######## demod_tune_ctrl_flat ########
===== src/rtl/demod_ctrl_pkg.sv =====
// Shared types and helpers for the demodulator tuning/squelch scheduler.
// DEMOD_SQ_HYST_EN enables a lower squelch close level (hysteresis).
package demod_ctrl_pkg;

    localparam int POW_WIDTH = 24;

    typedef enum logic [2:0] {
        IDLE    = 3'd0,
        TUNE    = 3'd1,
        SETTLE  = 3'd2,
        MEASURE = 3'd3,
        DECIDE  = 3'd4
    } state_t;

    // Power below this level drops the lock and (when scanning) advances the channel.
    function automatic logic [POW_WIDTH-1:0] close_level(input logic [POW_WIDTH-1:0] thresh);
`ifdef DEMOD_SQ_HYST_EN
        close_level = thresh - (thresh >> 2);
`else
        close_level = thresh;
`endif
    endfunction

endpackage


===== src/rtl/demod_tune_ctrl_if.sv =====
// Demodulated IQ sample stream: valid strobe plus signed I/Q.
interface demod_tune_ctrl_if #(
    parameter int IQ_WIDTH = 12
);
    logic                       iq_valid;
    logic signed [IQ_WIDTH-1:0] I_in;
    logic signed [IQ_WIDTH-1:0] Q_in;

    modport master (output iq_valid, I_in, Q_in);
    modport slave  (input  iq_valid, I_in, Q_in);
endinterface


===== src/rtl/demod_tune_ctrl_acc.sv =====
// Window power accumulator: sums I^2+Q^2 over 2^MEAS_LOG2 strobes and
// reports the truncated mean; clear has priority over accumulate.
module iq_power_acc
    import demod_ctrl_pkg::*;
#(
    parameter int IQ_WIDTH  = 12,
    parameter int MEAS_LOG2 = 8
) (
    input  logic                       clk,
    input  logic                       srst,
    input  logic                       clr,
    input  logic                       en,
    input  logic signed [IQ_WIDTH-1:0] i_smp,
    input  logic signed [IQ_WIDTH-1:0] q_smp,
    output logic                       done,
    output logic [POW_WIDTH-1:0]       power
);

    localparam int ACC_W = POW_WIDTH + MEAS_LOG2;

    logic signed [IQ_WIDTH-1:0]   smp [2];
    logic [POW_WIDTH-1:0]         sq  [2];
    logic [POW_WIDTH-1:0]         sum;
    logic [ACC_W-1:0]             acc_reg;
    logic [MEAS_LOG2-1:0]         cnt_reg;

    assign smp[0] = i_smp;
    assign smp[1] = q_smp;

    // The full signed product is never negative and at most 2^(2*IQ_WIDTH-2),
    // so its bit pattern is the unsigned square directly.
    generate
        for (genvar gi = 0; gi < 2; gi++) begin : g_square
            logic signed [2*IQ_WIDTH-1:0] prod;
            assign prod   = smp[gi] * smp[gi];
            assign sq[gi] = POW_WIDTH'($unsigned(prod));
        end
    endgenerate

    assign sum   = sq[0] + sq[1];
    assign done  = en && (&cnt_reg);
    assign power = acc_reg[ACC_W-1:MEAS_LOG2];

    always_ff @(posedge clk) begin
        if (srst || clr) begin
            acc_reg <= '0;
            cnt_reg <= '0;
        end else if (en) begin
            acc_reg <= acc_reg + ACC_W'(sum);
            cnt_reg <= cnt_reg + MEAS_LOG2'(1);
        end
    end

endmodule


===== src/rtl/demod_tune_ctrl.sv =====
// Tuning and squelch scheduler: drives the LO word and demod reset, measures
// window power, locks or scans channels. Build option: DEMOD_SQ_HYST_EN.
module demod_tune_ctrl
    import demod_ctrl_pkg::*;
#(
    parameter int                    IQ_WIDTH      = 12,
    parameter int                    FREQ_WIDTH    = 32,
    parameter int                    CH_BITS       = 4,
    parameter logic [FREQ_WIDTH-1:0] BASE_FREQ     = 32'd459561501,
    parameter logic [FREQ_WIDTH-1:0] STEP_FREQ     = 32'd10737418,
    parameter int                    SETTLE_CYCLES = 256,
    parameter int                    MEAS_LOG2     = 8
) (
    input  logic                  clk_in,
    input  logic                  RST,
    input  logic                  tune_req,
    input  logic [CH_BITS-1:0]    tune_ch,
    input  logic                  scan_en,
    input  logic [POW_WIDTH-1:0]  sq_thresh,
    demod_tune_ctrl_if.slave      iq,
    output logic [FREQ_WIDTH-1:0] LO_fre,
    output logic                  demod_rst,
    output logic                  audio_mute,
    output logic [CH_BITS-1:0]    cur_ch,
    output logic                  locked,
    output logic                  busy,
    output logic [POW_WIDTH-1:0]  power_out
);

    localparam int CNT_W = $clog2(SETTLE_CYCLES + 1);

    state_t                state_reg, state_next;
    logic [CH_BITS-1:0]    cur_ch_reg, cur_ch_next;
    logic [FREQ_WIDTH-1:0] lo_fre_reg, lo_fre_next;
    logic                  locked_reg, locked_next;
    logic [POW_WIDTH-1:0]  power_reg, power_next;
    logic [CNT_W-1:0]      settle_cnt_reg, settle_cnt_next;

    logic                  acc_clr;
    logic                  acc_en;
    logic                  acc_done;
    logic [POW_WIDTH-1:0]  acc_power;

    iq_power_acc #(
        .IQ_WIDTH  (IQ_WIDTH),
        .MEAS_LOG2 (MEAS_LOG2)
    ) u_acc (
        .clk   (clk_in),
        .srst  (RST),
        .clr   (acc_clr),
        .en    (acc_en),
        .i_smp (iq.I_in),
        .q_smp (iq.Q_in),
        .done  (acc_done),
        .power (acc_power)
    );

    always_ff @(posedge clk_in) begin
        if (RST) begin
            state_reg <= IDLE;
        end else begin
            state_reg <= state_next;
        end
    end

    always_ff @(posedge clk_in) begin
        if (RST) begin
            cur_ch_reg     <= '0;
            lo_fre_reg     <= BASE_FREQ;
            locked_reg     <= 1'b0;
            power_reg      <= '0;
            settle_cnt_reg <= '0;
        end else begin
            cur_ch_reg     <= cur_ch_next;
            lo_fre_reg     <= lo_fre_next;
            locked_reg     <= locked_next;
            power_reg      <= power_next;
            settle_cnt_reg <= settle_cnt_next;
        end
    end

    always_comb begin
        state_next      = state_reg;
        cur_ch_next     = cur_ch_reg;
        lo_fre_next     = lo_fre_reg;
        locked_next     = locked_reg;
        power_next      = power_reg;
        settle_cnt_next = settle_cnt_reg;
        acc_clr         = 1'b0;
        acc_en          = 1'b0;

        unique case (state_reg)
            IDLE: begin
            end
            TUNE: begin
                settle_cnt_next = '0;
                acc_clr         = 1'b1;
                state_next      = SETTLE;
            end
            SETTLE: begin
                if (iq.iq_valid) begin
                    if (settle_cnt_reg == CNT_W'(SETTLE_CYCLES - 1)) begin
                        settle_cnt_next = '0;
                        state_next      = MEASURE;
                    end else begin
                        settle_cnt_next = settle_cnt_reg + CNT_W'(1);
                    end
                end
            end
            MEASURE: begin
                acc_en = iq.iq_valid;
                if (acc_done) begin
                    state_next = DECIDE;
                end
            end
            DECIDE: begin
                power_next = acc_power;
                acc_clr    = 1'b1;
                state_next = MEASURE;
                if (acc_power >= sq_thresh) begin
                    locked_next = 1'b1;
                end else if (acc_power < close_level(sq_thresh)) begin
                    locked_next = 1'b0;
                    if (scan_en) begin
                        cur_ch_next = cur_ch_reg + CH_BITS'(1);
                        state_next  = TUNE;
                    end
                end
            end
            default: begin
                state_next = IDLE;
            end
        endcase

        // A manual request overrides whatever the current state decided.
        if (tune_req) begin
            cur_ch_next = tune_ch;
            locked_next = 1'b0;
            state_next  = TUNE;
        end

        if (state_next == TUNE) begin
            lo_fre_next = BASE_FREQ + FREQ_WIDTH'(cur_ch_next) * STEP_FREQ;
        end
    end

    assign LO_fre     = lo_fre_reg;
    assign cur_ch     = cur_ch_reg;
    assign locked     = locked_reg;
    assign audio_mute = ~locked_reg;
    assign power_out  = power_reg;
    assign demod_rst  = (state_reg == IDLE) || (state_reg == TUNE);
    assign busy       = (state_reg == TUNE) || (state_reg == SETTLE) ||
                        (((state_reg == MEASURE) || (state_reg == DECIDE)) && !locked_reg);

endmodule


===== src/flat_wrapper.sv =====
// flat-port wrapper written by rule: the top's interface ports become plain ports
module demod_tune_ctrl_flat import demod_ctrl_pkg::*;
#(
    parameter int                    IQ_WIDTH      = 12,
    parameter int                    FREQ_WIDTH    = 32,
    parameter int                    CH_BITS       = 4,
    parameter logic [FREQ_WIDTH-1:0] BASE_FREQ     = 32'd459561501,
    parameter logic [FREQ_WIDTH-1:0] STEP_FREQ     = 32'd10737418,
    parameter int                    SETTLE_CYCLES = 256,
    parameter int                    MEAS_LOG2     = 8
)
  (clk_in, RST, tune_req, tune_ch, scan_en, sq_thresh, LO_fre, demod_rst, audio_mute, cur_ch, locked, busy, power_out, iq_iq_valid, iq_I_in, iq_Q_in);
  demod_tune_ctrl_if #(.IQ_WIDTH(IQ_WIDTH)) iq_i ();
  input  logic clk_in;
  input  logic RST;
  input  logic tune_req;
  input  logic [CH_BITS-1:0] tune_ch;
  input  logic scan_en;
  input  logic [POW_WIDTH-1:0] sq_thresh;
  output logic [FREQ_WIDTH-1:0] LO_fre;
  output logic demod_rst;
  output logic audio_mute;
  output logic [CH_BITS-1:0] cur_ch;
  output logic locked;
  output logic busy;
  output logic [POW_WIDTH-1:0] power_out;
  input wire logic [$bits(iq_i.iq_valid)-1:0] iq_iq_valid;
  input wire logic [$bits(iq_i.I_in)-1:0] iq_I_in;
  input wire logic [$bits(iq_i.Q_in)-1:0] iq_Q_in;
  assign iq_i.iq_valid = iq_iq_valid;
  assign iq_i.I_in = iq_I_in;
  assign iq_i.Q_in = iq_Q_in;
  demod_tune_ctrl #(.IQ_WIDTH(IQ_WIDTH), .FREQ_WIDTH(FREQ_WIDTH), .CH_BITS(CH_BITS), .BASE_FREQ(BASE_FREQ), .STEP_FREQ(STEP_FREQ), .SETTLE_CYCLES(SETTLE_CYCLES), .MEAS_LOG2(MEAS_LOG2)) u_core (.clk_in(clk_in), .RST(RST), .tune_req(tune_req), .tune_ch(tune_ch), .scan_en(scan_en), .sq_thresh(sq_thresh), .iq(iq_i), .LO_fre(LO_fre), .demod_rst(demod_rst), .audio_mute(audio_mute), .cur_ch(cur_ch), .locked(locked), .busy(busy), .power_out(power_out));
endmodule

===== config.mk =====
export PLATFORM = sky130hd
export DESIGN_NAME = demod_tune_ctrl_flat
export DESIGN_NICKNAME = d
export VERILOG_FILES = /design/src/rtl/demod_ctrl_pkg.sv /design/src/rtl/demod_tune_ctrl_if.sv /design/src/rtl/demod_tune_ctrl_acc.sv /design/src/rtl/demod_tune_ctrl.sv /design/src/flat_wrapper.sv
export SDC_FILE = /design/constraint.sdc
export NUM_CORES = 1
export LEC_CHECK = 0
export ABC_AREA = 0
export CAP_MARGIN = 20
export CORE_ASPECT_RATIO = 0.7
export CORE_MARGIN = 2
export CORE_UTILIZATION = 36
export CTS_CLUSTER_SIZE = 10
export DETAILED_ROUTE_END_ITERATION = 12
export GPL_TIMING_DRIVEN = 1
export SLEW_MARGIN = 10
export SYNTH_ARGS = -nofsm -noshare
export SYNTH_HDL_FRONTEND = slang
export SYNTH_HIERARCHICAL = 1
export SYNTH_SLANG_ARGS = --single-unit

===== constraint.sdc =====
create_clock -name clk_in -period 14.37 [get_ports clk_in]
set_input_delay 2.874 -clock clk_in [delete_from_list [all_inputs] [get_ports clk_in]]
set_output_delay 2.874 -clock clk_in [all_outputs]
set_load 0.1 [all_outputs]

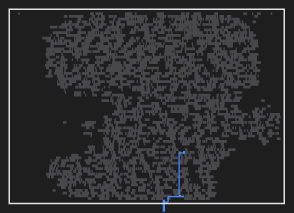
demod_tune_ctrl_flat: I/O nets highlighted
Scale: 1 px per um.
| color | port | bits | direction | edge | end cells | buffers | wire |
|---|---|---|---|---|---|---|---|
| blue | busy | 1 | output | bottom | 1 | 1 | 75.6 um |
number of buffers added on ports: 117
ports placed on the boundary: 121

==> flow.log <==
[flow] final metrics
INFO  metric clk-insertion-delay-late = 0.37 ns
INFO  metric ctsHtreeMaxLevel = 3
INFO  metric regArea = 2200 sq um
INFO  metric synth_top_cell_by_count = sky130_fd_sc_hd__inv_1
INFO  metric startpoint_of_the_worst_register_to_register_path = u_core/u_acc/acc_reg[9]
INFO  metric buffer_area_share = 5.99%
INFO  metric status = completed
INFO  metric max_clock_freq = 0.0820 GHz
INFO  metric routed_wire_length_per_instance = 16.4 um
INFO  metric r2r_setup_slack = 6.54 ns
INFO  metric holdCritPathClass = reg2reg
INFO  metric final.fill_count = 5016
INFO  metric synth_cell_area = 18300 sq um
INFO  metric crit_path_end_kind = flop
INFO  metric synth_simple_gate_area_share = 14.7%
[per-stage QoR]
step / cell area (sq um) / utilization, % / setup slack, ns / hold slack [ns]
finish: 20200 / 40.0 / 2.18 / 0.443
global route: 20200 / 40.0 / 1.73 / 0.464
CTS: 20200 / 40.0 / 2.32 / 0.440
detailed placement: 19900 / 39.4 / 1.96 / 0.428
global placement: 19900 / 39.4 / 1.96 / 0.424
floorplan: 18300 / - / 3.52 / 0.412

######## alu_operand_stage_flat ########
alu_operand_stage_flat, cell placement:
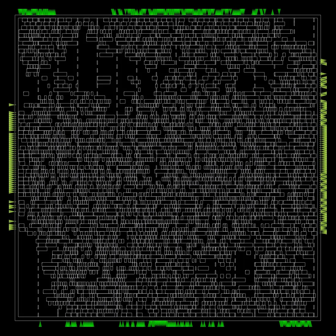
==> src/rtl/alu_operand_stage_if.sv <==
// ----------------------------------------------------------------------------
// alu_operand_stage_if
// Bundles the decode-side push bus, the two writeback bypass ports and the
// ALU-side pop bus of the ALU operand stage.
//   slave  : the operand stage itself (consumes micro-ops, produces operands)
//   master : the environment around it (decode, writeback, ALU)
// Signals:
//   in_*      decode micro-op, in_valid/in_ready handshake
//   fwd0_*    bypass port 0 (younger producer, wins on conflicts)
//   fwd1_*    bypass port 1 (older producer)
//   out_*     resolved operands, out_valid/out_ready handshake
// ----------------------------------------------------------------------------
interface alu_operand_stage_if;
    logic        in_valid;
    logic        in_ready;
    logic [31:0] in_pc;
    logic [4:0]  in_rs_idx;
    logic [4:0]  in_rt_idx;
    logic [31:0] in_rs_val;
    logic [31:0] in_rt_val;
    logic [31:0] in_imm;
    logic [4:0]  in_shamt;
    logic [1:0]  in_xsel;
    logic        in_ysel;
    logic [3:0]  in_op;
    logic [4:0]  in_rd;
    logic        in_wen;

    logic        fwd0_wen;
    logic [4:0]  fwd0_idx;
    logic [31:0] fwd0_data;
    logic        fwd1_wen;
    logic [4:0]  fwd1_idx;
    logic [31:0] fwd1_data;

    logic        out_valid;
    logic        out_ready;
    logic [31:0] out_x;
    logic [31:0] out_y;
    logic [3:0]  out_op;
    logic [4:0]  out_rd;
    logic        out_wen;
    logic [31:0] out_pc;

    modport slave (
        input  in_valid, in_pc, in_rs_idx, in_rt_idx, in_rs_val, in_rt_val,
               in_imm, in_shamt, in_xsel, in_ysel, in_op, in_rd, in_wen,
               fwd0_wen, fwd0_idx, fwd0_data, fwd1_wen, fwd1_idx, fwd1_data,
               out_ready,
        output in_ready, out_valid, out_x, out_y, out_op, out_rd, out_wen, out_pc
    );

    modport master (
        output in_valid, in_pc, in_rs_idx, in_rt_idx, in_rs_val, in_rt_val,
               in_imm, in_shamt, in_xsel, in_ysel, in_op, in_rd, in_wen,
               fwd0_wen, fwd0_idx, fwd0_data, fwd1_wen, fwd1_idx, fwd1_data,
               out_ready,
        input  in_ready, out_valid, out_x, out_y, out_op, out_rd, out_wen, out_pc
    );
endinterface

==> src/rtl/alu_operand_stage.sv <==
// ----------------------------------------------------------------------------
// alu_operand_stage
// In-order issue buffer directly upstream of the ALU. Decoded micro-ops are
// queued in a DEPTH-entry circular buffer; stale rs/rt values are patched from
// two writeback bypass ports both at push time and while an entry waits. The
// head entry drives fully resolved x/y operands to the ALU.
// Ports:
//   clk_i    clock, all state updates on the rising edge
//   rst_i    synchronous active-high reset (clears all stored entries)
//   flush_i  synchronous discard of all buffered entries
//   bus      alu_operand_stage_if.slave (decode push, bypass, ALU pop)
// in_ready is a register (never combinational from out_ready).
// ----------------------------------------------------------------------------
module alu_operand_stage #(
    parameter int DEPTH = 2
) (
    input  logic                clk_i,
    input  logic                rst_i,
    input  logic                flush_i,
    alu_operand_stage_if.slave  bus
);

    localparam int PW = $clog2(DEPTH);
    localparam int CW = PW + 1;
    localparam logic [CW-1:0] FULL_CNT = CW'(DEPTH);

    typedef struct packed {
        logic [31:0] pc;
        logic [4:0]  rs_idx;
        logic [4:0]  rt_idx;
        logic [31:0] rs_val;
        logic [31:0] rt_val;
        logic [31:0] imm;
        logic [4:0]  shamt;
        logic [1:0]  xsel;
        logic        ysel;
        logic [3:0]  op;
        logic [4:0]  rd;
        logic        wen;
    } entry_t;

    entry_t         mem_q [DEPTH];
    entry_t         mem_d [DEPTH];
    logic [PW-1:0]  head_q, head_d;
    logic [PW-1:0]  tail_q, tail_d;
    logic [CW-1:0]  count_q, count_d;
    logic           in_ready_q, in_ready_d;

    logic           push_s;
    logic           pop_s;
    entry_t         head_s;

    // Bypass select: register 0 is never forwarded, port 0 beats port 1.
    function automatic logic [31:0] fwd_val(
        input logic [4:0]  idx,
        input logic [31:0] val,
        input logic        f0_wen,
        input logic [4:0]  f0_idx,
        input logic [31:0] f0_data,
        input logic        f1_wen,
        input logic [4:0]  f1_idx,
        input logic [31:0] f1_data
    );
        if (idx == 5'd0) begin
            return val;
        end else if (f0_wen && (f0_idx == idx)) begin
            return f0_data;
        end else if (f1_wen && (f1_idx == idx)) begin
            return f1_data;
        end else begin
            return val;
        end
    endfunction

    // Slot idx holds a live entry when its distance from head is below count.
    function automatic logic slot_live(
        input logic [PW-1:0] idx,
        input logic [PW-1:0] head,
        input logic [CW-1:0] cnt
    );
        logic [PW-1:0] off;
        off = idx - head;
        return ({1'b0, off} < cnt);
    endfunction

    assign push_s = bus.in_valid && in_ready_q;
    assign pop_s  = (count_q != {CW{1'b0}}) && bus.out_ready;

    // Next-state: bypass patching of held entries, push, pointer/count update, flush.
    always_comb begin
        for (int i = 0; i < DEPTH; i++) begin
            mem_d[i] = mem_q[i];
        end
        head_d     = head_q;
        tail_d     = tail_q;
        count_d    = count_q;

        // Held entries pick up bypass data; the entry leaving this cycle is skipped.
        for (int i = 0; i < DEPTH; i++) begin
            if (slot_live(PW'(i), head_q, count_q) && !(pop_s && (PW'(i) == head_q))) begin
                mem_d[i].rs_val = fwd_val(mem_q[i].rs_idx, mem_q[i].rs_val,
                                          bus.fwd0_wen, bus.fwd0_idx, bus.fwd0_data,
                                          bus.fwd1_wen, bus.fwd1_idx, bus.fwd1_data);
                mem_d[i].rt_val = fwd_val(mem_q[i].rt_idx, mem_q[i].rt_val,
                                          bus.fwd0_wen, bus.fwd0_idx, bus.fwd0_data,
                                          bus.fwd1_wen, bus.fwd1_idx, bus.fwd1_data);
            end else begin
                mem_d[i] = mem_q[i];
            end
        end

        if (push_s) begin
            mem_d[tail_q].pc     = bus.in_pc;
            mem_d[tail_q].rs_idx = bus.in_rs_idx;
            mem_d[tail_q].rt_idx = bus.in_rt_idx;
            mem_d[tail_q].rs_val = fwd_val(bus.in_rs_idx, bus.in_rs_val,
                                           bus.fwd0_wen, bus.fwd0_idx, bus.fwd0_data,
                                           bus.fwd1_wen, bus.fwd1_idx, bus.fwd1_data);
            mem_d[tail_q].rt_val = fwd_val(bus.in_rt_idx, bus.in_rt_val,
                                           bus.fwd0_wen, bus.fwd0_idx, bus.fwd0_data,
                                           bus.fwd1_wen, bus.fwd1_idx, bus.fwd1_data);
            mem_d[tail_q].imm    = bus.in_imm;
            mem_d[tail_q].shamt  = bus.in_shamt;
            mem_d[tail_q].xsel   = bus.in_xsel;
            mem_d[tail_q].ysel   = bus.in_ysel;
            mem_d[tail_q].op     = bus.in_op;
            mem_d[tail_q].rd     = bus.in_rd;
            mem_d[tail_q].wen    = bus.in_wen;
            tail_d               = tail_q + PW'(1);
        end else begin
            tail_d = tail_q;
        end

        if (pop_s) begin
            head_d = head_q + PW'(1);
        end else begin
            head_d = head_q;
        end

        case ({push_s, pop_s})
            2'b10:   count_d = count_q + CW'(1);
            2'b01:   count_d = count_q - CW'(1);
            default: count_d = count_q;
        endcase

        // Flush overrides any push/pop; the popped op still left downstream.
        if (flush_i) begin
            head_d  = {PW{1'b0}};
            tail_d  = {PW{1'b0}};
            count_d = {CW{1'b0}};
        end else begin
            count_d = count_d;
        end

        in_ready_d = (count_d != FULL_CNT);
    end

    // State registers with synchronous reset clearing storage and pointers.
    always_ff @(posedge clk_i) begin
        if (rst_i) begin
            for (int i = 0; i < DEPTH; i++) begin
                mem_q[i] <= '0;
            end
            head_q     <= {PW{1'b0}};
            tail_q     <= {PW{1'b0}};
            count_q    <= {CW{1'b0}};
            in_ready_q <= 1'b1;
        end else begin
            for (int i = 0; i < DEPTH; i++) begin
                mem_q[i] <= mem_d[i];
            end
            head_q     <= head_d;
            tail_q     <= tail_d;
            count_q    <= count_d;
            in_ready_q <= in_ready_d;
        end
    end

    assign head_s = mem_q[head_q];

    // Operand muxing from the head entry; reserved xsel reads as zero.
    always_comb begin
        case (head_s.xsel)
            2'd0:    bus.out_x = head_s.rs_val;
            2'd1:    bus.out_x = {27'd0, head_s.shamt};
            2'd2:    bus.out_x = head_s.pc;
            default: bus.out_x = 32'd0;
        endcase
        if (head_s.ysel) begin
            bus.out_y = head_s.imm;
        end else begin
            bus.out_y = head_s.rt_val;
        end
    end

    assign bus.in_ready  = in_ready_q;
    assign bus.out_valid = (count_q != {CW{1'b0}});
    assign bus.out_op    = head_s.op;
    assign bus.out_rd    = head_s.rd;
    assign bus.out_wen   = head_s.wen;
    assign bus.out_pc    = head_s.pc;

endmodule

==> src/flat_wrapper.sv <==
// flat-port wrapper written by rule: the top's interface ports become plain ports
module alu_operand_stage_flat 
#(
    parameter int DEPTH = 2
)
  (clk_i, rst_i, flush_i, bus_in_valid, bus_in_pc, bus_in_rs_idx, bus_in_rt_idx, bus_in_rs_val, bus_in_rt_val, bus_in_imm, bus_in_shamt, bus_in_xsel, bus_in_ysel, bus_in_op, bus_in_rd, bus_in_wen, bus_fwd0_wen, bus_fwd0_idx, bus_fwd0_data, bus_fwd1_wen, bus_fwd1_idx, bus_fwd1_data, bus_out_ready, bus_in_ready, bus_out_valid, bus_out_x, bus_out_y, bus_out_op, bus_out_rd, bus_out_wen, bus_out_pc);
  alu_operand_stage_if bus_i ();
  input  logic clk_i;
  input  logic rst_i;
  input  logic flush_i;
  input wire logic [$bits(bus_i.in_valid)-1:0] bus_in_valid;
  input wire logic [$bits(bus_i.in_pc)-1:0] bus_in_pc;
  input wire logic [$bits(bus_i.in_rs_idx)-1:0] bus_in_rs_idx;
  input wire logic [$bits(bus_i.in_rt_idx)-1:0] bus_in_rt_idx;
  input wire logic [$bits(bus_i.in_rs_val)-1:0] bus_in_rs_val;
  input wire logic [$bits(bus_i.in_rt_val)-1:0] bus_in_rt_val;
  input wire logic [$bits(bus_i.in_imm)-1:0] bus_in_imm;
  input wire logic [$bits(bus_i.in_shamt)-1:0] bus_in_shamt;
  input wire logic [$bits(bus_i.in_xsel)-1:0] bus_in_xsel;
  input wire logic [$bits(bus_i.in_ysel)-1:0] bus_in_ysel;
  input wire logic [$bits(bus_i.in_op)-1:0] bus_in_op;
  input wire logic [$bits(bus_i.in_rd)-1:0] bus_in_rd;
  input wire logic [$bits(bus_i.in_wen)-1:0] bus_in_wen;
  input wire logic [$bits(bus_i.fwd0_wen)-1:0] bus_fwd0_wen;
  input wire logic [$bits(bus_i.fwd0_idx)-1:0] bus_fwd0_idx;
  input wire logic [$bits(bus_i.fwd0_data)-1:0] bus_fwd0_data;
  input wire logic [$bits(bus_i.fwd1_wen)-1:0] bus_fwd1_wen;
  input wire logic [$bits(bus_i.fwd1_idx)-1:0] bus_fwd1_idx;
  input wire logic [$bits(bus_i.fwd1_data)-1:0] bus_fwd1_data;
  input wire logic [$bits(bus_i.out_ready)-1:0] bus_out_ready;
  output wire logic [$bits(bus_i.in_ready)-1:0] bus_in_ready;
  output wire logic [$bits(bus_i.out_valid)-1:0] bus_out_valid;
  output wire logic [$bits(bus_i.out_x)-1:0] bus_out_x;
  output wire logic [$bits(bus_i.out_y)-1:0] bus_out_y;
  output wire logic [$bits(bus_i.out_op)-1:0] bus_out_op;
  output wire logic [$bits(bus_i.out_rd)-1:0] bus_out_rd;
  output wire logic [$bits(bus_i.out_wen)-1:0] bus_out_wen;
  output wire logic [$bits(bus_i.out_pc)-1:0] bus_out_pc;
  assign bus_i.in_valid = bus_in_valid;
  assign bus_i.in_pc = bus_in_pc;
  assign bus_i.in_rs_idx = bus_in_rs_idx;
  assign bus_i.in_rt_idx = bus_in_rt_idx;
  assign bus_i.in_rs_val = bus_in_rs_val;
  assign bus_i.in_rt_val = bus_in_rt_val;
  assign bus_i.in_imm = bus_in_imm;
  assign bus_i.in_shamt = bus_in_shamt;
  assign bus_i.in_xsel = bus_in_xsel;
  assign bus_i.in_ysel = bus_in_ysel;
  assign bus_i.in_op = bus_in_op;
  assign bus_i.in_rd = bus_in_rd;
  assign bus_i.in_wen = bus_in_wen;
  assign bus_i.fwd0_wen = bus_fwd0_wen;
  assign bus_i.fwd0_idx = bus_fwd0_idx;
  assign bus_i.fwd0_data = bus_fwd0_data;
  assign bus_i.fwd1_wen = bus_fwd1_wen;
  assign bus_i.fwd1_idx = bus_fwd1_idx;
  assign bus_i.fwd1_data = bus_fwd1_data;
  assign bus_i.out_ready = bus_out_ready;
  assign bus_in_ready = bus_i.in_ready;
  assign bus_out_valid = bus_i.out_valid;
  assign bus_out_x = bus_i.out_x;
  assign bus_out_y = bus_i.out_y;
  assign bus_out_op = bus_i.out_op;
  assign bus_out_rd = bus_i.out_rd;
  assign bus_out_wen = bus_i.out_wen;
  assign bus_out_pc = bus_i.out_pc;
  alu_operand_stage #(.DEPTH(DEPTH)) u_core (.clk_i(clk_i), .rst_i(rst_i), .flush_i(flush_i), .bus(bus_i));
endmodule
==> config.mk <==
export PLATFORM = sky130hd
export DESIGN_NAME = alu_operand_stage_flat
export DESIGN_NICKNAME = d
export VERILOG_FILES = /design/src/rtl/alu_operand_stage_if.sv /design/src/rtl/alu_operand_stage.sv /design/src/flat_wrapper.sv
export SDC_FILE = /design/constraint.sdc
export NUM_CORES = 1
export LEC_CHECK = 0
export ABC_AREA = 1
export CORE_MARGIN = 2
export CORE_UTILIZATION = 45
export DETAILED_ROUTE_END_ITERATION = 12
export PLACE_DENSITY = 0.75
export SYNTH_ARGS = -nofsm -noshare
export SYNTH_HDL_FRONTEND = slang
export SYNTH_SLANG_ARGS = --single-unit
==> constraint.sdc <==
create_clock -name clk_i -period 4.25 [get_ports clk_i]
set_input_delay 0.85 -clock clk_i [delete_from_list [all_inputs] [get_ports clk_i]]
set_output_delay 0.85 -clock clk_i [all_outputs]
set_load 0.02 [all_outputs]
==> flow.log <==
[flow] final metrics
INFO  metric fp_util = 45.3%
INFO  metric dr.max_layer_used = met5
INFO  metric non_clock_buffer_count = 401
INFO  metric grt-busiest-layer = met2
INFO  metric hold_buf_cts = 0
INFO  metric syn_to_layout_area_delta = 25.6%
INFO  metric place_hpwl = 53200 um
INFO  metric p_switching = 2.58 mW
INFO  metric buffer_area_share = 15.8%
INFO  metric crit_path_top_delay_cell = sky130_fd_sc_hd__o21ai_4
INFO  metric power.combinational.fraction = 21.8%
INFO  metric synthDominantCellAreaShare = 32.0%
INFO  metric met3_length = 6720 um
INFO  metric synthCells = 3482
INFO  metric io_buffers = 344
INFO  metric status = completed
INFO  metric intPower = 5.99 mW
INFO  metric warnings = 33
INFO  metric first_pass_iteration_count_of_the_detailed_router = 6
Notes on 'cell placement' of alu_operand_stage_flat above:
sequential cell area share: 25.5%
Finished Core Util: 56.9%

==> logic make-up (layout without fill, tap and decap cells) <==
group,count (synthesis),after routing
other,0,8
adders and majority gates,3,3
and+or+nand+nor,1882,1882
xor gates and xnor gates,2,2
AOI/OAI and AO/OA,765,765
DFF,318,318
muxes,3,3
buffers and inverters,509,735
==> path summary, 6_finish.rpt <==
kind / slack, ns / endpoint / cells past startpoint
hold reg to reg: 0.44 / flop / 2
setup / recovery: 0.21 / bus_out_y[15] / 5
setup reg to reg: 1.66 / u_core.mem_q[0][84] / 14
hold / removal: 0.44 / flop / 2

######## pult_io_core ########
pult_io_core, cell placement:
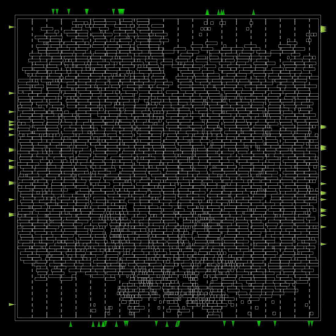
pult_io_core, I/O nets highlighted:
Scale: 1 px per um.
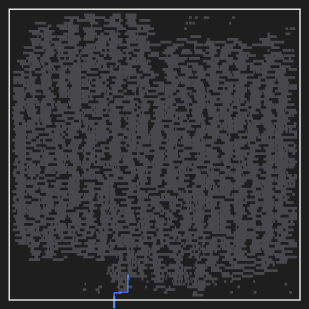
## config.mk

```make
export PLATFORM = sky130hd
export DESIGN_NAME = pult_io_core
export DESIGN_NICKNAME = d
export VERILOG_FILES = /design/src/rtl/pult_io_core.sv
export SDC_FILE = /design/constraint.sdc
export NUM_CORES = 1
export LEC_CHECK = 0
export CORE_MARGIN = 2
export CORE_UTILIZATION = 55
export CTS_CLUSTER_DIAMETER = 120
export DETAILED_ROUTE_END_ITERATION = 8
export PLACE_DENSITY = 0.71
export RECOVER_POWER = 50
export SLEW_MARGIN = 40
export SYNTH_ARGS = -nofsm -noshare
export SYNTH_HDL_FRONTEND = slang
export SYNTH_SLANG_ARGS = --single-unit
```

## constraint.sdc

```tcl
create_clock -name clk_io -period 4.5 [get_ports clk_io]
set_input_delay 0.9 -clock clk_io [delete_from_list [all_inputs] [get_ports clk_io]]
set_output_delay 0.9 -clock clk_io [all_outputs]
set_load 0.1 [all_outputs]
```

## src/rtl/pult_io_core.sv

```systemverilog
`default_nettype none
// +---------------------------------------------------------------------------+
// | Module   : pult_io_core                                                   |
// | Purpose  : Half-duplex RS-485 panel (pult) link engine. Host words are    |
// |            queued in a TX FIFO and sent as UART frames (LSB first,        |
// |            byte 0 first). Received frames are packed back into host words |
// |            and queued in an RX FIFO with first-word-fall-through output.  |
// | Option   : define PULT_IO_PARITY_EN for 8E1 frames (default build: 8N1).  |
// | Ports    : clk_io, rst            - clock, async active-high reset        |
// |            data_i, data_o         - serial line in / out                  |
// |            dir_485                - transceiver direction (1 = drive)     |
// |            wr_en, data_from_host  - host push into TX FIFO                |
// |            tx_full, busy          - TX FIFO full / transmitter active     |
// |            rd_en, data_to_host    - host pop / RX FIFO head word          |
// |            ready, rx_err          - RX word available / sticky RX error   |
// | Revision : 1.0 - initial release                                          |
// +---------------------------------------------------------------------------+
module pult_io_core #(
  parameter int G_HOST_DWIDTH = 32,
  parameter int G_FIFO_DEPTH  = 16,
  parameter int G_BAUD_DIV    = 64
) (
  input  logic                     clk_io,
  input  logic                     rst,
  input  logic                     data_i,
  output logic                     data_o,
  output logic                     dir_485,
  input  logic                     wr_en,
  input  logic [G_HOST_DWIDTH-1:0] data_from_host,
  input  logic                     rd_en,
  output logic [G_HOST_DWIDTH-1:0] data_to_host,
  output logic                     busy,
  output logic                     ready,
  output logic                     tx_full,
  output logic                     rx_err
);

  localparam int C_NB  = G_HOST_DWIDTH / 8;
  localparam int C_AW  = $clog2(G_FIFO_DEPTH);
  localparam int C_BW  = $clog2(G_BAUD_DIV);
  localparam int C_NBW = (C_NB > 1) ? $clog2(C_NB) : 1;

  localparam logic [C_BW-1:0]  C_BIT_LAST  = C_BW'(G_BAUD_DIV - 1);
  localparam logic [C_BW-1:0]  C_HALF_LAST = C_BW'(G_BAUD_DIV / 2 - 1);
  localparam logic [C_NBW-1:0] C_BYTE_LAST = C_NBW'(C_NB - 1);
  localparam logic [C_AW:0]    C_DEPTH     = (C_AW + 1)'(G_FIFO_DEPTH);

  localparam logic [2:0] TX_IDLE  = 3'd0;
  localparam logic [2:0] TX_LEAD  = 3'd1;
  localparam logic [2:0] TX_START = 3'd2;
  localparam logic [2:0] TX_DATA  = 3'd3;
  localparam logic [2:0] TX_STOP  = 3'd5;
  localparam logic [2:0] TX_TRAIL = 3'd6;

  localparam logic [2:0] RX_IDLE  = 3'd0;
  localparam logic [2:0] RX_START = 3'd1;
  localparam logic [2:0] RX_DATA  = 3'd2;
  localparam logic [2:0] RX_STOP  = 3'd4;
  localparam logic [2:0] RX_WAIT  = 3'd5;
`ifdef PULT_IO_PARITY_EN
  localparam logic [2:0] TX_PAR   = 3'd4;
  localparam logic [2:0] RX_PAR   = 3'd3;
`endif

  // ------------------------------------------------------------------ TX FIFO
  logic [G_HOST_DWIDTH-1:0] r_tx_mem [G_FIFO_DEPTH];
  logic [C_AW-1:0]          r_tx_wptr, r_tx_rptr;
  logic [C_AW:0]            r_tx_cnt;
  logic                     w_tx_push, w_tx_pop, w_tx_empty;

  assign tx_full    = (r_tx_cnt == C_DEPTH);
  assign w_tx_empty = (r_tx_cnt == '0);
  assign w_tx_push  = wr_en && !tx_full;

  always_ff @(posedge clk_io) begin
    if (w_tx_push) r_tx_mem[r_tx_wptr] <= data_from_host;
  end

  always_ff @(posedge clk_io or posedge rst) begin
    if (rst) begin
      r_tx_wptr <= '0;
      r_tx_rptr <= '0;
      r_tx_cnt  <= '0;
    end else begin
      if (w_tx_push) r_tx_wptr <= r_tx_wptr + 1'b1;
      if (w_tx_pop)  r_tx_rptr <= r_tx_rptr + 1'b1;
      case ({w_tx_push, w_tx_pop})
        2'b10:   r_tx_cnt <= r_tx_cnt + 1'b1;
        2'b01:   r_tx_cnt <= r_tx_cnt - 1'b1;
        default: r_tx_cnt <= r_tx_cnt;
      endcase
    end
  end

  // ------------------------------------------------------------------ TX FSM
  logic [2:0]               r_tx_state, w_tx_state_nxt;
  logic [C_BW-1:0]          r_tx_baud;
  logic [2:0]               r_tx_bit_cnt;
  logic [C_NBW-1:0]         r_tx_byte_cnt;
  logic [G_HOST_DWIDTH-1:0] r_tx_shreg;
  logic                     w_tx_bit_end, w_tx_byte_last;

  assign w_tx_bit_end   = (r_tx_baud == C_BIT_LAST);
  assign w_tx_byte_last = (r_tx_byte_cnt == C_BYTE_LAST);
  // Word loads happen either from IDLE or back-to-back at the end of the
  // last stop bit of the previous word (no LEAD/TRAIL between words).
  assign w_tx_pop = !w_tx_empty &&
                    ((r_tx_state == TX_IDLE) ||
                     (r_tx_state == TX_STOP && w_tx_bit_end && w_tx_byte_last));
  assign busy     = !w_tx_empty || (r_tx_state != TX_IDLE);

  always_ff @(posedge clk_io or posedge rst) begin
    if (rst) r_tx_state <= TX_IDLE;
    else     r_tx_state <= w_tx_state_nxt;
  end

  always_comb begin
    w_tx_state_nxt = r_tx_state;
    case (r_tx_state)
      TX_IDLE:  if (!w_tx_empty)  w_tx_state_nxt = TX_LEAD;
      TX_LEAD:  if (w_tx_bit_end) w_tx_state_nxt = TX_START;
      TX_START: if (w_tx_bit_end) w_tx_state_nxt = TX_DATA;
      TX_DATA:
        if (w_tx_bit_end && r_tx_bit_cnt == 3'd7) begin
`ifdef PULT_IO_PARITY_EN
          w_tx_state_nxt = TX_PAR;
`else
          w_tx_state_nxt = TX_STOP;
`endif
        end
`ifdef PULT_IO_PARITY_EN
      TX_PAR:   if (w_tx_bit_end) w_tx_state_nxt = TX_STOP;
`endif
      TX_STOP:
        if (w_tx_bit_end) begin
          if (!w_tx_byte_last || !w_tx_empty) w_tx_state_nxt = TX_START;
          else                                w_tx_state_nxt = TX_TRAIL;
        end
      TX_TRAIL: if (w_tx_bit_end) w_tx_state_nxt = TX_IDLE;
      default:  w_tx_state_nxt = TX_IDLE;
    endcase
  end

`ifdef PULT_IO_PARITY_EN
  logic r_tx_par;
`endif

  always_comb begin
    dir_485 = (r_tx_state != TX_IDLE);
    case (r_tx_state)
      TX_START: data_o = 1'b0;
      TX_DATA:  data_o = r_tx_shreg[0];
`ifdef PULT_IO_PARITY_EN
      TX_PAR:   data_o = r_tx_par;
`endif
      default:  data_o = 1'b1;
    endcase
  end

  always_ff @(posedge clk_io or posedge rst) begin
    if (rst) begin
      r_tx_baud     <= '0;
      r_tx_bit_cnt  <= '0;
      r_tx_byte_cnt <= '0;
      r_tx_shreg    <= '0;
    end else begin
      if (r_tx_state == TX_IDLE || w_tx_bit_end) r_tx_baud <= '0;
      else                                        r_tx_baud <= r_tx_baud + 1'b1;

      if (w_tx_pop) begin
        r_tx_shreg    <= r_tx_mem[r_tx_rptr];
        r_tx_byte_cnt <= '0;
      end else if (r_tx_state == TX_STOP && w_tx_bit_end && !w_tx_byte_last) begin
        r_tx_byte_cnt <= r_tx_byte_cnt + 1'b1;
      end

      if (r_tx_state == TX_START && w_tx_bit_end) r_tx_bit_cnt <= '0;
      // Shifting right after each data bit leaves the next byte in [7:0].
      if (r_tx_state == TX_DATA && w_tx_bit_end) begin
        r_tx_shreg   <= r_tx_shreg >> 1;
        r_tx_bit_cnt <= r_tx_bit_cnt + 1'b1;
      end
    end
  end

`ifdef PULT_IO_PARITY_EN
  // Even parity: running XOR of the data bits as they leave the shifter.
  always_ff @(posedge clk_io or posedge rst) begin
    if (rst)                                           r_tx_par <= 1'b0;
    else if (r_tx_state == TX_START && w_tx_bit_end)   r_tx_par <= 1'b0;
    else if (r_tx_state == TX_DATA && w_tx_bit_end)    r_tx_par <= r_tx_par ^ r_tx_shreg[0];
  end
`endif

  // ------------------------------------------------------------------ RX line
  logic r_rx_meta, r_rx_sync, r_rx_prev;

  always_ff @(posedge clk_io or posedge rst) begin
    if (rst) begin
      r_rx_meta <= 1'b1;
      r_rx_sync <= 1'b1;
      r_rx_prev <= 1'b1;
    end else begin
      r_rx_meta <= data_i;
      r_rx_sync <= r_rx_meta;
      r_rx_prev <= r_rx_sync;
    end
  end

  // ------------------------------------------------------------------ RX FSM
  logic [2:0]               r_rx_state, w_rx_state_nxt;
  logic [C_BW-1:0]          r_rx_baud;
  logic [2:0]               r_rx_bit_cnt;
  logic [C_NBW-1:0]         r_rx_byte_cnt;
  logic [7:0]               r_rx_shreg;
  logic [G_HOST_DWIDTH-1:0] r_rx_word, w_rx_word;
  logic                     w_rx_sample, w_rx_start_ok, w_rx_accept, w_rx_frame_err;
  logic                     w_rx_par_ok, w_rx_word_done, w_rx_hold;

  // Sampling points: half a bit after the start edge, then every full bit.
  // The receiver is frozen while we drive the line so our own echo is ignored.
  assign w_rx_sample = !dir_485 &&
                       (((r_rx_state == RX_START) && (r_rx_baud == C_HALF_LAST)) ||
                        ((r_rx_state == RX_DATA || r_rx_state == RX_STOP
`ifdef PULT_IO_PARITY_EN
                          || r_rx_state == RX_PAR
`endif
                         ) && (r_rx_baud == C_BIT_LAST)));
  assign w_rx_hold      = dir_485 || w_rx_sample ||
                          (r_rx_state == RX_IDLE) || (r_rx_state == RX_WAIT);
  assign w_rx_start_ok  = (r_rx_state == RX_START) && w_rx_sample && !r_rx_sync;
  assign w_rx_accept    = (r_rx_state == RX_STOP) && w_rx_sample && r_rx_sync && w_rx_par_ok;
  assign w_rx_frame_err = (r_rx_state == RX_STOP) && w_rx_sample && !(r_rx_sync && w_rx_par_ok);
  assign w_rx_word_done = w_rx_accept && (r_rx_byte_cnt == C_BYTE_LAST);

  always_ff @(posedge clk_io or posedge rst) begin
    if (rst) r_rx_state <= RX_IDLE;
    else     r_rx_state <= w_rx_state_nxt;
  end

  always_comb begin
    w_rx_state_nxt = r_rx_state;
    if (dir_485) begin
      w_rx_state_nxt = RX_IDLE;
    end else begin
      case (r_rx_state)
        RX_IDLE:  if (r_rx_prev && !r_rx_sync) w_rx_state_nxt = RX_START;
        RX_START: if (w_rx_sample) w_rx_state_nxt = r_rx_sync ? RX_IDLE : RX_DATA;
        RX_DATA:
          if (w_rx_sample && r_rx_bit_cnt == 3'd7) begin
`ifdef PULT_IO_PARITY_EN
            w_rx_state_nxt = RX_PAR;
`else
            w_rx_state_nxt = RX_STOP;
`endif
          end
`ifdef PULT_IO_PARITY_EN
        RX_PAR:   if (w_rx_sample) w_rx_state_nxt = RX_STOP;
`endif
        RX_STOP:  if (w_rx_sample) w_rx_state_nxt = w_rx_accept ? RX_IDLE : RX_WAIT;
        RX_WAIT:  if (r_rx_sync) w_rx_state_nxt = RX_IDLE;
        default:  w_rx_state_nxt = RX_IDLE;
      endcase
    end
  end

  always_ff @(posedge clk_io or posedge rst) begin
    if (rst) begin
      r_rx_baud     <= '0;
      r_rx_bit_cnt  <= '0;
      r_rx_byte_cnt <= '0;
      r_rx_shreg    <= '0;
      r_rx_word     <= '0;
    end else begin
      if (w_rx_hold) r_rx_baud <= '0;
      else           r_rx_baud <= r_rx_baud + 1'b1;

      if (w_rx_start_ok) r_rx_bit_cnt <= '0;
      if (w_rx_sample && r_rx_state == RX_DATA) begin
        r_rx_shreg   <= {r_rx_sync, r_rx_shreg[7:1]};
        r_rx_bit_cnt <= r_rx_bit_cnt + 1'b1;
      end

      if (w_rx_accept) begin
        r_rx_word[8*int'(r_rx_byte_cnt) +: 8] <= r_rx_shreg;
        r_rx_byte_cnt <= w_rx_word_done ? '0 : r_rx_byte_cnt + 1'b1;
      end else if (w_rx_frame_err) begin
        r_rx_byte_cnt <= '0;
      end
    end
  end

`ifdef PULT_IO_PARITY_EN
  logic r_rx_par_acc, r_rx_par_err;
  always_ff @(posedge clk_io or posedge rst) begin
    if (rst) begin
      r_rx_par_acc <= 1'b0;
      r_rx_par_err <= 1'b0;
    end else if (w_rx_start_ok) begin
      r_rx_par_acc <= 1'b0;
      r_rx_par_err <= 1'b0;
    end else if (w_rx_sample && r_rx_state == RX_DATA) begin
      r_rx_par_acc <= r_rx_par_acc ^ r_rx_sync;
    end else if (w_rx_sample && r_rx_state == RX_PAR) begin
      r_rx_par_err <= r_rx_par_acc ^ r_rx_sync;
    end
  end
  assign w_rx_par_ok = !r_rx_par_err;
`else
  assign w_rx_par_ok = 1'b1;
`endif

  // Completed word = earlier bytes already stored plus the byte just framed.
  always_comb begin
    w_rx_word = r_rx_word;
    w_rx_word[8*(C_NB-1) +: 8] = r_rx_shreg;
  end

  // ------------------------------------------------------------------ RX FIFO
  logic [G_HOST_DWIDTH-1:0] r_rx_mem [G_FIFO_DEPTH];
  logic [C_AW-1:0]          r_rx_wptr, r_rx_rptr;
  logic [C_AW:0]            r_rx_cnt;
  logic                     w_rx_full, w_rx_push, w_rx_pop, w_rx_ovf;

  assign w_rx_full    = (r_rx_cnt == C_DEPTH);
  assign ready        = (r_rx_cnt != '0);
  assign w_rx_pop     = rd_en && ready;
  // A pop in the same cycle frees the slot, so a full FIFO still accepts.
  assign w_rx_push    = w_rx_word_done && (!w_rx_full || w_rx_pop);
  assign w_rx_ovf     = w_rx_word_done && w_rx_full && !w_rx_pop;
  assign data_to_host = ready ? r_rx_mem[r_rx_rptr] : '0;

  always_ff @(posedge clk_io) begin
    if (w_rx_push) r_rx_mem[r_rx_wptr] <= w_rx_word;
  end

  always_ff @(posedge clk_io or posedge rst) begin
    if (rst) begin
      r_rx_wptr <= '0;
      r_rx_rptr <= '0;
      r_rx_cnt  <= '0;
      rx_err    <= 1'b0;
    end else begin
      if (w_rx_push) r_rx_wptr <= r_rx_wptr + 1'b1;
      if (w_rx_pop)  r_rx_rptr <= r_rx_rptr + 1'b1;
      case ({w_rx_push, w_rx_pop})
        2'b10:   r_rx_cnt <= r_rx_cnt + 1'b1;
        2'b01:   r_rx_cnt <= r_rx_cnt - 1'b1;
        default: r_rx_cnt <= r_rx_cnt;
      endcase
      // Set has priority over the clear from rd_en.
      if (w_rx_frame_err || w_rx_ovf) rx_err <= 1'b1;
      else if (rd_en)                 rx_err <= 1'b0;
    end
  end

endmodule
`default_nettype wire

```

==> flow.log <==
[flow] final metrics
INFO  metric status = finished with violations
INFO  metric setup.worst_path.start_class = flop
INFO  metric dr.max_layer_used = met5
INFO  metric overflow = 0
INFO  metric critical_path_cell_count = 5
INFO  metric rr_worst_depth = 7
INFO  metric path_cells = buf_12, mux4_2, mux4_2, and2_1, buf_4
INFO  metric grt_max_degree = 82
INFO  metric warnings = 37
INFO  metric dr_wl_met2 = 50100 um
INFO  metric met3_length = 5930 um
INFO  metric max-vdd-ir-drop = 382 uV
INFO  metric drt_first_iter_violations = 1740
INFO  metric place.gp.congestion = 0.799
INFO  metric max_slew_vio_count = 63
INFO  metric layout.clock.cell_area_share = 7.16%
INFO  metric vias = 21.3k
INFO  metric cts-root-to-sink-buffers = 3
INFO  metric maxCapViolations = 1
INFO  metric post_synth.cell_area_avg = 21.1 sq um
INFO  metric postSynthSeqShare = 75.6%
INFO  metric comb_area_share = 20.5%
INFO  metric first_pass_iteration_count_of_the_detailed_router = 5
INFO  metric num-multi-input-gates = 814
INFO  metric flop-count = 1146
INFO  metric violations = capacitance limit, slew limit
INFO  metric power.total = 25.7 mW
INFO  metric clk-insertion-delay-late = 0.67 ns
INFO  metric crit_buf_inv = 2
INFO  metric fin_nets = 2322
INFO  metric layout_min_cycle_time = 4.05 ns
INFO  metric synth_simple_gate_area_share = 3.10%
INFO  metric hold_end = r_rx_sync
INFO  metric layout.clock_buffers = 158
INFO  metric globalRouteMet2Util = 41.0%
INFO  metric cts_post_setup_buffers_inserted = 0
INFO  metric holdCritPathClass = reg2reg
INFO  metric floorplan.die_area = 83600 sq um
INFO  metric synth.cellmix.compoundShare = 2.73%
INFO  metric non_clock_buffer_count = 140
INFO  metric max_clock_freq = 0.247 GHz
INFO  metric ys_top_cells_by_area = sky130_fd_sc_hd__edfxtp_1 (69%), sky130_fd_sc_hd__mux4_2 (15%), sky130_fd_sc_hd__dfrtp_1 (6.7%), sky130_fd_sc_hd__a211oi_1 (1.1%), sky130_fd_sc_hd__ha_1 (0.78%)
About 'cell placement' of pult_io_core:
Cell Rows: 104
number of filler cells placed in the layout: 5304

About 'I/O nets highlighted' of pult_io_core:
| color | port | bits | direction | edge | end cells | buffers | wire |
|---|---|---|---|---|---|---|---|
| blue | busy | 1 | output | bottom | 1 | 1 | 36.0 um |
number of buffers added on ports: 74
ports placed on the boundary: 75

-- registers in the layout, summed over array words and instances (netlist names), 5 cells and up --
name and flops:
r_tx_mem 512, r_tx_cnt 5, r_rx_baud 6, r_rx_cnt 5
r_tx_shreg 32, r_tx_baud 6, r_rx_mem 512, r_rx_word 24
r_rx_shreg 8
-- power breakdown --
part           switching (mW)  leakage, nW  internal, mW
Combinational            1.92         3.87          1.84
Sequential              0.500         12.2          12.2
Clock                    3.81         1.78          5.41
Total                    6.23         17.8          19.5

######## instr_mem_loader ########
[src/rtl/instr_mem_loader_pkg.sv]
// -----------------------------------------------------------------------------
// instr_mem_loader_pkg
// Shared constants for the instruction-side program loader.
//   - FSM state encoding (also consumed by ControlUnit decode)
//   - Default NOP instruction word returned for non-program fetches
// -----------------------------------------------------------------------------
package instr_mem_loader_pkg;

   localparam logic [1:0] ST_EMPTY = 2'd0;   // no program present
   localparam logic [1:0] ST_LOAD  = 2'd1;   // accepting program bytes
   localparam logic [1:0] ST_RUN   = 2'd2;   // program valid, core executes

   localparam logic [7:0] NOP_INSTR_DEFAULT = 8'h00;

   // True when a state value means the core may execute.
   function automatic logic state_is_run(input logic [1:0] st);
      return (st == ST_RUN);
   endfunction

endpackage

[src/rtl/instr_mem_loader_load_fsm.sv]
// -----------------------------------------------------------------------------
// load_fsm
// Sequences program loads into the instruction store.
// Ports:
//   clk, reset      clock, asynchronous active-low reset
//   load_start      restart a program load (wins over load_valid)
//   load_valid      byte valid this cycle
//   load_last       final byte of the program
//   state           current FSM state (ST_EMPTY / ST_LOAD / ST_RUN)
//   load_ready      high only while in ST_LOAD
//   cpu_run         registered copy of (state == ST_RUN)
//   prog_len        bytes in the current program (ADDR_W+1 bits)
//   load_err        sticky overflow flag
//   mem_we          write strobe for the program store
//   mem_waddr       write address for the program store
// -----------------------------------------------------------------------------
module instr_mem_loader_load_fsm
   import instr_mem_loader_pkg::*;
#(
   parameter int ADDR_W = 8,
   parameter int DEPTH  = 256
) (
   input  logic              clk,
   input  logic              reset,
   input  logic              load_start,
   input  logic              load_valid,
   input  logic              load_last,
   output logic [1:0]        state,
   output logic              load_ready,
   output logic              cpu_run,
   output logic [ADDR_W:0]   prog_len,
   output logic              load_err,
   output logic              mem_we,
   output logic [ADDR_W-1:0] mem_waddr
);

   // Pointer value of the final storable byte; reaching it ends the load.
   localparam logic [ADDR_W:0] LAST_PTR = (ADDR_W+1)'(DEPTH - 1);

   logic [1:0]      state_q,    state_d;
   logic [ADDR_W:0] wr_ptr_q,   wr_ptr_d;
   logic [ADDR_W:0] prog_len_q, prog_len_d;
   logic            load_err_q, load_err_d;
   logic            cpu_run_q,  cpu_run_d;
   // Set for exactly one cycle after a load that filled the store without
   // load_last; a byte offered in that cycle is the overflow byte.
   logic            ovf_pend_q, ovf_pend_d;
   logic            accept;

   always_comb begin
      state_d    = state_q;
      wr_ptr_d   = wr_ptr_q;
      prog_len_d = prog_len_q;
      load_err_d = load_err_q;
      ovf_pend_d = 1'b0;
      mem_we     = 1'b0;
      accept     = (state_q == ST_LOAD) && load_valid && !load_start;

      if (ovf_pend_q && load_valid) begin
         load_err_d = 1'b1;
      end

      if (load_start) begin
         // Restart from any state; earlier array contents stay but are
         // no longer counted.
         state_d    = ST_LOAD;
         wr_ptr_d   = '0;
         prog_len_d = '0;
         load_err_d = 1'b0;
      end else if (accept) begin
         mem_we     = 1'b1;
         wr_ptr_d   = wr_ptr_q + 1'b1;
         prog_len_d = wr_ptr_q + 1'b1;
         if (load_last) begin
            state_d = ST_RUN;
         end else if (wr_ptr_q == LAST_PTR) begin
            // Store is full: finish the load instead of wrapping.
            state_d    = ST_RUN;
            ovf_pend_d = 1'b1;
         end
      end

      cpu_run_d = state_is_run(state_d);
   end

   always_ff @(posedge clk or negedge reset) begin
      if (!reset) begin
         state_q    <= ST_EMPTY;
         wr_ptr_q   <= '0;
         prog_len_q <= '0;
         load_err_q <= 1'b0;
         ovf_pend_q <= 1'b0;
         cpu_run_q  <= 1'b0;
      end else begin
         state_q    <= state_d;
         wr_ptr_q   <= wr_ptr_d;
         prog_len_q <= prog_len_d;
         load_err_q <= load_err_d;
         ovf_pend_q <= ovf_pend_d;
         cpu_run_q  <= cpu_run_d;
      end
   end

   assign state      = state_q;
   assign load_ready = (state_q == ST_LOAD);
   assign cpu_run    = cpu_run_q;
   assign prog_len   = prog_len_q;
   assign load_err   = load_err_q;
   assign mem_waddr  = wr_ptr_q[ADDR_W-1:0];

endmodule

[src/rtl/instr_mem_loader.sv]
// -----------------------------------------------------------------------------
// instr_mem_loader
// Loadable program store answering the core's instruction fetches.
// Ports:
//   clk, reset      clock, asynchronous active-low reset
//   Read_Address    fetch address from the core's PC
//   instruction     fetched word (combinational, zero latency)
//   load_start      begin a new program load
//   load_valid      load_data valid this cycle
//   load_data       program byte
//   load_last       marks the final program byte
//   load_ready      store accepts a byte this cycle
//   cpu_run         core may execute while high
//   prog_len        bytes in the current program
//   load_err        sticky overflow flag
// DEPTH must not exceed 2**ADDR_W and must be at least 2.
// -----------------------------------------------------------------------------
module instr_mem_loader
   import instr_mem_loader_pkg::*;
#(
   parameter int         ADDR_W    = 8,
   parameter int         DEPTH     = 256,
   parameter logic [7:0] NOP_INSTR = NOP_INSTR_DEFAULT
) (
   input  logic              clk,
   input  logic              reset,
   input  logic [ADDR_W-1:0] Read_Address,
   output logic [7:0]        instruction,
   input  logic              load_start,
   input  logic              load_valid,
   input  logic [7:0]        load_data,
   input  logic              load_last,
   output logic              load_ready,
   output logic              cpu_run,
   output logic [ADDR_W:0]   prog_len,
   output logic              load_err
);

   localparam int IDX_W = $clog2(DEPTH);

   logic [1:0]        state;
   logic              mem_we;
   logic [ADDR_W-1:0] mem_waddr;
   logic [7:0]        mem [DEPTH];
   logic              fetch_hit;

   instr_mem_loader_load_fsm #(
      .ADDR_W (ADDR_W),
      .DEPTH  (DEPTH)
   ) u_load_fsm (
      .clk        (clk),
      .reset      (reset),
      .load_start (load_start),
      .load_valid (load_valid),
      .load_last  (load_last),
      .state      (state),
      .load_ready (load_ready),
      .cpu_run    (cpu_run),
      .prog_len   (prog_len),
      .load_err   (load_err),
      .mem_we     (mem_we),
      .mem_waddr  (mem_waddr)
   );

   // Program store; contents survive reset and reloads, validity is
   // tracked solely by state and prog_len.
   always_ff @(posedge clk) begin
      if (mem_we) begin
         mem[mem_waddr[IDX_W-1:0]] <= load_data;
      end
   end

   // Because prog_len never exceeds DEPTH, a hit also guarantees the
   // truncated index below addresses a written location.
   assign fetch_hit   = state_is_run(state) && ({1'b0, Read_Address} < prog_len);
   assign instruction = fetch_hit ? mem[Read_Address[IDX_W-1:0]] : NOP_INSTR;

endmodule

[config.mk]
export PLATFORM = sky130hd
export DESIGN_NAME = instr_mem_loader
export DESIGN_NICKNAME = d
export VERILOG_FILES = /design/src/rtl/instr_mem_loader_pkg.sv /design/src/rtl/instr_mem_loader_load_fsm.sv /design/src/rtl/instr_mem_loader.sv
export SDC_FILE = /design/constraint.sdc
export NUM_CORES = 2
export LEC_CHECK = 0
export CORE_ASPECT_RATIO = 2
export CORE_MARGIN = 8
export CORE_UTILIZATION = 30
export DETAILED_ROUTE_END_ITERATION = 10
export PLACE_DENSITY_LB_ADDON = 0.08
export SLEW_MARGIN = 20
export SYNTH_ARGS = -nofsm -noshare
export SYNTH_HDL_FRONTEND = slang
export SYNTH_SLANG_ARGS = --single-unit
[constraint.sdc]
create_clock -name clk -period 5.75 [get_ports clk]
set_input_delay 0.575 -clock clk [delete_from_list [all_inputs] [get_ports clk]]
set_output_delay 0.575 -clock clk [all_outputs]
set_load 0.02 [all_outputs]
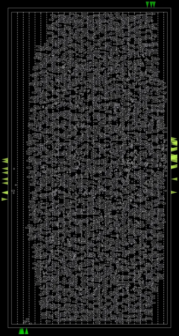
instr_mem_loader: cell placement
sequential cell area share: 66.1%
number of filler cells placed in the layout: 25.3k
flip-flops: 2062
Finished Core Util: 34.7%

==> flow.log <==
[flow] final metrics
INFO  metric synthTopLogicFamily = multiplexers
INFO  metric clock_sinks = 2062
INFO  metric status = completed
INFO  metric power.share.clock = 41.4%
INFO  metric final_layout_size_suffix_gt1_share = 21.4%
INFO  metric grt-busiest-layer = met2
INFO  metric required = 5.18 ns
INFO  metric tapcell.inserted = 3536
INFO  metric fp_util = 30.1%
INFO  metric place.detailed.instances = 7725
INFO  metric routed_wire_length_per_instance = 35.9 um
INFO  metric core-area = 270000 sq um
INFO  metric cellPowerDensity = 336 nW/um^2
INFO  metric clk_transition_reported_paths = 0.07 ns
INFO  metric clockNetworkPower = 13.0 mW
INFO  metric detail_route.vias_per_cell = 5.17
INFO  metric num-multi-input-gates = 1770
INFO  metric layout.cells.non_filler = 8074
INFO  metric grt_first_pass_wirelength = 393000 um
INFO  metric crit_buf_inv = 2
INFO  metric synthDistinctLibCells = 68
INFO  metric power.total = 31.5 mW
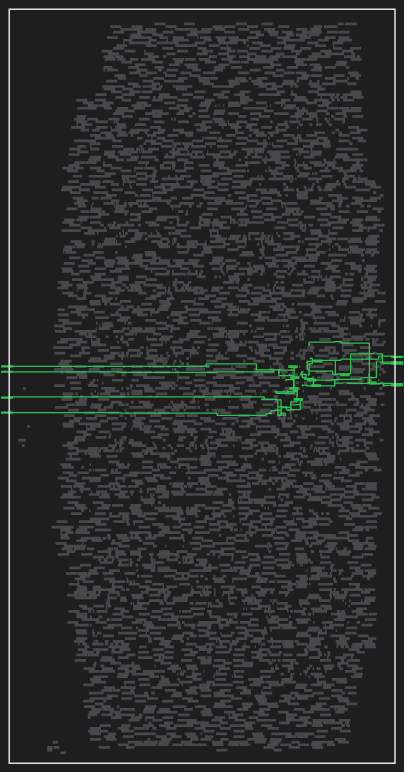
instr_mem_loader: I/O nets highlighted
Scale: 1 px per um.
| color | port | bits | direction | edge | end cells | buffers | wire |
|---|---|---|---|---|---|---|---|
| green | prog_len | 9 | output | 5 right, 4 left | 9 | 9 | 2020 um |

[worst max-delay path by stage]
stage | startpoint | end | slack (ns) | cells after the start
after global routing | u_load_fsm.wr_ptr_q[3] | instruction[2] | 0.10 | 10
final | u_load_fsm.wr_ptr_q[3] | instruction[2] | 0.24 | 10
after floorplan | u_load_fsm.wr_ptr_q[4] | instruction[4] | 2.25 | 9
after CTS | u_load_fsm.wr_ptr_q[3] | instruction[3] | 0.19 | 11
after global placement | Read_Address[1] | instruction[1] | -0.25 | 10
after detailed placement | Read_Address[0] | instruction[2] | 0.14 | 12

######## spi_master_seq_flat ########
`src/rtl/spi_master_seq_if.sv`:
```
// Control-side handshake plus SPI pins of the sequencer; master = sequencer, slave = its environment.
// No storage here; start is only honoured while busy is low, later requests are dropped.
interface spi_master_seq_if #(
    parameter int WIDTH = 16
);
    logic             start;
    logic [WIDTH-1:0] tx_data;
    logic             busy;
    logic             done;
    logic [WIDTH-1:0] rx_data;
    logic             sclk;
    logic             mosi;
    logic             miso;
    logic             cs_n;

    modport master (
        input  start, tx_data, miso,
        output busy, done, rx_data, sclk, mosi, cs_n
    );

    modport slave (
        output start, tx_data, miso,
        input  busy, done, rx_data, sclk, mosi, cs_n
    );
endinterface

```
`src/rtl/spi_master_seq.sv`:
```
// SPI mode-0 frame sequencer: setup, WIDTH-bit shift, hold, gap; busy for (2*WIDTH+3)*DIVIDER cycles.
// No backpressure: start is sampled only in IDLE, requests while busy are dropped without queueing.
module spi_master_seq #(
    parameter int DIVIDER = 40,
    parameter int WIDTH   = 16
) (
    input  logic               clk,
    input  logic               n_rst,
    spi_master_seq_if.master   bus
);
    localparam int CW = (DIVIDER > 1) ? $clog2(DIVIDER) : 1;
    localparam int BW = $clog2(WIDTH + 1);

    typedef enum logic [2:0] {IDLE, SETUP, SHIFT, HOLD, GAP} state_t;

    state_t           state_q, state_d;
    logic [CW-1:0]    cnt_q, cnt_d;
    logic [BW-1:0]    bit_cnt_q, bit_cnt_d;
    logic [WIDTH-1:0] tx_sh_q, tx_sh_d;
    logic [WIDTH-1:0] rx_sh_q, rx_sh_d;
    logic [WIDTH-1:0] rx_data_q, rx_data_d;
    logic             sclk_q, sclk_d;
    logic             mosi_q, mosi_d;
    logic             cs_n_q, cs_n_d;
    logic             done_q, done_d;

    logic             tc, sclk_rise, sclk_fall, last_bit;
    logic [WIDTH-1:0] tx_next;

    assign tc        = (cnt_q == CW'(DIVIDER - 1));
    assign sclk_rise = (state_q == SHIFT) && tc && !sclk_q;
    assign sclk_fall = (state_q == SHIFT) && tc && sclk_q;
    assign last_bit  = (bit_cnt_q == BW'(WIDTH - 1));
    assign tx_next   = tx_sh_q << 1;

    always_ff @(posedge clk or negedge n_rst) begin
        if (!n_rst) begin
            state_q   <= IDLE;
            cnt_q     <= '0;
            bit_cnt_q <= '0;
            tx_sh_q   <= '0;
            rx_sh_q   <= '0;
            rx_data_q <= '0;
            sclk_q    <= 1'b0;
            mosi_q    <= 1'b0;
            cs_n_q    <= 1'b1;
            done_q    <= 1'b0;
        end else begin
            state_q   <= state_d;
            cnt_q     <= cnt_d;
            bit_cnt_q <= bit_cnt_d;
            tx_sh_q   <= tx_sh_d;
            rx_sh_q   <= rx_sh_d;
            rx_data_q <= rx_data_d;
            sclk_q    <= sclk_d;
            mosi_q    <= mosi_d;
            cs_n_q    <= cs_n_d;
            done_q    <= done_d;
        end
    end

    always_comb begin
        state_d = state_q;
        unique case (state_q)
            IDLE:    if (bus.start)             state_d = SETUP;
            SETUP:   if (tc)                    state_d = SHIFT;
            SHIFT:   if (sclk_fall && last_bit) state_d = HOLD;
            HOLD:    if (tc)                    state_d = GAP;
            GAP:     if (tc)                    state_d = IDLE;
            default:                            state_d = IDLE;
        endcase
    end

    always_comb begin
        cnt_d     = (state_q == IDLE || tc) ? '0 : cnt_q + CW'(1);
        bit_cnt_d = bit_cnt_q;
        tx_sh_d   = tx_sh_q;
        rx_sh_d   = rx_sh_q;
        rx_data_d = rx_data_q;
        sclk_d    = sclk_q;
        mosi_d    = mosi_q;
        cs_n_d    = cs_n_q;
        done_d    = 1'b0;

        if (state_q == IDLE && bus.start) begin
            tx_sh_d   = bus.tx_data;
            rx_sh_d   = '0;
            bit_cnt_d = '0;
            cs_n_d    = 1'b0;
            mosi_d    = bus.tx_data[WIDTH-1];
        end

        // mosi changes only on falling sclk so the slave sees it stable across the rising edge
        if (state_q == SHIFT && tc) begin
            sclk_d = ~sclk_q;
        end
        if (sclk_rise) begin
            rx_sh_d = (rx_sh_q << 1) | WIDTH'(bus.miso);
        end
        if (sclk_fall) begin
            bit_cnt_d = bit_cnt_q + BW'(1);
            if (!last_bit) begin
                tx_sh_d = tx_next;
                mosi_d  = tx_next[WIDTH-1];
            end
        end

        if (state_q == HOLD && tc) begin
            cs_n_d    = 1'b1;
            mosi_d    = 1'b0;
            rx_data_d = rx_sh_q;
            done_d    = 1'b1;
        end
    end

    assign bus.busy    = (state_q != IDLE);
    assign bus.done    = done_q;
    assign bus.rx_data = rx_data_q;
    assign bus.sclk    = sclk_q;
    assign bus.mosi    = mosi_q;
    assign bus.cs_n    = cs_n_q;
endmodule

```
`src/flat_wrapper.sv`:
```
// flat-port wrapper written by rule: the top's interface ports become plain ports
module spi_master_seq_flat 
#(
    parameter int DIVIDER = 40,
    parameter int WIDTH   = 16
)
  (clk, n_rst, bus_start, bus_tx_data, bus_miso, bus_busy, bus_done, bus_rx_data, bus_sclk, bus_mosi, bus_cs_n);
  spi_master_seq_if #(.WIDTH(WIDTH)) bus_i ();
  input  logic clk;
  input  logic n_rst;
  input wire logic [$bits(bus_i.start)-1:0] bus_start;
  input wire logic [$bits(bus_i.tx_data)-1:0] bus_tx_data;
  input wire logic [$bits(bus_i.miso)-1:0] bus_miso;
  output wire logic [$bits(bus_i.busy)-1:0] bus_busy;
  output wire logic [$bits(bus_i.done)-1:0] bus_done;
  output wire logic [$bits(bus_i.rx_data)-1:0] bus_rx_data;
  output wire logic [$bits(bus_i.sclk)-1:0] bus_sclk;
  output wire logic [$bits(bus_i.mosi)-1:0] bus_mosi;
  output wire logic [$bits(bus_i.cs_n)-1:0] bus_cs_n;
  assign bus_i.start = bus_start;
  assign bus_i.tx_data = bus_tx_data;
  assign bus_i.miso = bus_miso;
  assign bus_busy = bus_i.busy;
  assign bus_done = bus_i.done;
  assign bus_rx_data = bus_i.rx_data;
  assign bus_sclk = bus_i.sclk;
  assign bus_mosi = bus_i.mosi;
  assign bus_cs_n = bus_i.cs_n;
  spi_master_seq #(.DIVIDER(DIVIDER), .WIDTH(WIDTH)) u_core (.clk(clk), .n_rst(n_rst), .bus(bus_i));
endmodule
```
`config.mk`:
```
export PLATFORM = sky130hd
export DESIGN_NAME = spi_master_seq_flat
export DESIGN_NICKNAME = d
export VERILOG_FILES = /design/src/rtl/spi_master_seq_if.sv /design/src/rtl/spi_master_seq.sv /design/src/flat_wrapper.sv
export SDC_FILE = /design/constraint.sdc
export NUM_CORES = 1
export LEC_CHECK = 0
export CORE_MARGIN = 2
export CORE_UTILIZATION = 55
export CTS_BUF_LIST = sky130_fd_sc_hd__clkbuf_8
export DETAILED_ROUTE_END_ITERATION = 6
export DONT_BUFFER_PORTS = 1
export GPL_ROUTABILITY_DRIVEN = 1
export PLACE_DENSITY = 0.76
export SLEW_MARGIN = 20
export SYNTH_ARGS = -nofsm -noshare
export SYNTH_HDL_FRONTEND = slang
export SYNTH_SLANG_ARGS = --single-unit
```
`constraint.sdc`:
```
create_clock -name clk -period 2.5 [get_ports clk]
set_input_delay 0.75 -clock clk [delete_from_list [all_inputs] [get_ports clk]]
set_output_delay 0.75 -clock clk [all_outputs]
set_load 0.01 [all_outputs]
```
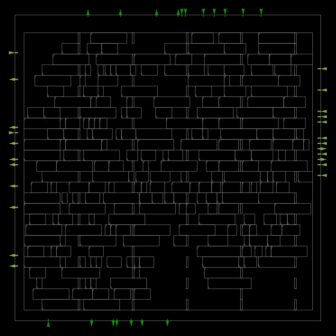
spi_master_seq_flat: cell placement
area inside the core boundary: 5200 sq um
number of filler cells placed in the layout: 412
tap cell count: 70
Finished Core Util: 62.9%
sequential cell area share: 49.8%

==> flow.log <==
[flow] final metrics
INFO  metric status = completed
INFO  metric crit_path_top_delay_cell = sky130_fd_sc_hd__dfrtp_1
INFO  metric max-vdd-ir-drop = 538 uV
INFO  metric post_synth.cell_area_avg = 12.8 sq um
INFO  metric worst_clock_skew = 0.0106 ns
INFO  metric cts-buffers-inserted = 9
INFO  metric fp_util = 57.8%
INFO  metric p_switching = 0.381 mW
INFO  metric postSynthSeqShare = 54.1%
INFO  metric ioPinCount = 41
INFO  metric synth_top_cell_by_count = sky130_fd_sc_hd__dfrtp_1
INFO  metric cts-root-to-sink-buffers = 2
INFO  metric drt_first_iter_violations = 123
INFO  metric first_global_vias = 1693
INFO  metric layout.cells.non_filler = 313
INFO  metric place.detailed.instances = 297
INFO  metric first_pass_iteration_count_of_the_detailed_router = 4
INFO  metric powerSeq = 1.05 mW
INFO  metric path_cells = ha_1, and3_1, ha_1, nor4b_1, nand4_1, buf_4, mux2_4
INFO  metric drt-met1-wl = 2300 um
INFO  metric critical_path_peak_fanout = 16
INFO  metric postLayoutSetupSlackWorst = 0.343 ns
INFO  metric dpl_worst_slack = 0.333 ns
INFO  metric critPathArrivalTime = 2.38 ns
INFO  metric holdCritPathClass = in2async
INFO  metric synth_simple_gate_area_share = 9.31%
INFO  metric timing.critical_path.slowest_cell_delay = 0.41 ns
INFO  metric clockRootBuffer = sky130_fd_sc_hd__clkbuf_8
INFO  metric power.total = 2.04 mW
INFO  metric yosys_area = 3010 sq um
INFO  metric die_width = 78.0 um
INFO  metric crit_path_end_kind = flop
INFO  metric maxCapViolations = 0
INFO  metric place.gp.congestion = 0.767
INFO  metric synthTopLogicFamily = multiplexers
INFO  metric overflow = 0
INFO  metric numSynthFlops = 65
INFO  metric startpoint_of_the_worst_register_to_register_path = u_core.bit_cnt_q[0]
INFO  metric synthDistinctLibCells = 35
INFO  metric syn_to_layout_area_delta = 8.73%
INFO  metric pwr-share-seq = 51.6%
INFO  metric leakage_power = 1.91 nW
INFO  metric grt_max_degree = 66
INFO  metric most_frequently_placed_logic_cell_in_the_final_layout = sky130_fd_sc_hd__dfrtp_1
-- area by class of cell --
class / instances / area [sq um] / share of cell area [%]
inverter: 22 / 82.6 / 2.52
clock buffer: 11 / 151 / 4.63
clock inverter: 5 / 72.6 / 2.22
sequential: 65 / 1630 / 49.8
timing repair buffer: 4 / 30.0 / 0.918
tap: 70 / 87.6 / 2.68
multi-input combinational: 136 / 1220 / 37.3
-- per-layer routing --
metal  vias up  global-route usage (%)
met4         0                    9.47
met3         9                    5.47
met5         -                       0
met2        47                    25.9
met1       847                    23.8
li1        802                       -

######## clk_tick_ctrl ########
File: config.mk
export PLATFORM = sky130hd
export DESIGN_NAME = clk_tick_ctrl
export DESIGN_NICKNAME = d
export VERILOG_FILES = /design/src/rtl/clk_tick_ctrl_pkg.sv /design/src/rtl/clk_tick_prescale.sv /design/src/rtl/clk_tick_ctrl.sv
export SDC_FILE = /design/constraint.sdc
export NUM_CORES = 1
export LEC_CHECK = 0
export CAP_MARGIN = 10
export CORE_MARGIN = 2
export CORE_UTILIZATION = 35
export DETAILED_ROUTE_END_ITERATION = 7
export GPL_TIMING_DRIVEN = 0
export PLACE_DENSITY = 0.66
export SYNTH_ARGS = -nofsm -noshare
export SYNTH_HDL_FRONTEND = slang
export SYNTH_SLANG_ARGS = --single-unit
File: constraint.sdc
create_clock -name CLK -period 4.4 [get_ports CLK]
set_input_delay 0.88 -clock CLK [delete_from_list [all_inputs] [get_ports CLK]]
set_output_delay 0.88 -clock CLK [all_outputs]
set_load 0.03 [all_outputs]
File: src/rtl/clk_tick_ctrl_pkg.sv
// clk_tick_ctrl_pkg: shared state encoding and default widths for the tick controller
package clk_tick_ctrl_pkg;
    typedef enum logic {ST_IDLE = 1'b0, ST_RUN = 1'b1} state_e;
    localparam int DEF_DIV_W = 8;
    localparam int DEF_CNT_W = 16;
    localparam int DIV_MIN   = 1;
endpackage

File: src/rtl/clk_tick_prescale.sv
// clk_tick_prescale: prescale counter that wraps at div-1 and flags the terminal count
module clk_tick_prescale
    import clk_tick_ctrl_pkg::*;
#(
    parameter int DIV_W = DEF_DIV_W
) (
    input  logic             clk,
    input  logic             rst_n,
    input  logic             clr,
    input  logic             en,
    input  logic [DIV_W-1:0] div,
    output logic             tc
);
    logic [DIV_W-1:0] cnt_q, cnt_d;
    assign tc = (cnt_q == div - DIV_W'(DIV_MIN));
    // next count: clear wins, otherwise count up and wrap on terminal count
    always_comb begin
        cnt_d = clr ? '0 : (en ? (tc ? '0 : cnt_q + DIV_W'(1)) : cnt_q);
    end
    // count register
    always_ff @(posedge clk or negedge rst_n) begin
        if (!rst_n) cnt_q <= '0;
        else        cnt_q <= cnt_d;
    end
endmodule

File: src/rtl/clk_tick_ctrl.sv
// clk_tick_ctrl: turns the system clock into programmable clock-enable ticks (optional square output under CLK_TICK_CTRL_SQUARE_EN)
module clk_tick_ctrl
    import clk_tick_ctrl_pkg::*;
#(
    parameter int DIV_W = DEF_DIV_W,
    parameter int CNT_W = DEF_CNT_W
) (
    input  logic             CLK,
    input  logic             CLR,
    input  logic             CFG_VALID,
    output logic             CFG_READY,
    input  logic [DIV_W-1:0] CFG_DIV,
    input  logic [CNT_W-1:0] CFG_BURST,
    input  logic             START,
    input  logic             STOP,
    output logic             TICK,
    output logic             BUSY,
    output logic             DONE,
    output logic [CNT_W-1:0] TICK_CNT
`ifdef CLK_TICK_CTRL_SQUARE_EN
    ,
    output logic             CLK_DIV_OUT
`endif
);
    state_e           state_q, state_d;
    logic [DIV_W-1:0] div_q, div_d;
    logic [CNT_W-1:0] burst_q, burst_d;
    logic [CNT_W-1:0] cnt_q, cnt_d;
    logic             tick_q, tick_d;
    logic             done_q, done_d;
    logic             idle, run, cfg_acc, start, tc, tick_ev, last;
    logic [CNT_W-1:0] cnt_inc;

    assign idle      = (state_q == ST_IDLE);
    assign run       = (state_q == ST_RUN);
    assign cfg_acc   = CFG_VALID && idle;
    assign start     = idle && START && !STOP;
    assign tick_ev   = run && !STOP && tc;
    assign cnt_inc   = cnt_q + CNT_W'(1);
    assign last      = tick_ev && (burst_q != '0) && (cnt_inc == burst_q);
    assign CFG_READY = idle;
    assign BUSY      = run;
    assign TICK      = tick_q;
    assign DONE      = done_q;
    assign TICK_CNT  = cnt_q;

    clk_tick_prescale #(.DIV_W(DIV_W)) u_prescale (
        .clk   (CLK),
        .rst_n (CLR),
        .clr   (start),
        .en    (run),
        .div   (div_q),
        .tc    (tc)
    );

    // next-state: FSM transitions, config capture and tick/burst accounting
    always_comb begin
        state_d = idle ? (start ? ST_RUN : ST_IDLE) : ((STOP || last) ? ST_IDLE : ST_RUN);
        div_d   = cfg_acc ? ((CFG_DIV == '0) ? DIV_W'(DIV_MIN) : CFG_DIV) : div_q;
        burst_d = cfg_acc ? CFG_BURST : burst_q;
        cnt_d   = start ? '0 : (tick_ev ? cnt_inc : cnt_q);
        tick_d  = tick_ev;
        done_d  = last;
    end

    // state and output registers
    always_ff @(posedge CLK or negedge CLR) begin
        if (!CLR) begin
            state_q <= ST_IDLE;
            div_q   <= DIV_W'(DIV_MIN);
            burst_q <= '0;
            cnt_q   <= '0;
            tick_q  <= 1'b0;
            done_q  <= 1'b0;
        end else begin
            state_q <= state_d;
            div_q   <= div_d;
            burst_q <= burst_d;
            cnt_q   <= cnt_d;
            tick_q  <= tick_d;
            done_q  <= done_d;
        end
    end

`ifdef CLK_TICK_CTRL_SQUARE_EN
    logic sq_q, sq_d;
    assign CLK_DIV_OUT = sq_q;
    // square wave flips on each tick and is parked low whenever the controller is idle
    always_comb begin
        sq_d = (state_d == ST_IDLE) ? 1'b0 : (tick_ev ? ~sq_q : sq_q);
    end
    // square wave register
    always_ff @(posedge CLK or negedge CLR) begin
        if (!CLR) sq_q <= 1'b0;
        else      sq_q <= sq_d;
    end
`endif
endmodule

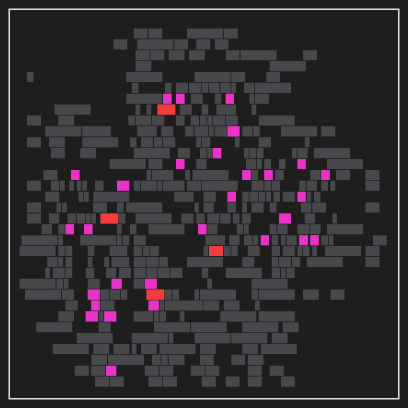
clk_tick_ctrl: gate families picked out
Scale: 4 px per um.
| color | family | cells |
|---|---|---|
| magenta | AND and OR gates | 29 |
| red | adder and majority cells | 4 |

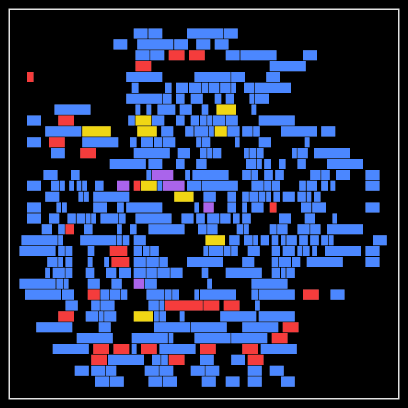
clk_tick_ctrl: sizing map
Scale: 4 px per um.
| color | size | cells | share |
|---|---|---|---|
| red | drive 2 | 28 | 7.6% |
| yellow | drive 6 and up | 9 | 2.4% |
| blue | drive 1 or less | 327 | 89% |
| purple | drive 3 to 4 | 5 | 1.4% |
non-clock buffer count: 63
design area: 3750 sq um
Syn-to-layout area delta: 23.9%
final worst slack: 1.22 ns

==> flow.log <==
[flow] final metrics
INFO  metric final_layout_size_suffix_gt1_share = 11.4%
INFO  metric layout.cells.most_common_list = sky130_fd_sc_hd__dfrtp_1 (50), sky130_fd_sc_hd__clkdlybuf4s50_1 (47), sky130_fd_sc_hd__nand2_1 (26), sky130_fd_sc_hd__o21ai_0 (22), sky130_fd_sc_hd__mux2_2 (20)
INFO  metric global_route.usage.met1 = 20.8%
INFO  metric first_global_vias = 2485
INFO  metric synth-xor-area-share = 8.10%
INFO  metric synth_cell_area = 3030 sq um
INFO  metric detail_route.vias_per_cell = 5.40
INFO  metric first_pass_iteration_count_of_the_detailed_router = 4
INFO  metric io_buffers = 48
INFO  metric synthTopLogicFamily = simple AND/OR/NAND/NOR gates
INFO  metric critPathArrivalTime = 3.39 ns
INFO  metric synth-main-ff-cell = sky130_fd_sc_hd__dfrtp_1
INFO  metric yosys_area = 3030 sq um
INFO  metric ys_top_cells_by_area = sky130_fd_sc_hd__dfrtp_1 (41%), sky130_fd_sc_hd__mux2_2 (7.4%), sky130_fd_sc_hd__xnor2_1 (5.5%), sky130_fd_sc_hd__o21ai_0 (3.6%), sky130_fd_sc_hd__nand2_1 (3.2%)
INFO  metric common_cells = sky130_fd_sc_hd__dfrtp_1 (50), sky130_fd_sc_hd__nand2_1 (26), sky130_fd_sc_hd__o21ai_0 (22)
INFO  metric max-vdd-ir-drop = 172 uV
INFO  metric final.fill_count = 795
INFO  metric critical_path_peak_fanout = 10
INFO  metric critical_path_cell_count = 10
INFO  metric clockNetworkPower = 0.293 mW
INFO  metric setup_tns = 0 ns
INFO  metric grt_setup_unrepaired = no
INFO  metric max_slew_vio_count = 0
INFO  metric power.combinational.fraction = 20.7%
INFO  metric floorplan.die_area = 9410 sq um
INFO  metric enable_flop_cells = 0
INFO  metric synthCells = 312
INFO  metric layout_min_cycle_time = 3.18 ns
INFO  metric post-route-util = 45.2%
INFO  metric muxShareOfSynthArea = 10.4%
INFO  metric ioPinCount = 49
INFO  metric p_switching = 0.339 mW
INFO  metric most_frequently_placed_logic_cell_in_the_final_layout = sky130_fd_sc_hd__dfrtp_1
INFO  metric clockRootBuffer = sky130_fd_sc_hd__clkbuf_8
INFO  metric fp_util = 36.5%
INFO  metric ys_cells = 312
INFO  metric synth_simple_gate_area_share = 20.5%
INFO  metric power.total = 1.10 mW
INFO  metric finalHoldViolations = 0
INFO  metric status = completed
INFO  metric synth.cellmix.adderShare = 1.57%
INFO  metric hold_buf_cts = 0
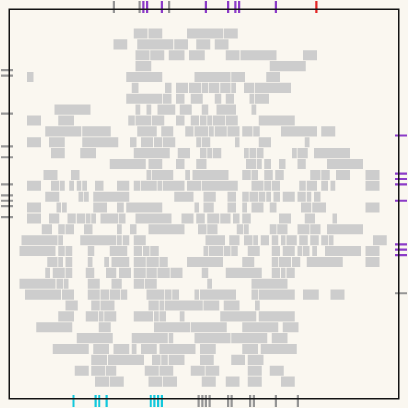
clk_tick_ctrl: pin placement
Scale: 4 px per um. Pins as bars across the die edge, other pins in gray.
| color | port | pins | direction | edge |
|---|---|---|---|---|
| purple | TICK_CNT | 16 | output | 8 top, 8 right |
| cyan | CFG_DIV | 8 | input | bottom |
| red | TICK | 1 | output | top |

[area by class of cell]
cell class | instances | share of cell area (%)
multi-input cells | 235 | 43.7
well taps | 105 | 3.50
clock buffers | 5 | 1.84
clock inverters | 3 | 0.734
repair buffers | 49 | 13.2
plain buffers | 14 | 1.77
flip-flops and latches | 51 | 34.1
inverters | 12 | 1.20
[registers in the layout (all words and copies together), names as in the netlist]
register          cells
TICK_CNT             16
DONE                  1
BUSY                  1
u_prescale.cnt_q      8
TICK                  1
burst_q              16
div_q                 8

######## des_key_sched_ctrl ########
--- config.mk ---
export PLATFORM = sky130hd
export DESIGN_NAME = des_key_sched_ctrl
export DESIGN_NICKNAME = d
export VERILOG_FILES = /design/src/rtl/des_pkg.sv /design/src/rtl/des_pc2.sv /design/src/rtl/des_key_sched_ctrl.sv
export SDC_FILE = /design/constraint.sdc
export NUM_CORES = 1
export LEC_CHECK = 0
export CAP_MARGIN = 20
export CORE_ASPECT_RATIO = 1.25
export CORE_MARGIN = 5
export CORE_UTILIZATION = 50
export CTS_BUF_LIST = sky130_fd_sc_hd__clkbuf_2
export CTS_CLUSTER_SIZE = 10
export DETAILED_ROUTE_END_ITERATION = 16
export GPL_ROUTABILITY_DRIVEN = 1
export PLACE_DENSITY = 0.75
export SYNTH_ARGS = -nofsm -noshare
export SYNTH_HDL_FRONTEND = slang
export SYNTH_SLANG_ARGS = --single-unit
--- constraint.sdc ---
create_clock -name clk -period 3.9 [get_ports clk]
set_input_delay 0.39 -clock clk [delete_from_list [all_inputs] [get_ports clk]]
set_output_delay 0.39 -clock clk [all_outputs]
set_load 0.005 [all_outputs]
--- src/rtl/des_pkg.sv ---
// Shared DES definitions: permutation tables, rotation schedule, sequencer
// state encodings and small helpers. The round datapath imports this as well.
//
// Bit numbering: DES numbers bits from 1 at the MSB. Vectors here are declared
// descending, so DES bit n of a W-bit vector lives at index W-n.
package des_pkg;

    // Sequencer states.
    typedef enum logic {
        ST_IDLE  = 1'b0,
        ST_ROUND = 1'b1
    } state_e;

    localparam int KEY_W    = 64;
    localparam int CD_W     = 56;
    localparam int HALF_W   = 28;
    localparam int SUBKEY_W = 48;
    localparam int ROUNDS   = 16;

    // PC-1: 64-bit key -> 56-bit C||D, entries are DES bit numbers (1-based).
    localparam int PC1 [56] = '{
        57, 49, 41, 33, 25, 17,  9,
         1, 58, 50, 42, 34, 26, 18,
        10,  2, 59, 51, 43, 35, 27,
        19, 11,  3, 60, 52, 44, 36,
        63, 55, 47, 39, 31, 23, 15,
         7, 62, 54, 46, 38, 30, 22,
        14,  6, 61, 53, 45, 37, 29,
        21, 13,  5, 28, 20, 12,  4
    };

    // PC-2: 56-bit C||D -> 48-bit subkey, entries are DES bit numbers (1-based).
    localparam int PC2 [48] = '{
        14, 17, 11, 24,  1,  5,
         3, 28, 15,  6, 21, 10,
        23, 19, 12,  4, 26,  8,
        16,  7, 27, 20, 13,  2,
        41, 52, 31, 37, 47, 55,
        30, 40, 51, 45, 33, 48,
        44, 49, 39, 56, 34, 53,
        46, 42, 50, 36, 29, 32
    };

    // Left-rotation amount applied before round r, stored at index r-1.
    localparam logic [1:0] SHIFTS [16] = '{
        2'd1, 2'd1, 2'd2, 2'd2, 2'd2, 2'd2, 2'd2, 2'd2,
        2'd1, 2'd2, 2'd2, 2'd2, 2'd2, 2'd2, 2'd2, 2'd1
    };

    // Apply PC-1 to a key; parity bits (every 8th DES bit) are dropped.
    function automatic logic [CD_W-1:0] pc1_perm(input logic [KEY_W-1:0] k);
        logic [CD_W-1:0] r;
        r = '0;
        for (int i = 0; i < CD_W; i++) begin
            r[CD_W-1-i] = k[KEY_W-PC1[i]];
        end
        return r;
    endfunction

    // Rotate a 28-bit half left by 1 or 2 (anything other than 1 means 2).
    function automatic logic [HALF_W-1:0] rotl28(input logic [HALF_W-1:0] x,
                                                 input logic [1:0] n);
        logic [HALF_W-1:0] r;
        if (n == 2'd1) begin
            r = {x[HALF_W-2:0], x[HALF_W-1]};
        end else begin
            r = {x[HALF_W-3:0], x[HALF_W-1:HALF_W-2]};
        end
        return r;
    endfunction

    // Rotate a 28-bit half right by 1 or 2 (anything other than 1 means 2).
    function automatic logic [HALF_W-1:0] rotr28(input logic [HALF_W-1:0] x,
                                                 input logic [1:0] n);
        logic [HALF_W-1:0] r;
        if (n == 2'd1) begin
            r = {x[0], x[HALF_W-1:1]};
        end else begin
            r = {x[1:0], x[HALF_W-1:2]};
        end
        return r;
    endfunction

    // True when every key byte has an odd number of ones.
    function automatic logic key_parity_ok(input logic [KEY_W-1:0] k);
        logic ok;
        ok = 1'b1;
        for (int b = 0; b < 8; b++) begin
            if (^k[8*b +: 8] == 1'b0) begin
                ok = 1'b0;
            end
        end
        return ok;
    endfunction

endpackage

--- src/rtl/des_pc2.sv ---
// Combinational PC-2: selects the 48 subkey bits out of the 56-bit C||D state.
module des_pc2
    import des_pkg::*;
(
    input  logic [CD_W-1:0]     cd,
    output logic [SUBKEY_W-1:0] subkey
);

    // Pure wiring permutation, one output bit per table entry.
    always_comb begin
        subkey = '0;
        for (int i = 0; i < SUBKEY_W; i++) begin
            subkey[SUBKEY_W-1-i] = cd[CD_W-PC2[i]];
        end
    end

endmodule

--- src/rtl/des_key_sched_ctrl.sv ---
// Iterative DES key-schedule sequencer. Latches PC-1 of the key on accept and
// then walks the C/D rotations, presenting one 48-bit subkey per handshake:
// K1..K16 for encryption, K16..K1 for decryption.
//
// Subkey interface: subkey_valid is high for the whole ROUND state. A transfer
// happens on a rising edge where subkey_valid && subkey_ready; until then
// subkey and round_idx hold stable, and valid never drops except on abort or
// reset. round_idx is the issue slot, not the DES round number.
//
// key and subkey are MSB-first: DES bit 1 is key[63] and subkey[47].
module des_key_sched_ctrl
    import des_pkg::*;
#(
    parameter bit PARITY_CHECK = 1'b0
) (
    input  logic                clk,
    input  logic                rst,
    input  logic                start,
    input  logic                mode,
    input  logic [KEY_W-1:0]    key,
    input  logic                abort,
    output logic                busy,
    output logic                subkey_valid,
    input  logic                subkey_ready,
    output logic [SUBKEY_W-1:0] subkey,
    output logic [3:0]          round_idx,
    output logic                last_round,
    output logic                done,
    output logic                key_err,
    output state_e              dbg_state
);

    state_e                state_q, state_d;
    logic [HALF_W-1:0]     c_q, c_d;
    logic [HALF_W-1:0]     dh_q, dh_d;
    logic [3:0]            idx_q, idx_d;
    logic                  mode_q, mode_d;
    logic                  done_q, done_d;
    logic                  key_err_q, key_err_d;

    logic                  in_round;
    logic                  handshake;
    logic                  key_ok;
    logic [CD_W-1:0]       pc1_key;
    logic [1:0]            enc_shift;
    logic [1:0]            dec_shift;

    assign in_round  = (state_q == ST_ROUND);
    assign handshake = in_round && subkey_ready;
    assign key_ok    = !PARITY_CHECK || key_parity_ok(key);
    assign pc1_key   = pc1_perm(key);

    // Slot i moves to slot i+1: encrypt needs the shift of round i+2, decrypt
    // undoes the shift of round 16-i. Only used while idx_q < 15.
    assign enc_shift = SHIFTS[idx_q + 4'd1];
    assign dec_shift = SHIFTS[4'd15 - idx_q];

    // Next-state logic: accept, per-handshake rotation, completion and abort.
    always_comb begin
        state_d   = state_q;
        c_d       = c_q;
        dh_d      = dh_q;
        idx_d     = idx_q;
        mode_d    = mode_q;
        done_d    = 1'b0;
        key_err_d = 1'b0;

        case (state_q)
            ST_IDLE: begin
                if (start) begin
                    if (key_ok) begin
                        state_d = ST_ROUND;
                        mode_d  = mode;
                        idx_d   = 4'd0;
                        if (mode) begin
                            // Total shift over 16 rounds is 28, so C16||D16 == C0||D0.
                            c_d  = pc1_key[CD_W-1:HALF_W];
                            dh_d = pc1_key[HALF_W-1:0];
                        end else begin
                            c_d  = rotl28(pc1_key[CD_W-1:HALF_W], 2'd1);
                            dh_d = rotl28(pc1_key[HALF_W-1:0], 2'd1);
                        end
                    end else begin
                        key_err_d = 1'b1;
                    end
                end
            end
            ST_ROUND: begin
                if (abort) begin
                    state_d = ST_IDLE;
                end else if (handshake) begin
                    if (idx_q == 4'd15) begin
                        state_d = ST_IDLE;
                        done_d  = 1'b1;
                    end else begin
                        idx_d = idx_q + 4'd1;
                        if (mode_q) begin
                            c_d  = rotr28(c_q, dec_shift);
                            dh_d = rotr28(dh_q, dec_shift);
                        end else begin
                            c_d  = rotl28(c_q, enc_shift);
                            dh_d = rotl28(dh_q, enc_shift);
                        end
                    end
                end
            end
            default: begin
                state_d = ST_IDLE;
            end
        endcase
    end

    // State, C/D registers and registered status pulses.
    always_ff @(posedge clk or posedge rst) begin
        if (rst) begin
            state_q   <= ST_IDLE;
            c_q       <= '0;
            dh_q      <= '0;
            idx_q     <= 4'd0;
            mode_q    <= 1'b0;
            done_q    <= 1'b0;
            key_err_q <= 1'b0;
        end else begin
            state_q   <= state_d;
            c_q       <= c_d;
            dh_q      <= dh_d;
            idx_q     <= idx_d;
            mode_q    <= mode_d;
            done_q    <= done_d;
            key_err_q <= key_err_d;
        end
    end

    // Subkey depends only on the registered C||D, never on key/start.
    des_pc2 u_pc2 (
        .cd     ({c_q, dh_q}),
        .subkey (subkey)
    );

    assign busy         = in_round;
    assign subkey_valid = in_round;
    assign round_idx    = idx_q;
    assign last_round   = in_round && (idx_q == 4'd15);
    assign done         = done_q;
    assign key_err      = key_err_q;
    assign dbg_state    = state_q;

endmodule

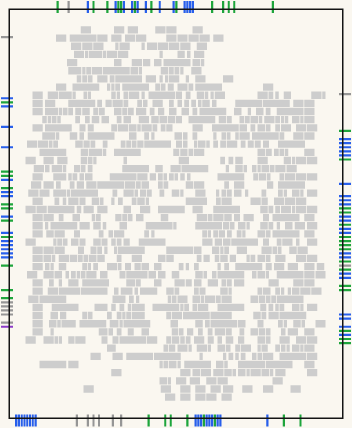
des_key_sched_ctrl: pin placement
Scale: 3 px per um. Pins as bars across the die edge, other pins in gray.
| color | port | pins | direction | edge |
|---|---|---|---|---|
| green | subkey | 48 | output | 16 right, 13 top, 11 left, 8 bottom |
| purple | subkey_ready | 1 | input | left |
| blue | key | 64 | input | 21 right, 17 bottom, 14 left, 12 top |
die y size: 136 um
number of buffers added on ports: 118
overall die width: 111 um

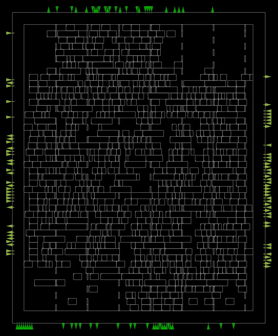
des_key_sched_ctrl: cell placement
Final Instance Count excl. Fillers: 989
sequential cell area share: 22.0%
Finished Core Util: 57.1%
flip-flops: 63

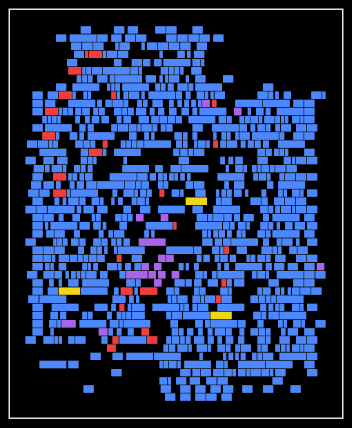
des_key_sched_ctrl: sizing map
Scale: 3 px per um.
| color | size | cells | share |
|---|---|---|---|
| blue | drive 1 or less | 774 | 94% |
| red | drive 2 | 26 | 3.2% |
| yellow | drive 6 and up | 3 | 0.37% |
| purple | drive 3 to 4 | 17 | 2.1% |
Syn-to-layout area delta: 13.0%
final worst slack: 1.18 ns

==> flow.log <==
[flow] final metrics
INFO  metric detail_route.drc_violations = 0
INFO  metric synth_cell_area = 6330 sq um
INFO  metric grt-busiest-layer = met2
INFO  metric max_clock_freq = 0.367 GHz
INFO  metric p_switching = 1.73 mW
INFO  metric clock_sinks = 63
INFO  metric max-vdd-ir-drop = 294 uV
INFO  metric place.detailed.instances = 973
INFO  metric synthDistinctLibCells = 36
INFO  metric setup-violations-final = 0
INFO  metric globalRouteMet2Util = 39.0%
INFO  metric num_antenna_cells = 1
INFO  metric routed_wire_length_per_instance = 18.3 um
INFO  metric setup.worst_path.start_class = flop
INFO  metric place.gp.congestion = 0.840
INFO  metric final_layout_size_suffix_gt1_share = 5.61%
INFO  metric common_cells = sky130_fd_sc_hd__mux2i_1 (112), sky130_fd_sc_hd__o21ai_0 (65), sky130_fd_sc_hd__dfrtp_1 (63)
INFO  metric layout.cells.most_common_list = sky130_fd_sc_hd__clkdlybuf4s50_1 (117), sky130_fd_sc_hd__mux2i_1 (112), sky130_fd_sc_hd__o21ai_0 (65), sky130_fd_sc_hd__dfrtp_1 (63)
INFO  metric ioPinCount = 128
INFO  metric cts-buffers-inserted = 9
INFO  metric warnings = 37
INFO  metric most_frequently_placed_logic_cell_in_the_final_layout = sky130_fd_sc_hd__clkdlybuf4s50_1
INFO  metric tapcell.inserted = 168
INFO  metric cts-root-to-sink-buffers = 2
INFO  metric startpoint_of_the_worst_register_to_register_path = round_idx[1]
INFO  metric grt_setup_unrepaired = no
INFO  metric routed_wirelength = 18100 um
INFO  metric yosys_area = 6330 sq um
INFO  metric place_hpwl = 11400 um
INFO  metric clockNetworkPower = 0.316 mW
INFO  metric fp_util = 50.5%
INFO  metric crit_path_end_kind = primary output
INFO  metric dr.max_layer_used = met4
INFO  metric worst_hold_slack = 0.226 ns
INFO  metric final.fill_count = 1209
INFO  metric global_route.usage.met1 = 29.8%
INFO  metric nNonClkInverters = 7
INFO  metric status = completed
-- sequential cells by signal (all words and copies together) (netlist names) --
name	cells
c_q	28
round_idx	4
mode_q	1
busy	1
dh_q	28
done	1
-- cell families (layout without fill, tap and decap cells) --
group | Yosys count | count (layout) | share of synthesized area [%]
AOI/OAI and AO/OA | 291 | 291 | 28.2
xor gates and xnor gates | 1 | 1 | 0.138
adders and majority gates | 4 | 4 | 0.790
buffers and inverters | 147 | 154 | 13.4
DFF | 63 | 63 | 24.9
muxes | 112 | 112 | 17.7
other | 1 | 2 | 0.0592
and+or+nand+nor | 194 | 194 | 14.8

######## branch_predictor ########
branch_predictor, I/O nets highlighted:
Scale: 1 px per um.
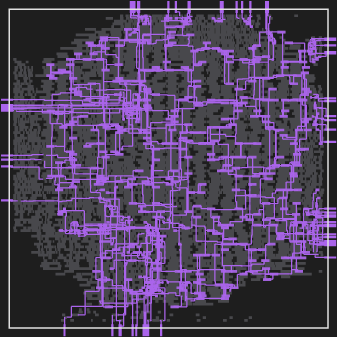
branch_predictor, pin placement:
Scale: 1.5 px per um. Pins as bars across the die edge, other pins in gray.
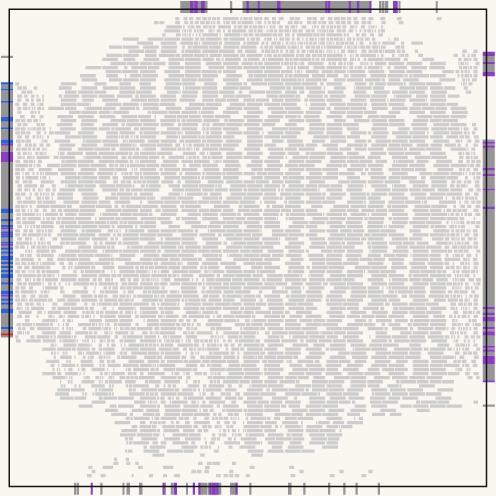
branch_predictor, sizing map:
Scale: 1.5 px per um.
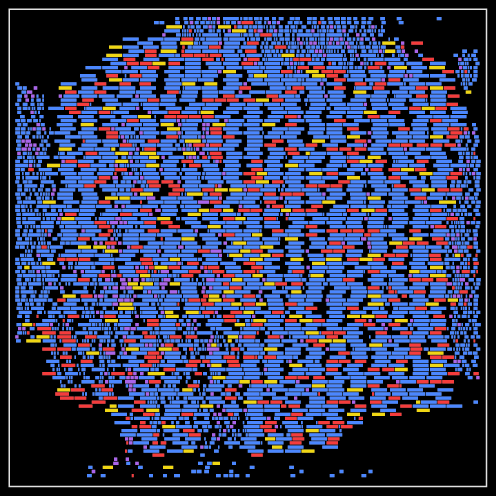
$ cat config.mk
export PLATFORM = sky130hd
export DESIGN_NAME = branch_predictor
export DESIGN_NICKNAME = d
export VERILOG_FILES = /design/src/rtl/branch_predictor.sv
export SDC_FILE = /design/constraint.sdc
export NUM_CORES = 2
export LEC_CHECK = 0
export CAP_MARGIN = 20
export CORE_MARGIN = 3
export CORE_UTILIZATION = 55
export DETAILED_ROUTE_END_ITERATION = 8
export PLACE_DENSITY = 0.81
export SLEW_MARGIN = 15
export SYNTH_ARGS = -nofsm -noshare
export SYNTH_HDL_FRONTEND = slang
export SYNTH_SLANG_ARGS = --single-unit
export TNS_END_PERCENT = 50
$ cat constraint.sdc
create_clock -name CLK -period 6.1 [get_ports CLK]
set_input_delay 1.525 -clock CLK [delete_from_list [all_inputs] [get_ports CLK]]
set_output_delay 1.525 -clock CLK [all_outputs]
set_load 0.01 [all_outputs]
$ cat src/rtl/branch_predictor.sv
// Fetch-stage BTB with 2-bit saturating direction counters, trained from the EM latch.
// Define BRANCH_PREDICTOR_GSHARE_EN to move the counters into a gshare pattern table indexed by idx ^ ghr.
module branch_predictor #(
  parameter int ENTRIES = 16,
  parameter int TAG_W   = 8
) (
  input  logic        CLK,
  input  logic        nRST,
  input  logic [63:0] pc_f,
  output logic        pred_taken,
  output logic [63:0] pred_target,
  input  logic        freeze,
  input  logic        update_en,
  input  logic [63:0] update_pc,
  input  logic        update_taken,
  input  logic [63:0] update_target,
  input  logic        update_pred_taken,
  input  logic [63:0] update_pred_target,
  output logic        mispredict,
  output logic [63:0] redirect_pc,
  output logic [31:0] mispredict_count
);
  localparam int IDX_W = $clog2(ENTRIES);

  logic [ENTRIES-1:0] r_valid;
  logic [TAG_W-1:0]   r_tag    [ENTRIES];
  logic [63:0]        r_target [ENTRIES];
  logic [31:0]        r_mis_cnt;

  logic [IDX_W-1:0] w_f_idx, w_u_idx;
  logic [TAG_W-1:0] w_f_tag, w_u_tag;
  logic             w_f_hit, w_u_hit;
  logic [1:0]       w_f_ctr;
  logic [63:0]      w_pc_f_inc;
  logic             w_train;

  function automatic logic [1:0] f_sat(input logic [1:0] c, input logic up);
    if (up) return (c == 2'b11) ? c : c + 2'd1;
    else    return (c == 2'b00) ? c : c - 2'd1;
  endfunction

  assign w_f_idx    = pc_f[IDX_W+1:2];
  assign w_f_tag    = pc_f[IDX_W+TAG_W+1:IDX_W+2];
  assign w_u_idx    = update_pc[IDX_W+1:2];
  assign w_u_tag    = update_pc[IDX_W+TAG_W+1:IDX_W+2];
  assign w_f_hit    = r_valid[w_f_idx] && (r_tag[w_f_idx] == w_f_tag);
  assign w_u_hit    = r_valid[w_u_idx] && (r_tag[w_u_idx] == w_u_tag);
  assign w_pc_f_inc = pc_f + 64'd4;
  // Gating with nRST keeps a held EM update from training or flagging while reset is low.
  assign w_train    = nRST & update_en & ~freeze;

  assign pred_taken  = w_f_hit & w_f_ctr[1];
  assign pred_target = pred_taken ? r_target[w_f_idx] : w_pc_f_inc;

  assign mispredict  = w_train & ((update_pred_taken != update_taken) |
                                  (update_taken & (update_pred_target != update_target)));
  assign redirect_pc = update_taken ? update_target : update_pc + 64'd4;
  assign mispredict_count = r_mis_cnt;

`ifdef BRANCH_PREDICTOR_GSHARE_EN
  logic [1:0]       r_pht [ENTRIES];
  logic [IDX_W-1:0] r_ghr;
  logic [IDX_W-1:0] w_u_pidx;

  assign w_f_ctr  = r_pht[w_f_idx ^ r_ghr];
  assign w_u_pidx = w_u_idx ^ r_ghr;

  always_ff @(posedge CLK or negedge nRST) begin
    if (!nRST) begin
      r_valid <= '0;
      r_ghr   <= '0;
      for (int i = 0; i < ENTRIES; i++) r_pht[i] <= 2'b01;
    end else if (w_train) begin
      r_pht[w_u_pidx] <= f_sat(r_pht[w_u_pidx], update_taken);
      r_ghr           <= {r_ghr[IDX_W-2:0], update_taken};
      if (!w_u_hit && update_taken) r_valid[w_u_idx] <= 1'b1;
    end
  end
`else
  logic [1:0] r_ctr [ENTRIES];

  assign w_f_ctr = r_ctr[w_f_idx];

  always_ff @(posedge CLK or negedge nRST) begin
    if (!nRST) begin
      r_valid <= '0;
      for (int i = 0; i < ENTRIES; i++) r_ctr[i] <= 2'b01;
    end else if (w_train) begin
      if (w_u_hit) begin
        r_ctr[w_u_idx] <= f_sat(r_ctr[w_u_idx], update_taken);
      end else if (update_taken) begin
        r_valid[w_u_idx] <= 1'b1;
        r_ctr[w_u_idx]   <= 2'b10;
      end
    end
  end
`endif

  // Tag/target need no reset: they are only observed through a set valid bit.
  always_ff @(posedge CLK) begin
    if (w_train && update_taken) begin
      r_tag[w_u_idx]    <= w_u_tag;
      r_target[w_u_idx] <= update_target;
    end
  end

  always_ff @(posedge CLK or negedge nRST) begin
    if (!nRST)
      r_mis_cnt <= '0;
    else if (mispredict && (r_mis_cnt != 32'hFFFF_FFFF))
      r_mis_cnt <= r_mis_cnt + 32'd1;
  end

endmodule

==> flow.log <==
[flow] final metrics
INFO  metric r2r_setup_slack = 2.92 ns
INFO  metric common_cells = sky130_fd_sc_hd__edfxtp_1 (1152), sky130_fd_sc_hd__mux4_2 (375), sky130_fd_sc_hd__nand2_1 (169)
INFO  metric synth_top_cell_by_count = sky130_fd_sc_hd__edfxtp_1
INFO  metric met3_length = 22800 um
INFO  metric regArea = 36600 sq um
INFO  metric status = completed
INFO  metric critical_path_capture_point = redirect_pc[44]
INFO  metric synth-xor-area-share = 3.45%
INFO  metric synth.cellmix.adderShare = 0.141%
INFO  metric global_route.usage.met1 = 43.5%
INFO  metric max-vdd-ir-drop = 228 uV
INFO  metric cts_post_setup_buffers_inserted = 9
INFO  metric comb_area_share = 24.6%
INFO  metric fp_nets = 3222
INFO  metric core-area = 95600 sq um
INFO  metric clockRootBuffer = sky130_fd_sc_hd__clkbuf_16
INFO  metric drt_first_iter_violations = 5223
INFO  metric num_antenna_cells = 12
INFO  metric cts_resized = 162
INFO  metric combinational_gate_area = 16100 sq um
INFO  metric drtAntennaViolNets = 0
## Picture notes: 'I/O nets highlighted' of branch_predictor
| color | port | bits | direction | edge | end cells | buffers | wire |
|---|---|---|---|---|---|---|---|
| purple | pc_f | 64 | input | 25 right, 18 top, 11 bottom, 10 left | 556 | 122 | 15700 um |
ports placed on the boundary: 424
number of buffers added on ports: 423

## Picture notes: 'pin placement' of branch_predictor
| color | port | pins | direction | edge |
|---|---|---|---|---|
| purple | pc_f | 64 | input | 25 right, 18 top, 11 bottom, 10 left |
| red | update_taken | 1 | input | left |
| blue | mispredict_count | 32 | output | left |
all pins by edge: 132 right, 126 left, 122 top, 44 bottom
die y size: 317 um
overall die width: 317 um

## Picture notes: 'sizing map' of branch_predictor
| color | size | cells | share |
|---|---|---|---|
| yellow | drive 6 and up | 184 | 4.9% |
| red | drive 2 | 481 | 13% |
| purple | drive 3 to 4 | 343 | 9.1% |
| blue | drive 1 or less | 2761 | 73% |

cells by family (layout without fill, tap and decap cells):
kind of cell,Yosys count,count (layout)
XOR/XNOR,210,210
AND/OR/NAND/NOR,586,586
AND-OR/OR-AND,274,274
buffers and inverters,200,1015
flip-flops,1232,1232
other,0,12
adder cells (fa/ha/maj),6,6
multiplexers,446,446
power breakdown:
| part | internal (mW) | total (mW) | switching (mW) |
|---|---|---|---|
| Clock | 4.02 | 7.17 | 3.15 |
| Sequential | 9.31 | 9.36 | 0.0577 |
| Combinational | 0.774 | 1.65 | 0.881 |

######## ram_arbiter ########
### config.mk
export PLATFORM = sky130hd
export DESIGN_NAME = ram_arbiter
export DESIGN_NICKNAME = d
export VERILOG_FILES = /design/src/rtl/cpu8_pkg.sv /design/src/rtl/rr_arb2.sv /design/src/rtl/ram_arbiter.sv
export SDC_FILE = /design/constraint.sdc
export NUM_CORES = 1
export LEC_CHECK = 0
export CORE_AREA = 2 2 60 62
export DETAILED_ROUTE_END_ITERATION = 8
export DIE_AREA = 0 0 62 64
export PLACE_DENSITY_LB_ADDON = 0.1
export SLEW_MARGIN = 20
export SYNTH_ARGS = -nofsm -noshare
export SYNTH_HDL_FRONTEND = slang
export SYNTH_SLANG_ARGS = --single-unit
### constraint.sdc
create_clock -name clk -period 3 [get_ports clk]
set_clock_uncertainty 0.1 [all_clocks]
set_input_delay 0.3 -clock clk [delete_from_list [all_inputs] [get_ports clk]]
set_output_delay 0.3 -clock clk [all_outputs]
set_load 0.01 [all_outputs]
### src/rtl/cpu8_pkg.sv
// Shared constants for the 8-bit CPU slice: FSM state encoding, requester
// port IDs and default bus widths.
package cpu8_pkg;

  localparam int AW_DEF = 8;
  localparam int DW_DEF = 8;

  typedef enum logic [1:0] {
    ST_IDLE  = 2'd0,
    ST_ISSUE = 2'd1,
    ST_RESP  = 2'd2
  } state_e;

  localparam logic PORT_CPU = 1'b0;
  localparam logic PORT_DMA = 1'b1;

endpackage

### src/rtl/rr_arb2.sv
// Two-way combinational arbiter: lone requester wins; ties go to port 0 under
// fixed priority, otherwise to the port that was not granted last.
module rr_arb2
  import cpu8_pkg::*;
#(
  parameter bit FIXED_PRIO = 1'b0
) (
  input  logic req0_i,
  input  logic req1_i,
  input  logic last_gnt_i,
  output logic win_o,
  output logic valid_o
);

  always_comb begin
    valid_o = req0_i | req1_i;
    win_o   = PORT_CPU;
    if (req0_i && req1_i) begin
      if (FIXED_PRIO) begin
        win_o = PORT_CPU;
      end else begin
        win_o = ~last_gnt_i;
      end
    end else if (req1_i) begin
      win_o = PORT_DMA;
    end else begin
      win_o = PORT_CPU;
    end
  end

endmodule

### src/rtl/ram_arbiter.sv
// Shares a single-port RAM between a CPU port (0) and a DMA port (1); one
// access at a time through IDLE -> ISSUE -> RESP, with a req/ack handshake.
module ram_arbiter
  import cpu8_pkg::*;
#(
  parameter int AW         = AW_DEF,
  parameter int DW         = DW_DEF,
  parameter bit FIXED_PRIO = 1'b0
) (
  input  logic          clk,
  input  logic          rst,
  input  logic          p0_req,
  input  logic          p0_we,
  input  logic [AW-1:0] p0_addr,
  input  logic [DW-1:0] p0_wdata,
  output logic          p0_ack,
  output logic [DW-1:0] p0_rdata,
  input  logic          p1_req,
  input  logic          p1_we,
  input  logic [AW-1:0] p1_addr,
  input  logic [DW-1:0] p1_wdata,
  output logic          p1_ack,
  output logic [DW-1:0] p1_rdata,
  output logic [AW-1:0] ram_addr,
  output logic          ram_we,
  output logic          ram_re,
  output logic [DW-1:0] ram_wdata,
  input  logic [DW-1:0] ram_rdata,
  output logic          busy
);

  state_e          state_q, state_d;
  logic            gnt_q, gnt_d;
  logic            last_gnt_q, last_gnt_d;
  logic            cmd_we_q, cmd_we_d;
  logic [AW-1:0]   cmd_addr_q, cmd_addr_d;
  logic [DW-1:0]   cmd_wdata_q, cmd_wdata_d;
  logic            arb_win;
  logic            arb_valid;

  rr_arb2 #(.FIXED_PRIO(FIXED_PRIO)) u_arb (
    .req0_i     (p0_req),
    .req1_i     (p1_req),
    .last_gnt_i (last_gnt_q),
    .win_o      (arb_win),
    .valid_o    (arb_valid)
  );

  // last_gnt resets to the DMA port so the first tie goes to the CPU
  always_ff @(posedge clk) begin
    if (rst) begin
      state_q     <= ST_IDLE;
      gnt_q       <= PORT_CPU;
      last_gnt_q  <= PORT_DMA;
      cmd_we_q    <= 1'b0;
      cmd_addr_q  <= '0;
      cmd_wdata_q <= '0;
    end else begin
      state_q     <= state_d;
      gnt_q       <= gnt_d;
      last_gnt_q  <= last_gnt_d;
      cmd_we_q    <= cmd_we_d;
      cmd_addr_q  <= cmd_addr_d;
      cmd_wdata_q <= cmd_wdata_d;
    end
  end

  always_comb begin
    state_d     = state_q;
    gnt_d       = gnt_q;
    last_gnt_d  = last_gnt_q;
    cmd_we_d    = cmd_we_q;
    cmd_addr_d  = cmd_addr_q;
    cmd_wdata_d = cmd_wdata_q;
    case (state_q)
      ST_IDLE: begin
        if (arb_valid) begin
          state_d     = ST_ISSUE;
          gnt_d       = arb_win;
          last_gnt_d  = arb_win;
          cmd_we_d    = arb_win ? p1_we    : p0_we;
          cmd_addr_d  = arb_win ? p1_addr  : p0_addr;
          cmd_wdata_d = arb_win ? p1_wdata : p0_wdata;
        end else begin
          state_d = ST_IDLE;
        end
      end
      ST_ISSUE: state_d = ST_RESP;
      ST_RESP:  state_d = ST_IDLE;
      default:  state_d = ST_IDLE;
    endcase
  end

  // RAM strobes only in ISSUE; read data is already registered by the RAM
  always_comb begin
    ram_addr  = cmd_addr_q;
    ram_wdata = cmd_wdata_q;
    ram_we    = (state_q == ST_ISSUE) &  cmd_we_q;
    ram_re    = (state_q == ST_ISSUE) & ~cmd_we_q;
    busy      = (state_q == ST_ISSUE) | (state_q == ST_RESP);
    p0_ack    = (state_q == ST_RESP) & (gnt_q == PORT_CPU);
    p1_ack    = (state_q == ST_RESP) & (gnt_q == PORT_DMA);
    p0_rdata  = ram_rdata;
    p1_rdata  = ram_rdata;
  end

endmodule
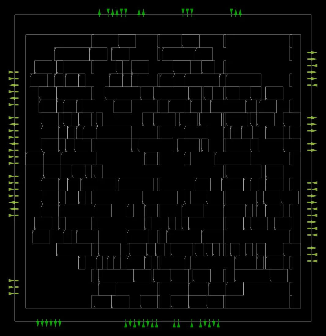
ram_arbiter: cell placement
Cell Rows: 21
flip-flops: 21

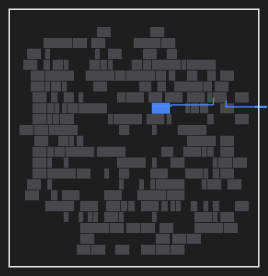
ram_arbiter: I/O nets highlighted
Scale: 4 px per um.
| color | port | bits | direction | edge | end cells | buffers | wire |
|---|---|---|---|---|---|---|---|
| blue | busy | 1 | output | right | 1 | 1 | 26.3 um |

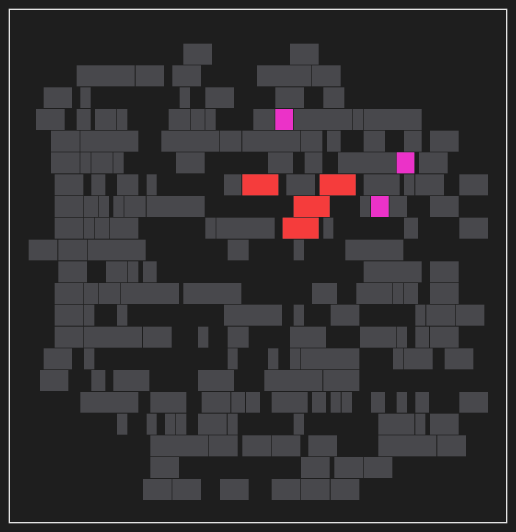
ram_arbiter: gate families picked out
Scale: 8 px per um.
| color | family | cells |
|---|---|---|
| magenta | AND and OR gates | 3 |
| red | adder and majority cells | 4 |
multi-input gate share of total cell area: 33.3%
most frequently placed logic cell in the final layout: sky130_fd_sc_hd__clkdlybuf4s50_1

==> flow.log <==
[flow] final metrics
INFO  metric clk_transition_reported_paths = 0.12 ns
INFO  metric yosysWarnings = 0
INFO  metric fin_nets = 225
INFO  metric crit_type = reg2out
INFO  metric io_buffers = 58
INFO  metric timing.rr.end = ram_wdata[0]
INFO  metric synthDistinctLibCells = 21
INFO  metric detail_route.drc_violations = 0
INFO  metric grt.met3_usage = 4.66%
INFO  metric largest_class = buffers
INFO  metric ioPinCount = 83
INFO  metric dr_wl_met2 = 1420 um
INFO  metric status = completed
INFO  metric post_synth.cell_area_avg = 8.69 sq um
INFO  metric antenna_violations_before_repair = 0
INFO  metric critical_path_peak_fanout = 3
INFO  metric fp_util = 35.5%
INFO  metric hold_end = ram_addr[6]
INFO  metric clockNetworkPower = 0.136 mW
INFO  metric clk-insertion-delay-late = 0.30 ns
INFO  metric yosys_area = 1160 sq um
INFO  metric grt-busiest-layer = met2
INFO  metric tapcell.inserted = 46
INFO  metric layout.clock.cell_area_share = 1.58%
INFO  metric synthDominantCellAreaShare = 36.1%
INFO  metric drt-met1-wl = 1170 um
INFO  metric grt_setup_unrepaired = no
INFO  metric max_clock_freq = 0.503 GHz
INFO  metric worst_slew_pin_slew = 0.623 ns
INFO  metric holdCritPathClass = reg2reg
INFO  metric seq-cell-share = 25.3%
INFO  metric fp.dieH = 64 um
INFO  metric ys_top_cells_by_area = sky130_fd_sc_hd__dfxtp_1 (36%), sky130_fd_sc_hd__buf_4 (12%), sky130_fd_sc_hd__a211oi_2 (11%), sky130_fd_sc_hd__a21oi_1 (7.3%), sky130_fd_sc_hd__nor2_1 (6.1%)
INFO  metric cts_resized = 0
INFO  metric overflow = 0
INFO  metric power.combinational.fraction = 35.1%
[Yosys cell counts, drive strengths merged]
library cell,number
a31oi,1
buf,22
a22oi,1
nor2b,3
dfxtp,21
nor2,19
clkbuf,2
a21bo,1
ha,4
nand2,17
o21ai,1
a211oi,17
or2,1
a21boi,1
o21a,1
and2,2
a21oi,18
inv,2
[cells by family after synthesis]
logic type	after synthesis	share of synthesized area, %
flip-flops	21	36.1
buffers and inverters	26	16.4
AND/OR/NAND/NOR	42	14.8
AND-OR/OR-AND	41	28.4
adder cells (fa/ha/maj)	4	4.30

######## instr_fetch ########
### src/rtl/fetch_pkg.sv
// Shared types and constants for the fetch stage.
package fetch_pkg;
    typedef enum logic [1:0] {BOOT, RUN, HALT} fetch_state_t;

    localparam logic [31:0] PC_STEP           = 32'd4;
    localparam logic [31:0] DEFAULT_HALT_CODE = 32'hFFFF_FFFF;

    typedef struct packed {
        logic [31:0] instr;
        logic [31:0] pc;
    } fetch_slot_t;
endpackage

### src/rtl/next_pc_sel.sv
// Next-PC priority mux: jump over branch over sequential, plus target alignment check.
// Latency: combinational.
// Backpressure: none; the caller decides whether the selected pc is applied.
module next_pc_sel
    import fetch_pkg::*;
(
    input  logic [31:0] pc,
    input  logic        jump,
    input  logic [31:0] jump_target,
    input  logic        branch_taken,
    input  logic [31:0] branch_target,
    output logic [31:0] next_pc,
    output logic        redirect,
    output logic        misalign
);
    always_comb begin
        redirect = jump | branch_taken;
        if (jump)
            next_pc = jump_target;
        else if (branch_taken)
            next_pc = branch_target;
        else
            next_pc = pc + PC_STEP;
        misalign = redirect && (next_pc[1:0] != 2'b00);
    end
endmodule

### src/rtl/instr_fetch.sv
// PC register and fetch sequencer feeding decode through a one-entry output register.
// Latency: one cycle from Addr to instr_out/pc_out; redirects cost one bubble.
// Backpressure: valid_out & !ready_in freezes pc and the output register; redirects still act.
module instr_fetch
    import fetch_pkg::*;
#(
    parameter logic [31:0] RESET_PC   = 32'h0000_0000,
    parameter int unsigned IMEM_BYTES = 36,
    parameter logic [31:0] HALT_CODE  = DEFAULT_HALT_CODE
) (
    input  logic        clk,
    input  logic        reset,
    output logic [31:0] Addr,
    input  logic [31:0] InstrCode,
    input  logic        jump,
    input  logic [31:0] jump_target,
    input  logic        branch_taken,
    input  logic [31:0] branch_target,
    output logic [31:0] instr_out,
    output logic [31:0] pc_out,
    output logic        valid_out,
    input  logic        ready_in,
    output logic        halted,
    output logic        err
);
    localparam logic [31:0] LAST_PC = 32'(IMEM_BYTES - 4);

    fetch_state_t state;
    fetch_slot_t  out_q;
    logic [31:0]  pc;
    logic [31:0]  next_pc;
    logic         redirect;
    logic         misalign;
    logic         out_vld;
    logic         halted_q;
    logic         err_q;
    logic         out_free;

    next_pc_sel u_next_pc_sel (
        .pc            (pc),
        .jump          (jump),
        .jump_target   (jump_target),
        .branch_taken  (branch_taken),
        .branch_target (branch_target),
        .next_pc       (next_pc),
        .redirect      (redirect),
        .misalign      (misalign)
    );

    assign out_free  = !out_vld || ready_in;
    assign Addr      = pc;
    assign instr_out = out_q.instr;
    assign pc_out    = out_q.pc;
    assign valid_out = out_vld;
    assign halted    = halted_q;
    assign err       = err_q;

    always_ff @(posedge clk) begin
        if (!reset) begin
            state    <= BOOT;
            pc       <= RESET_PC;
            out_q    <= '0;
            out_vld  <= 1'b0;
            halted_q <= 1'b0;
            err_q    <= 1'b0;
        end else begin
            case (state)
                BOOT: state <= RUN;
                RUN: begin
                    if (misalign) begin
                        state    <= HALT;
                        halted_q <= 1'b1;
                        err_q    <= 1'b1;
                        out_vld  <= 1'b0;
                    end else if (redirect) begin
                        pc      <= next_pc;
                        out_vld <= 1'b0;
                    end else if (out_free) begin
                        // Out-of-range pc stops fetch before memory is trusted.
                        if (pc > LAST_PC) begin
                            state    <= HALT;
                            halted_q <= 1'b1;
                            err_q    <= 1'b1;
                            out_vld  <= 1'b0;
                        end else begin
                            out_q   <= '{instr: InstrCode, pc: pc};
                            out_vld <= 1'b1;
                            if (InstrCode == HALT_CODE) begin
                                state    <= HALT;
                                halted_q <= 1'b1;
                            end else begin
                                pc <= next_pc;
                            end
                        end
                    end
                end
                HALT: begin
                    if (out_vld && ready_in)
                        out_vld <= 1'b0;
                end
                default: state <= BOOT;
            endcase
        end
    end
endmodule

### config.mk
export PLATFORM = sky130hd
export DESIGN_NAME = instr_fetch
export DESIGN_NICKNAME = d
export VERILOG_FILES = /design/src/rtl/fetch_pkg.sv /design/src/rtl/next_pc_sel.sv /design/src/rtl/instr_fetch.sv
export SDC_FILE = /design/constraint.sdc
export NUM_CORES = 1
export LEC_CHECK = 0
export ABC_CLOCK_PERIOD_IN_PS = 3250
export CORE_MARGIN = 2
export CORE_UTILIZATION = 43
export CTS_CLUSTER_DIAMETER = 150
export DETAILED_ROUTE_END_ITERATION = 16
export GPL_TIMING_DRIVEN = 1
export HOLD_SLACK_MARGIN = 0.02
export PLACE_DENSITY = 0.85
export SLEW_MARGIN = 0
export SYNTH_ARGS = -nofsm -noshare
export SYNTH_HDL_FRONTEND = slang
export SYNTH_SLANG_ARGS = --single-unit
### constraint.sdc
create_clock -name clk -period 3.25 [get_ports clk]
set_clock_uncertainty 0.2 [all_clocks]
set_input_delay 0.8125 -clock clk [delete_from_list [all_inputs] [get_ports clk]]
set_output_delay 0.8125 -clock clk [all_outputs]
set_load 0.01 [all_outputs]
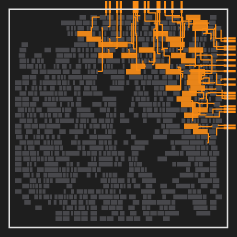
instr_fetch: I/O nets highlighted
Scale: 2 px per um.
| color | port | bits | direction | edge | end cells | buffers | wire |
|---|---|---|---|---|---|---|---|
| orange | instr_out | 32 | output | 18 right, 14 top | 32 | 32 | 790 um |

==> flow.log <==
[flow] final metrics
INFO  metric synth_top_cell_by_count = sky130_fd_sc_hd__nand2_1
INFO  metric detail_route.vias_per_cell = 5.46
INFO  metric first_pass_iteration_count_of_the_detailed_router = 6
INFO  metric met3_length = 1220 um
INFO  metric antenna_violations_before_repair = 1
INFO  metric synth_simple_gate_area_share = 25.8%
INFO  metric clk_transition_reported_paths = 0.11 ns
INFO  metric powerSeq = 1.37 mW
INFO  metric place_hpwl = 11300 um
INFO  metric intPower = 1.96 mW
INFO  metric status = completed
INFO  metric setup_tns = 0 ns
INFO  metric setup-violations-final = 0
INFO  metric hold_buf_cts = 0
INFO  metric fp.dieH = 108 um
INFO  metric max_clock_freq = 0.338 GHz
INFO  metric routed_wirelength = 15200 um
INFO  metric cts_post_setup_buffers_inserted = 0
INFO  metric max_slew_vio_count = 0
## final cells by class
cell class,count,share of cell area [%]
Inverter,12,0.634
Clock inverter,7,0.792
Timing Repair Buffer,233,31.6
Clock buffer,9,1.74
Tap cell,140,2.46
Multi-Input combinational cell,438,34.4
Sequential cell,101,28.4
## final timing paths
kind | endpoint | from | cells past startpoint | slack, ns
worst max register to register | Addr[19] | Addr[3] | 8 | 0.29
worst min-delay path | instr_out[7] | instr_out[7] | 2 | 0.26
worst max-delay path | Addr[19] | Addr[3] | 8 | 0.29
worst min register to register | instr_out[7] | instr_out[7] | 2 | 0.26


==> gallery <==
Gate families picked out.
shot_01.png
Scale: 1.5 px per um.
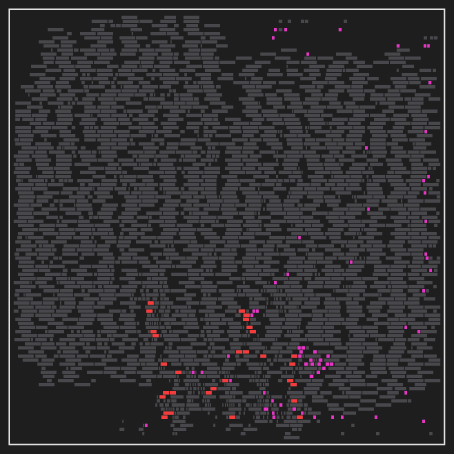
shot_02.png
Scale: 6 px per um.
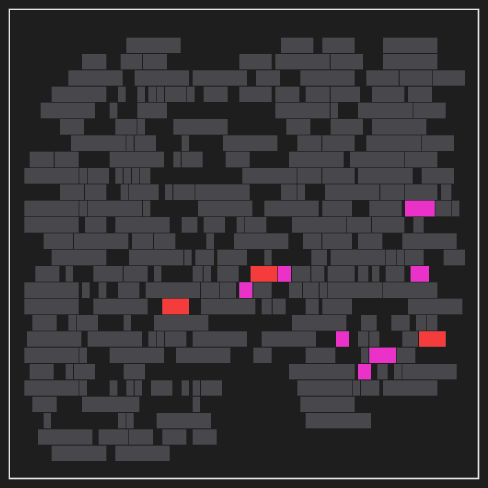
shot_03.png
Scale: 1.5 px per um.
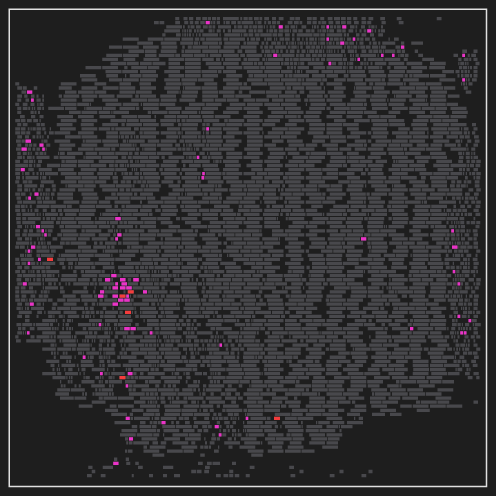
shot_04.png
Scale: 3 px per um.
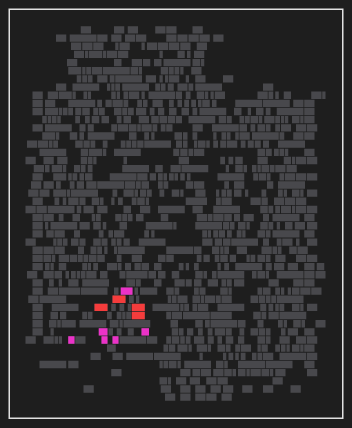
shot_05.png
Scale: 4 px per um.
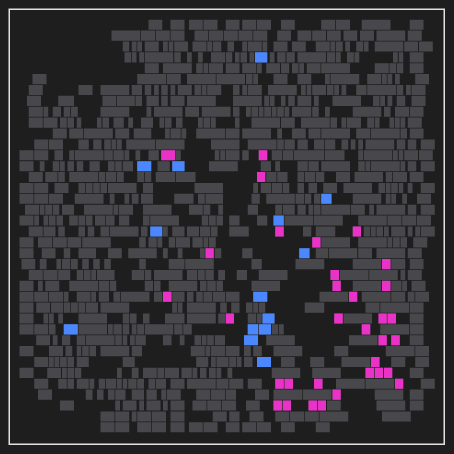
shot_06.png
Scale: 1.5 px per um.
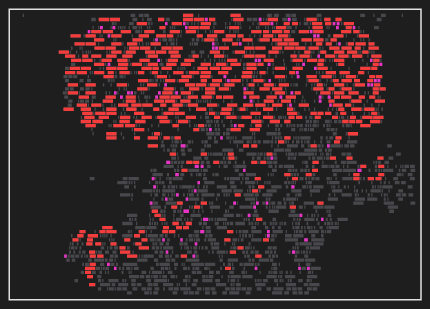
- largest die: shot_03.png
- smallest die: shot_02.png
For pult_io_core, see shot_01.png.
For spi_master_seq_flat, see shot_02.png.
For branch_predictor, see shot_03.png.
For demod_tune_ctrl_flat, see shot_06.png.
For instr_fetch, see shot_05.png.
For des_key_sched_ctrl, see shot_04.png.

Key to shot_06.png:
| color | family | cells |
|---|---|---|
| red | adder and majority cells | 465 |
| magenta | AND and OR gates | 107 |


==> layout pictures side by side <==
Cell placement.
panel A
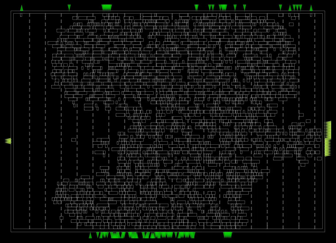
panel B
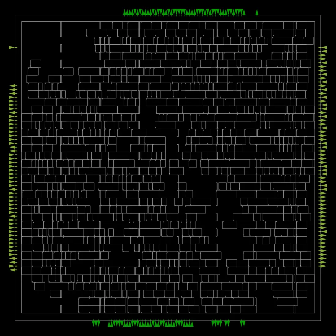
panel C
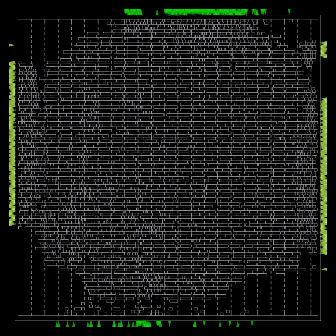
panel D
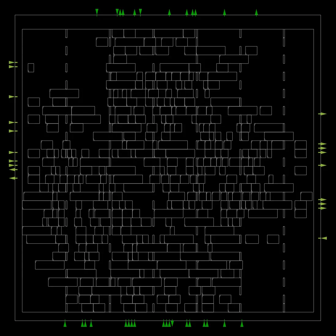
instr_fetch -> panel B
demod_tune_ctrl_flat -> panel A
clk_tick_ctrl -> panel D
branch_predictor -> panel C
Of these, most cells: panel C
Of these, fewest sequential cells: panel D

Power is estimated from default activity; no workload was simulated.
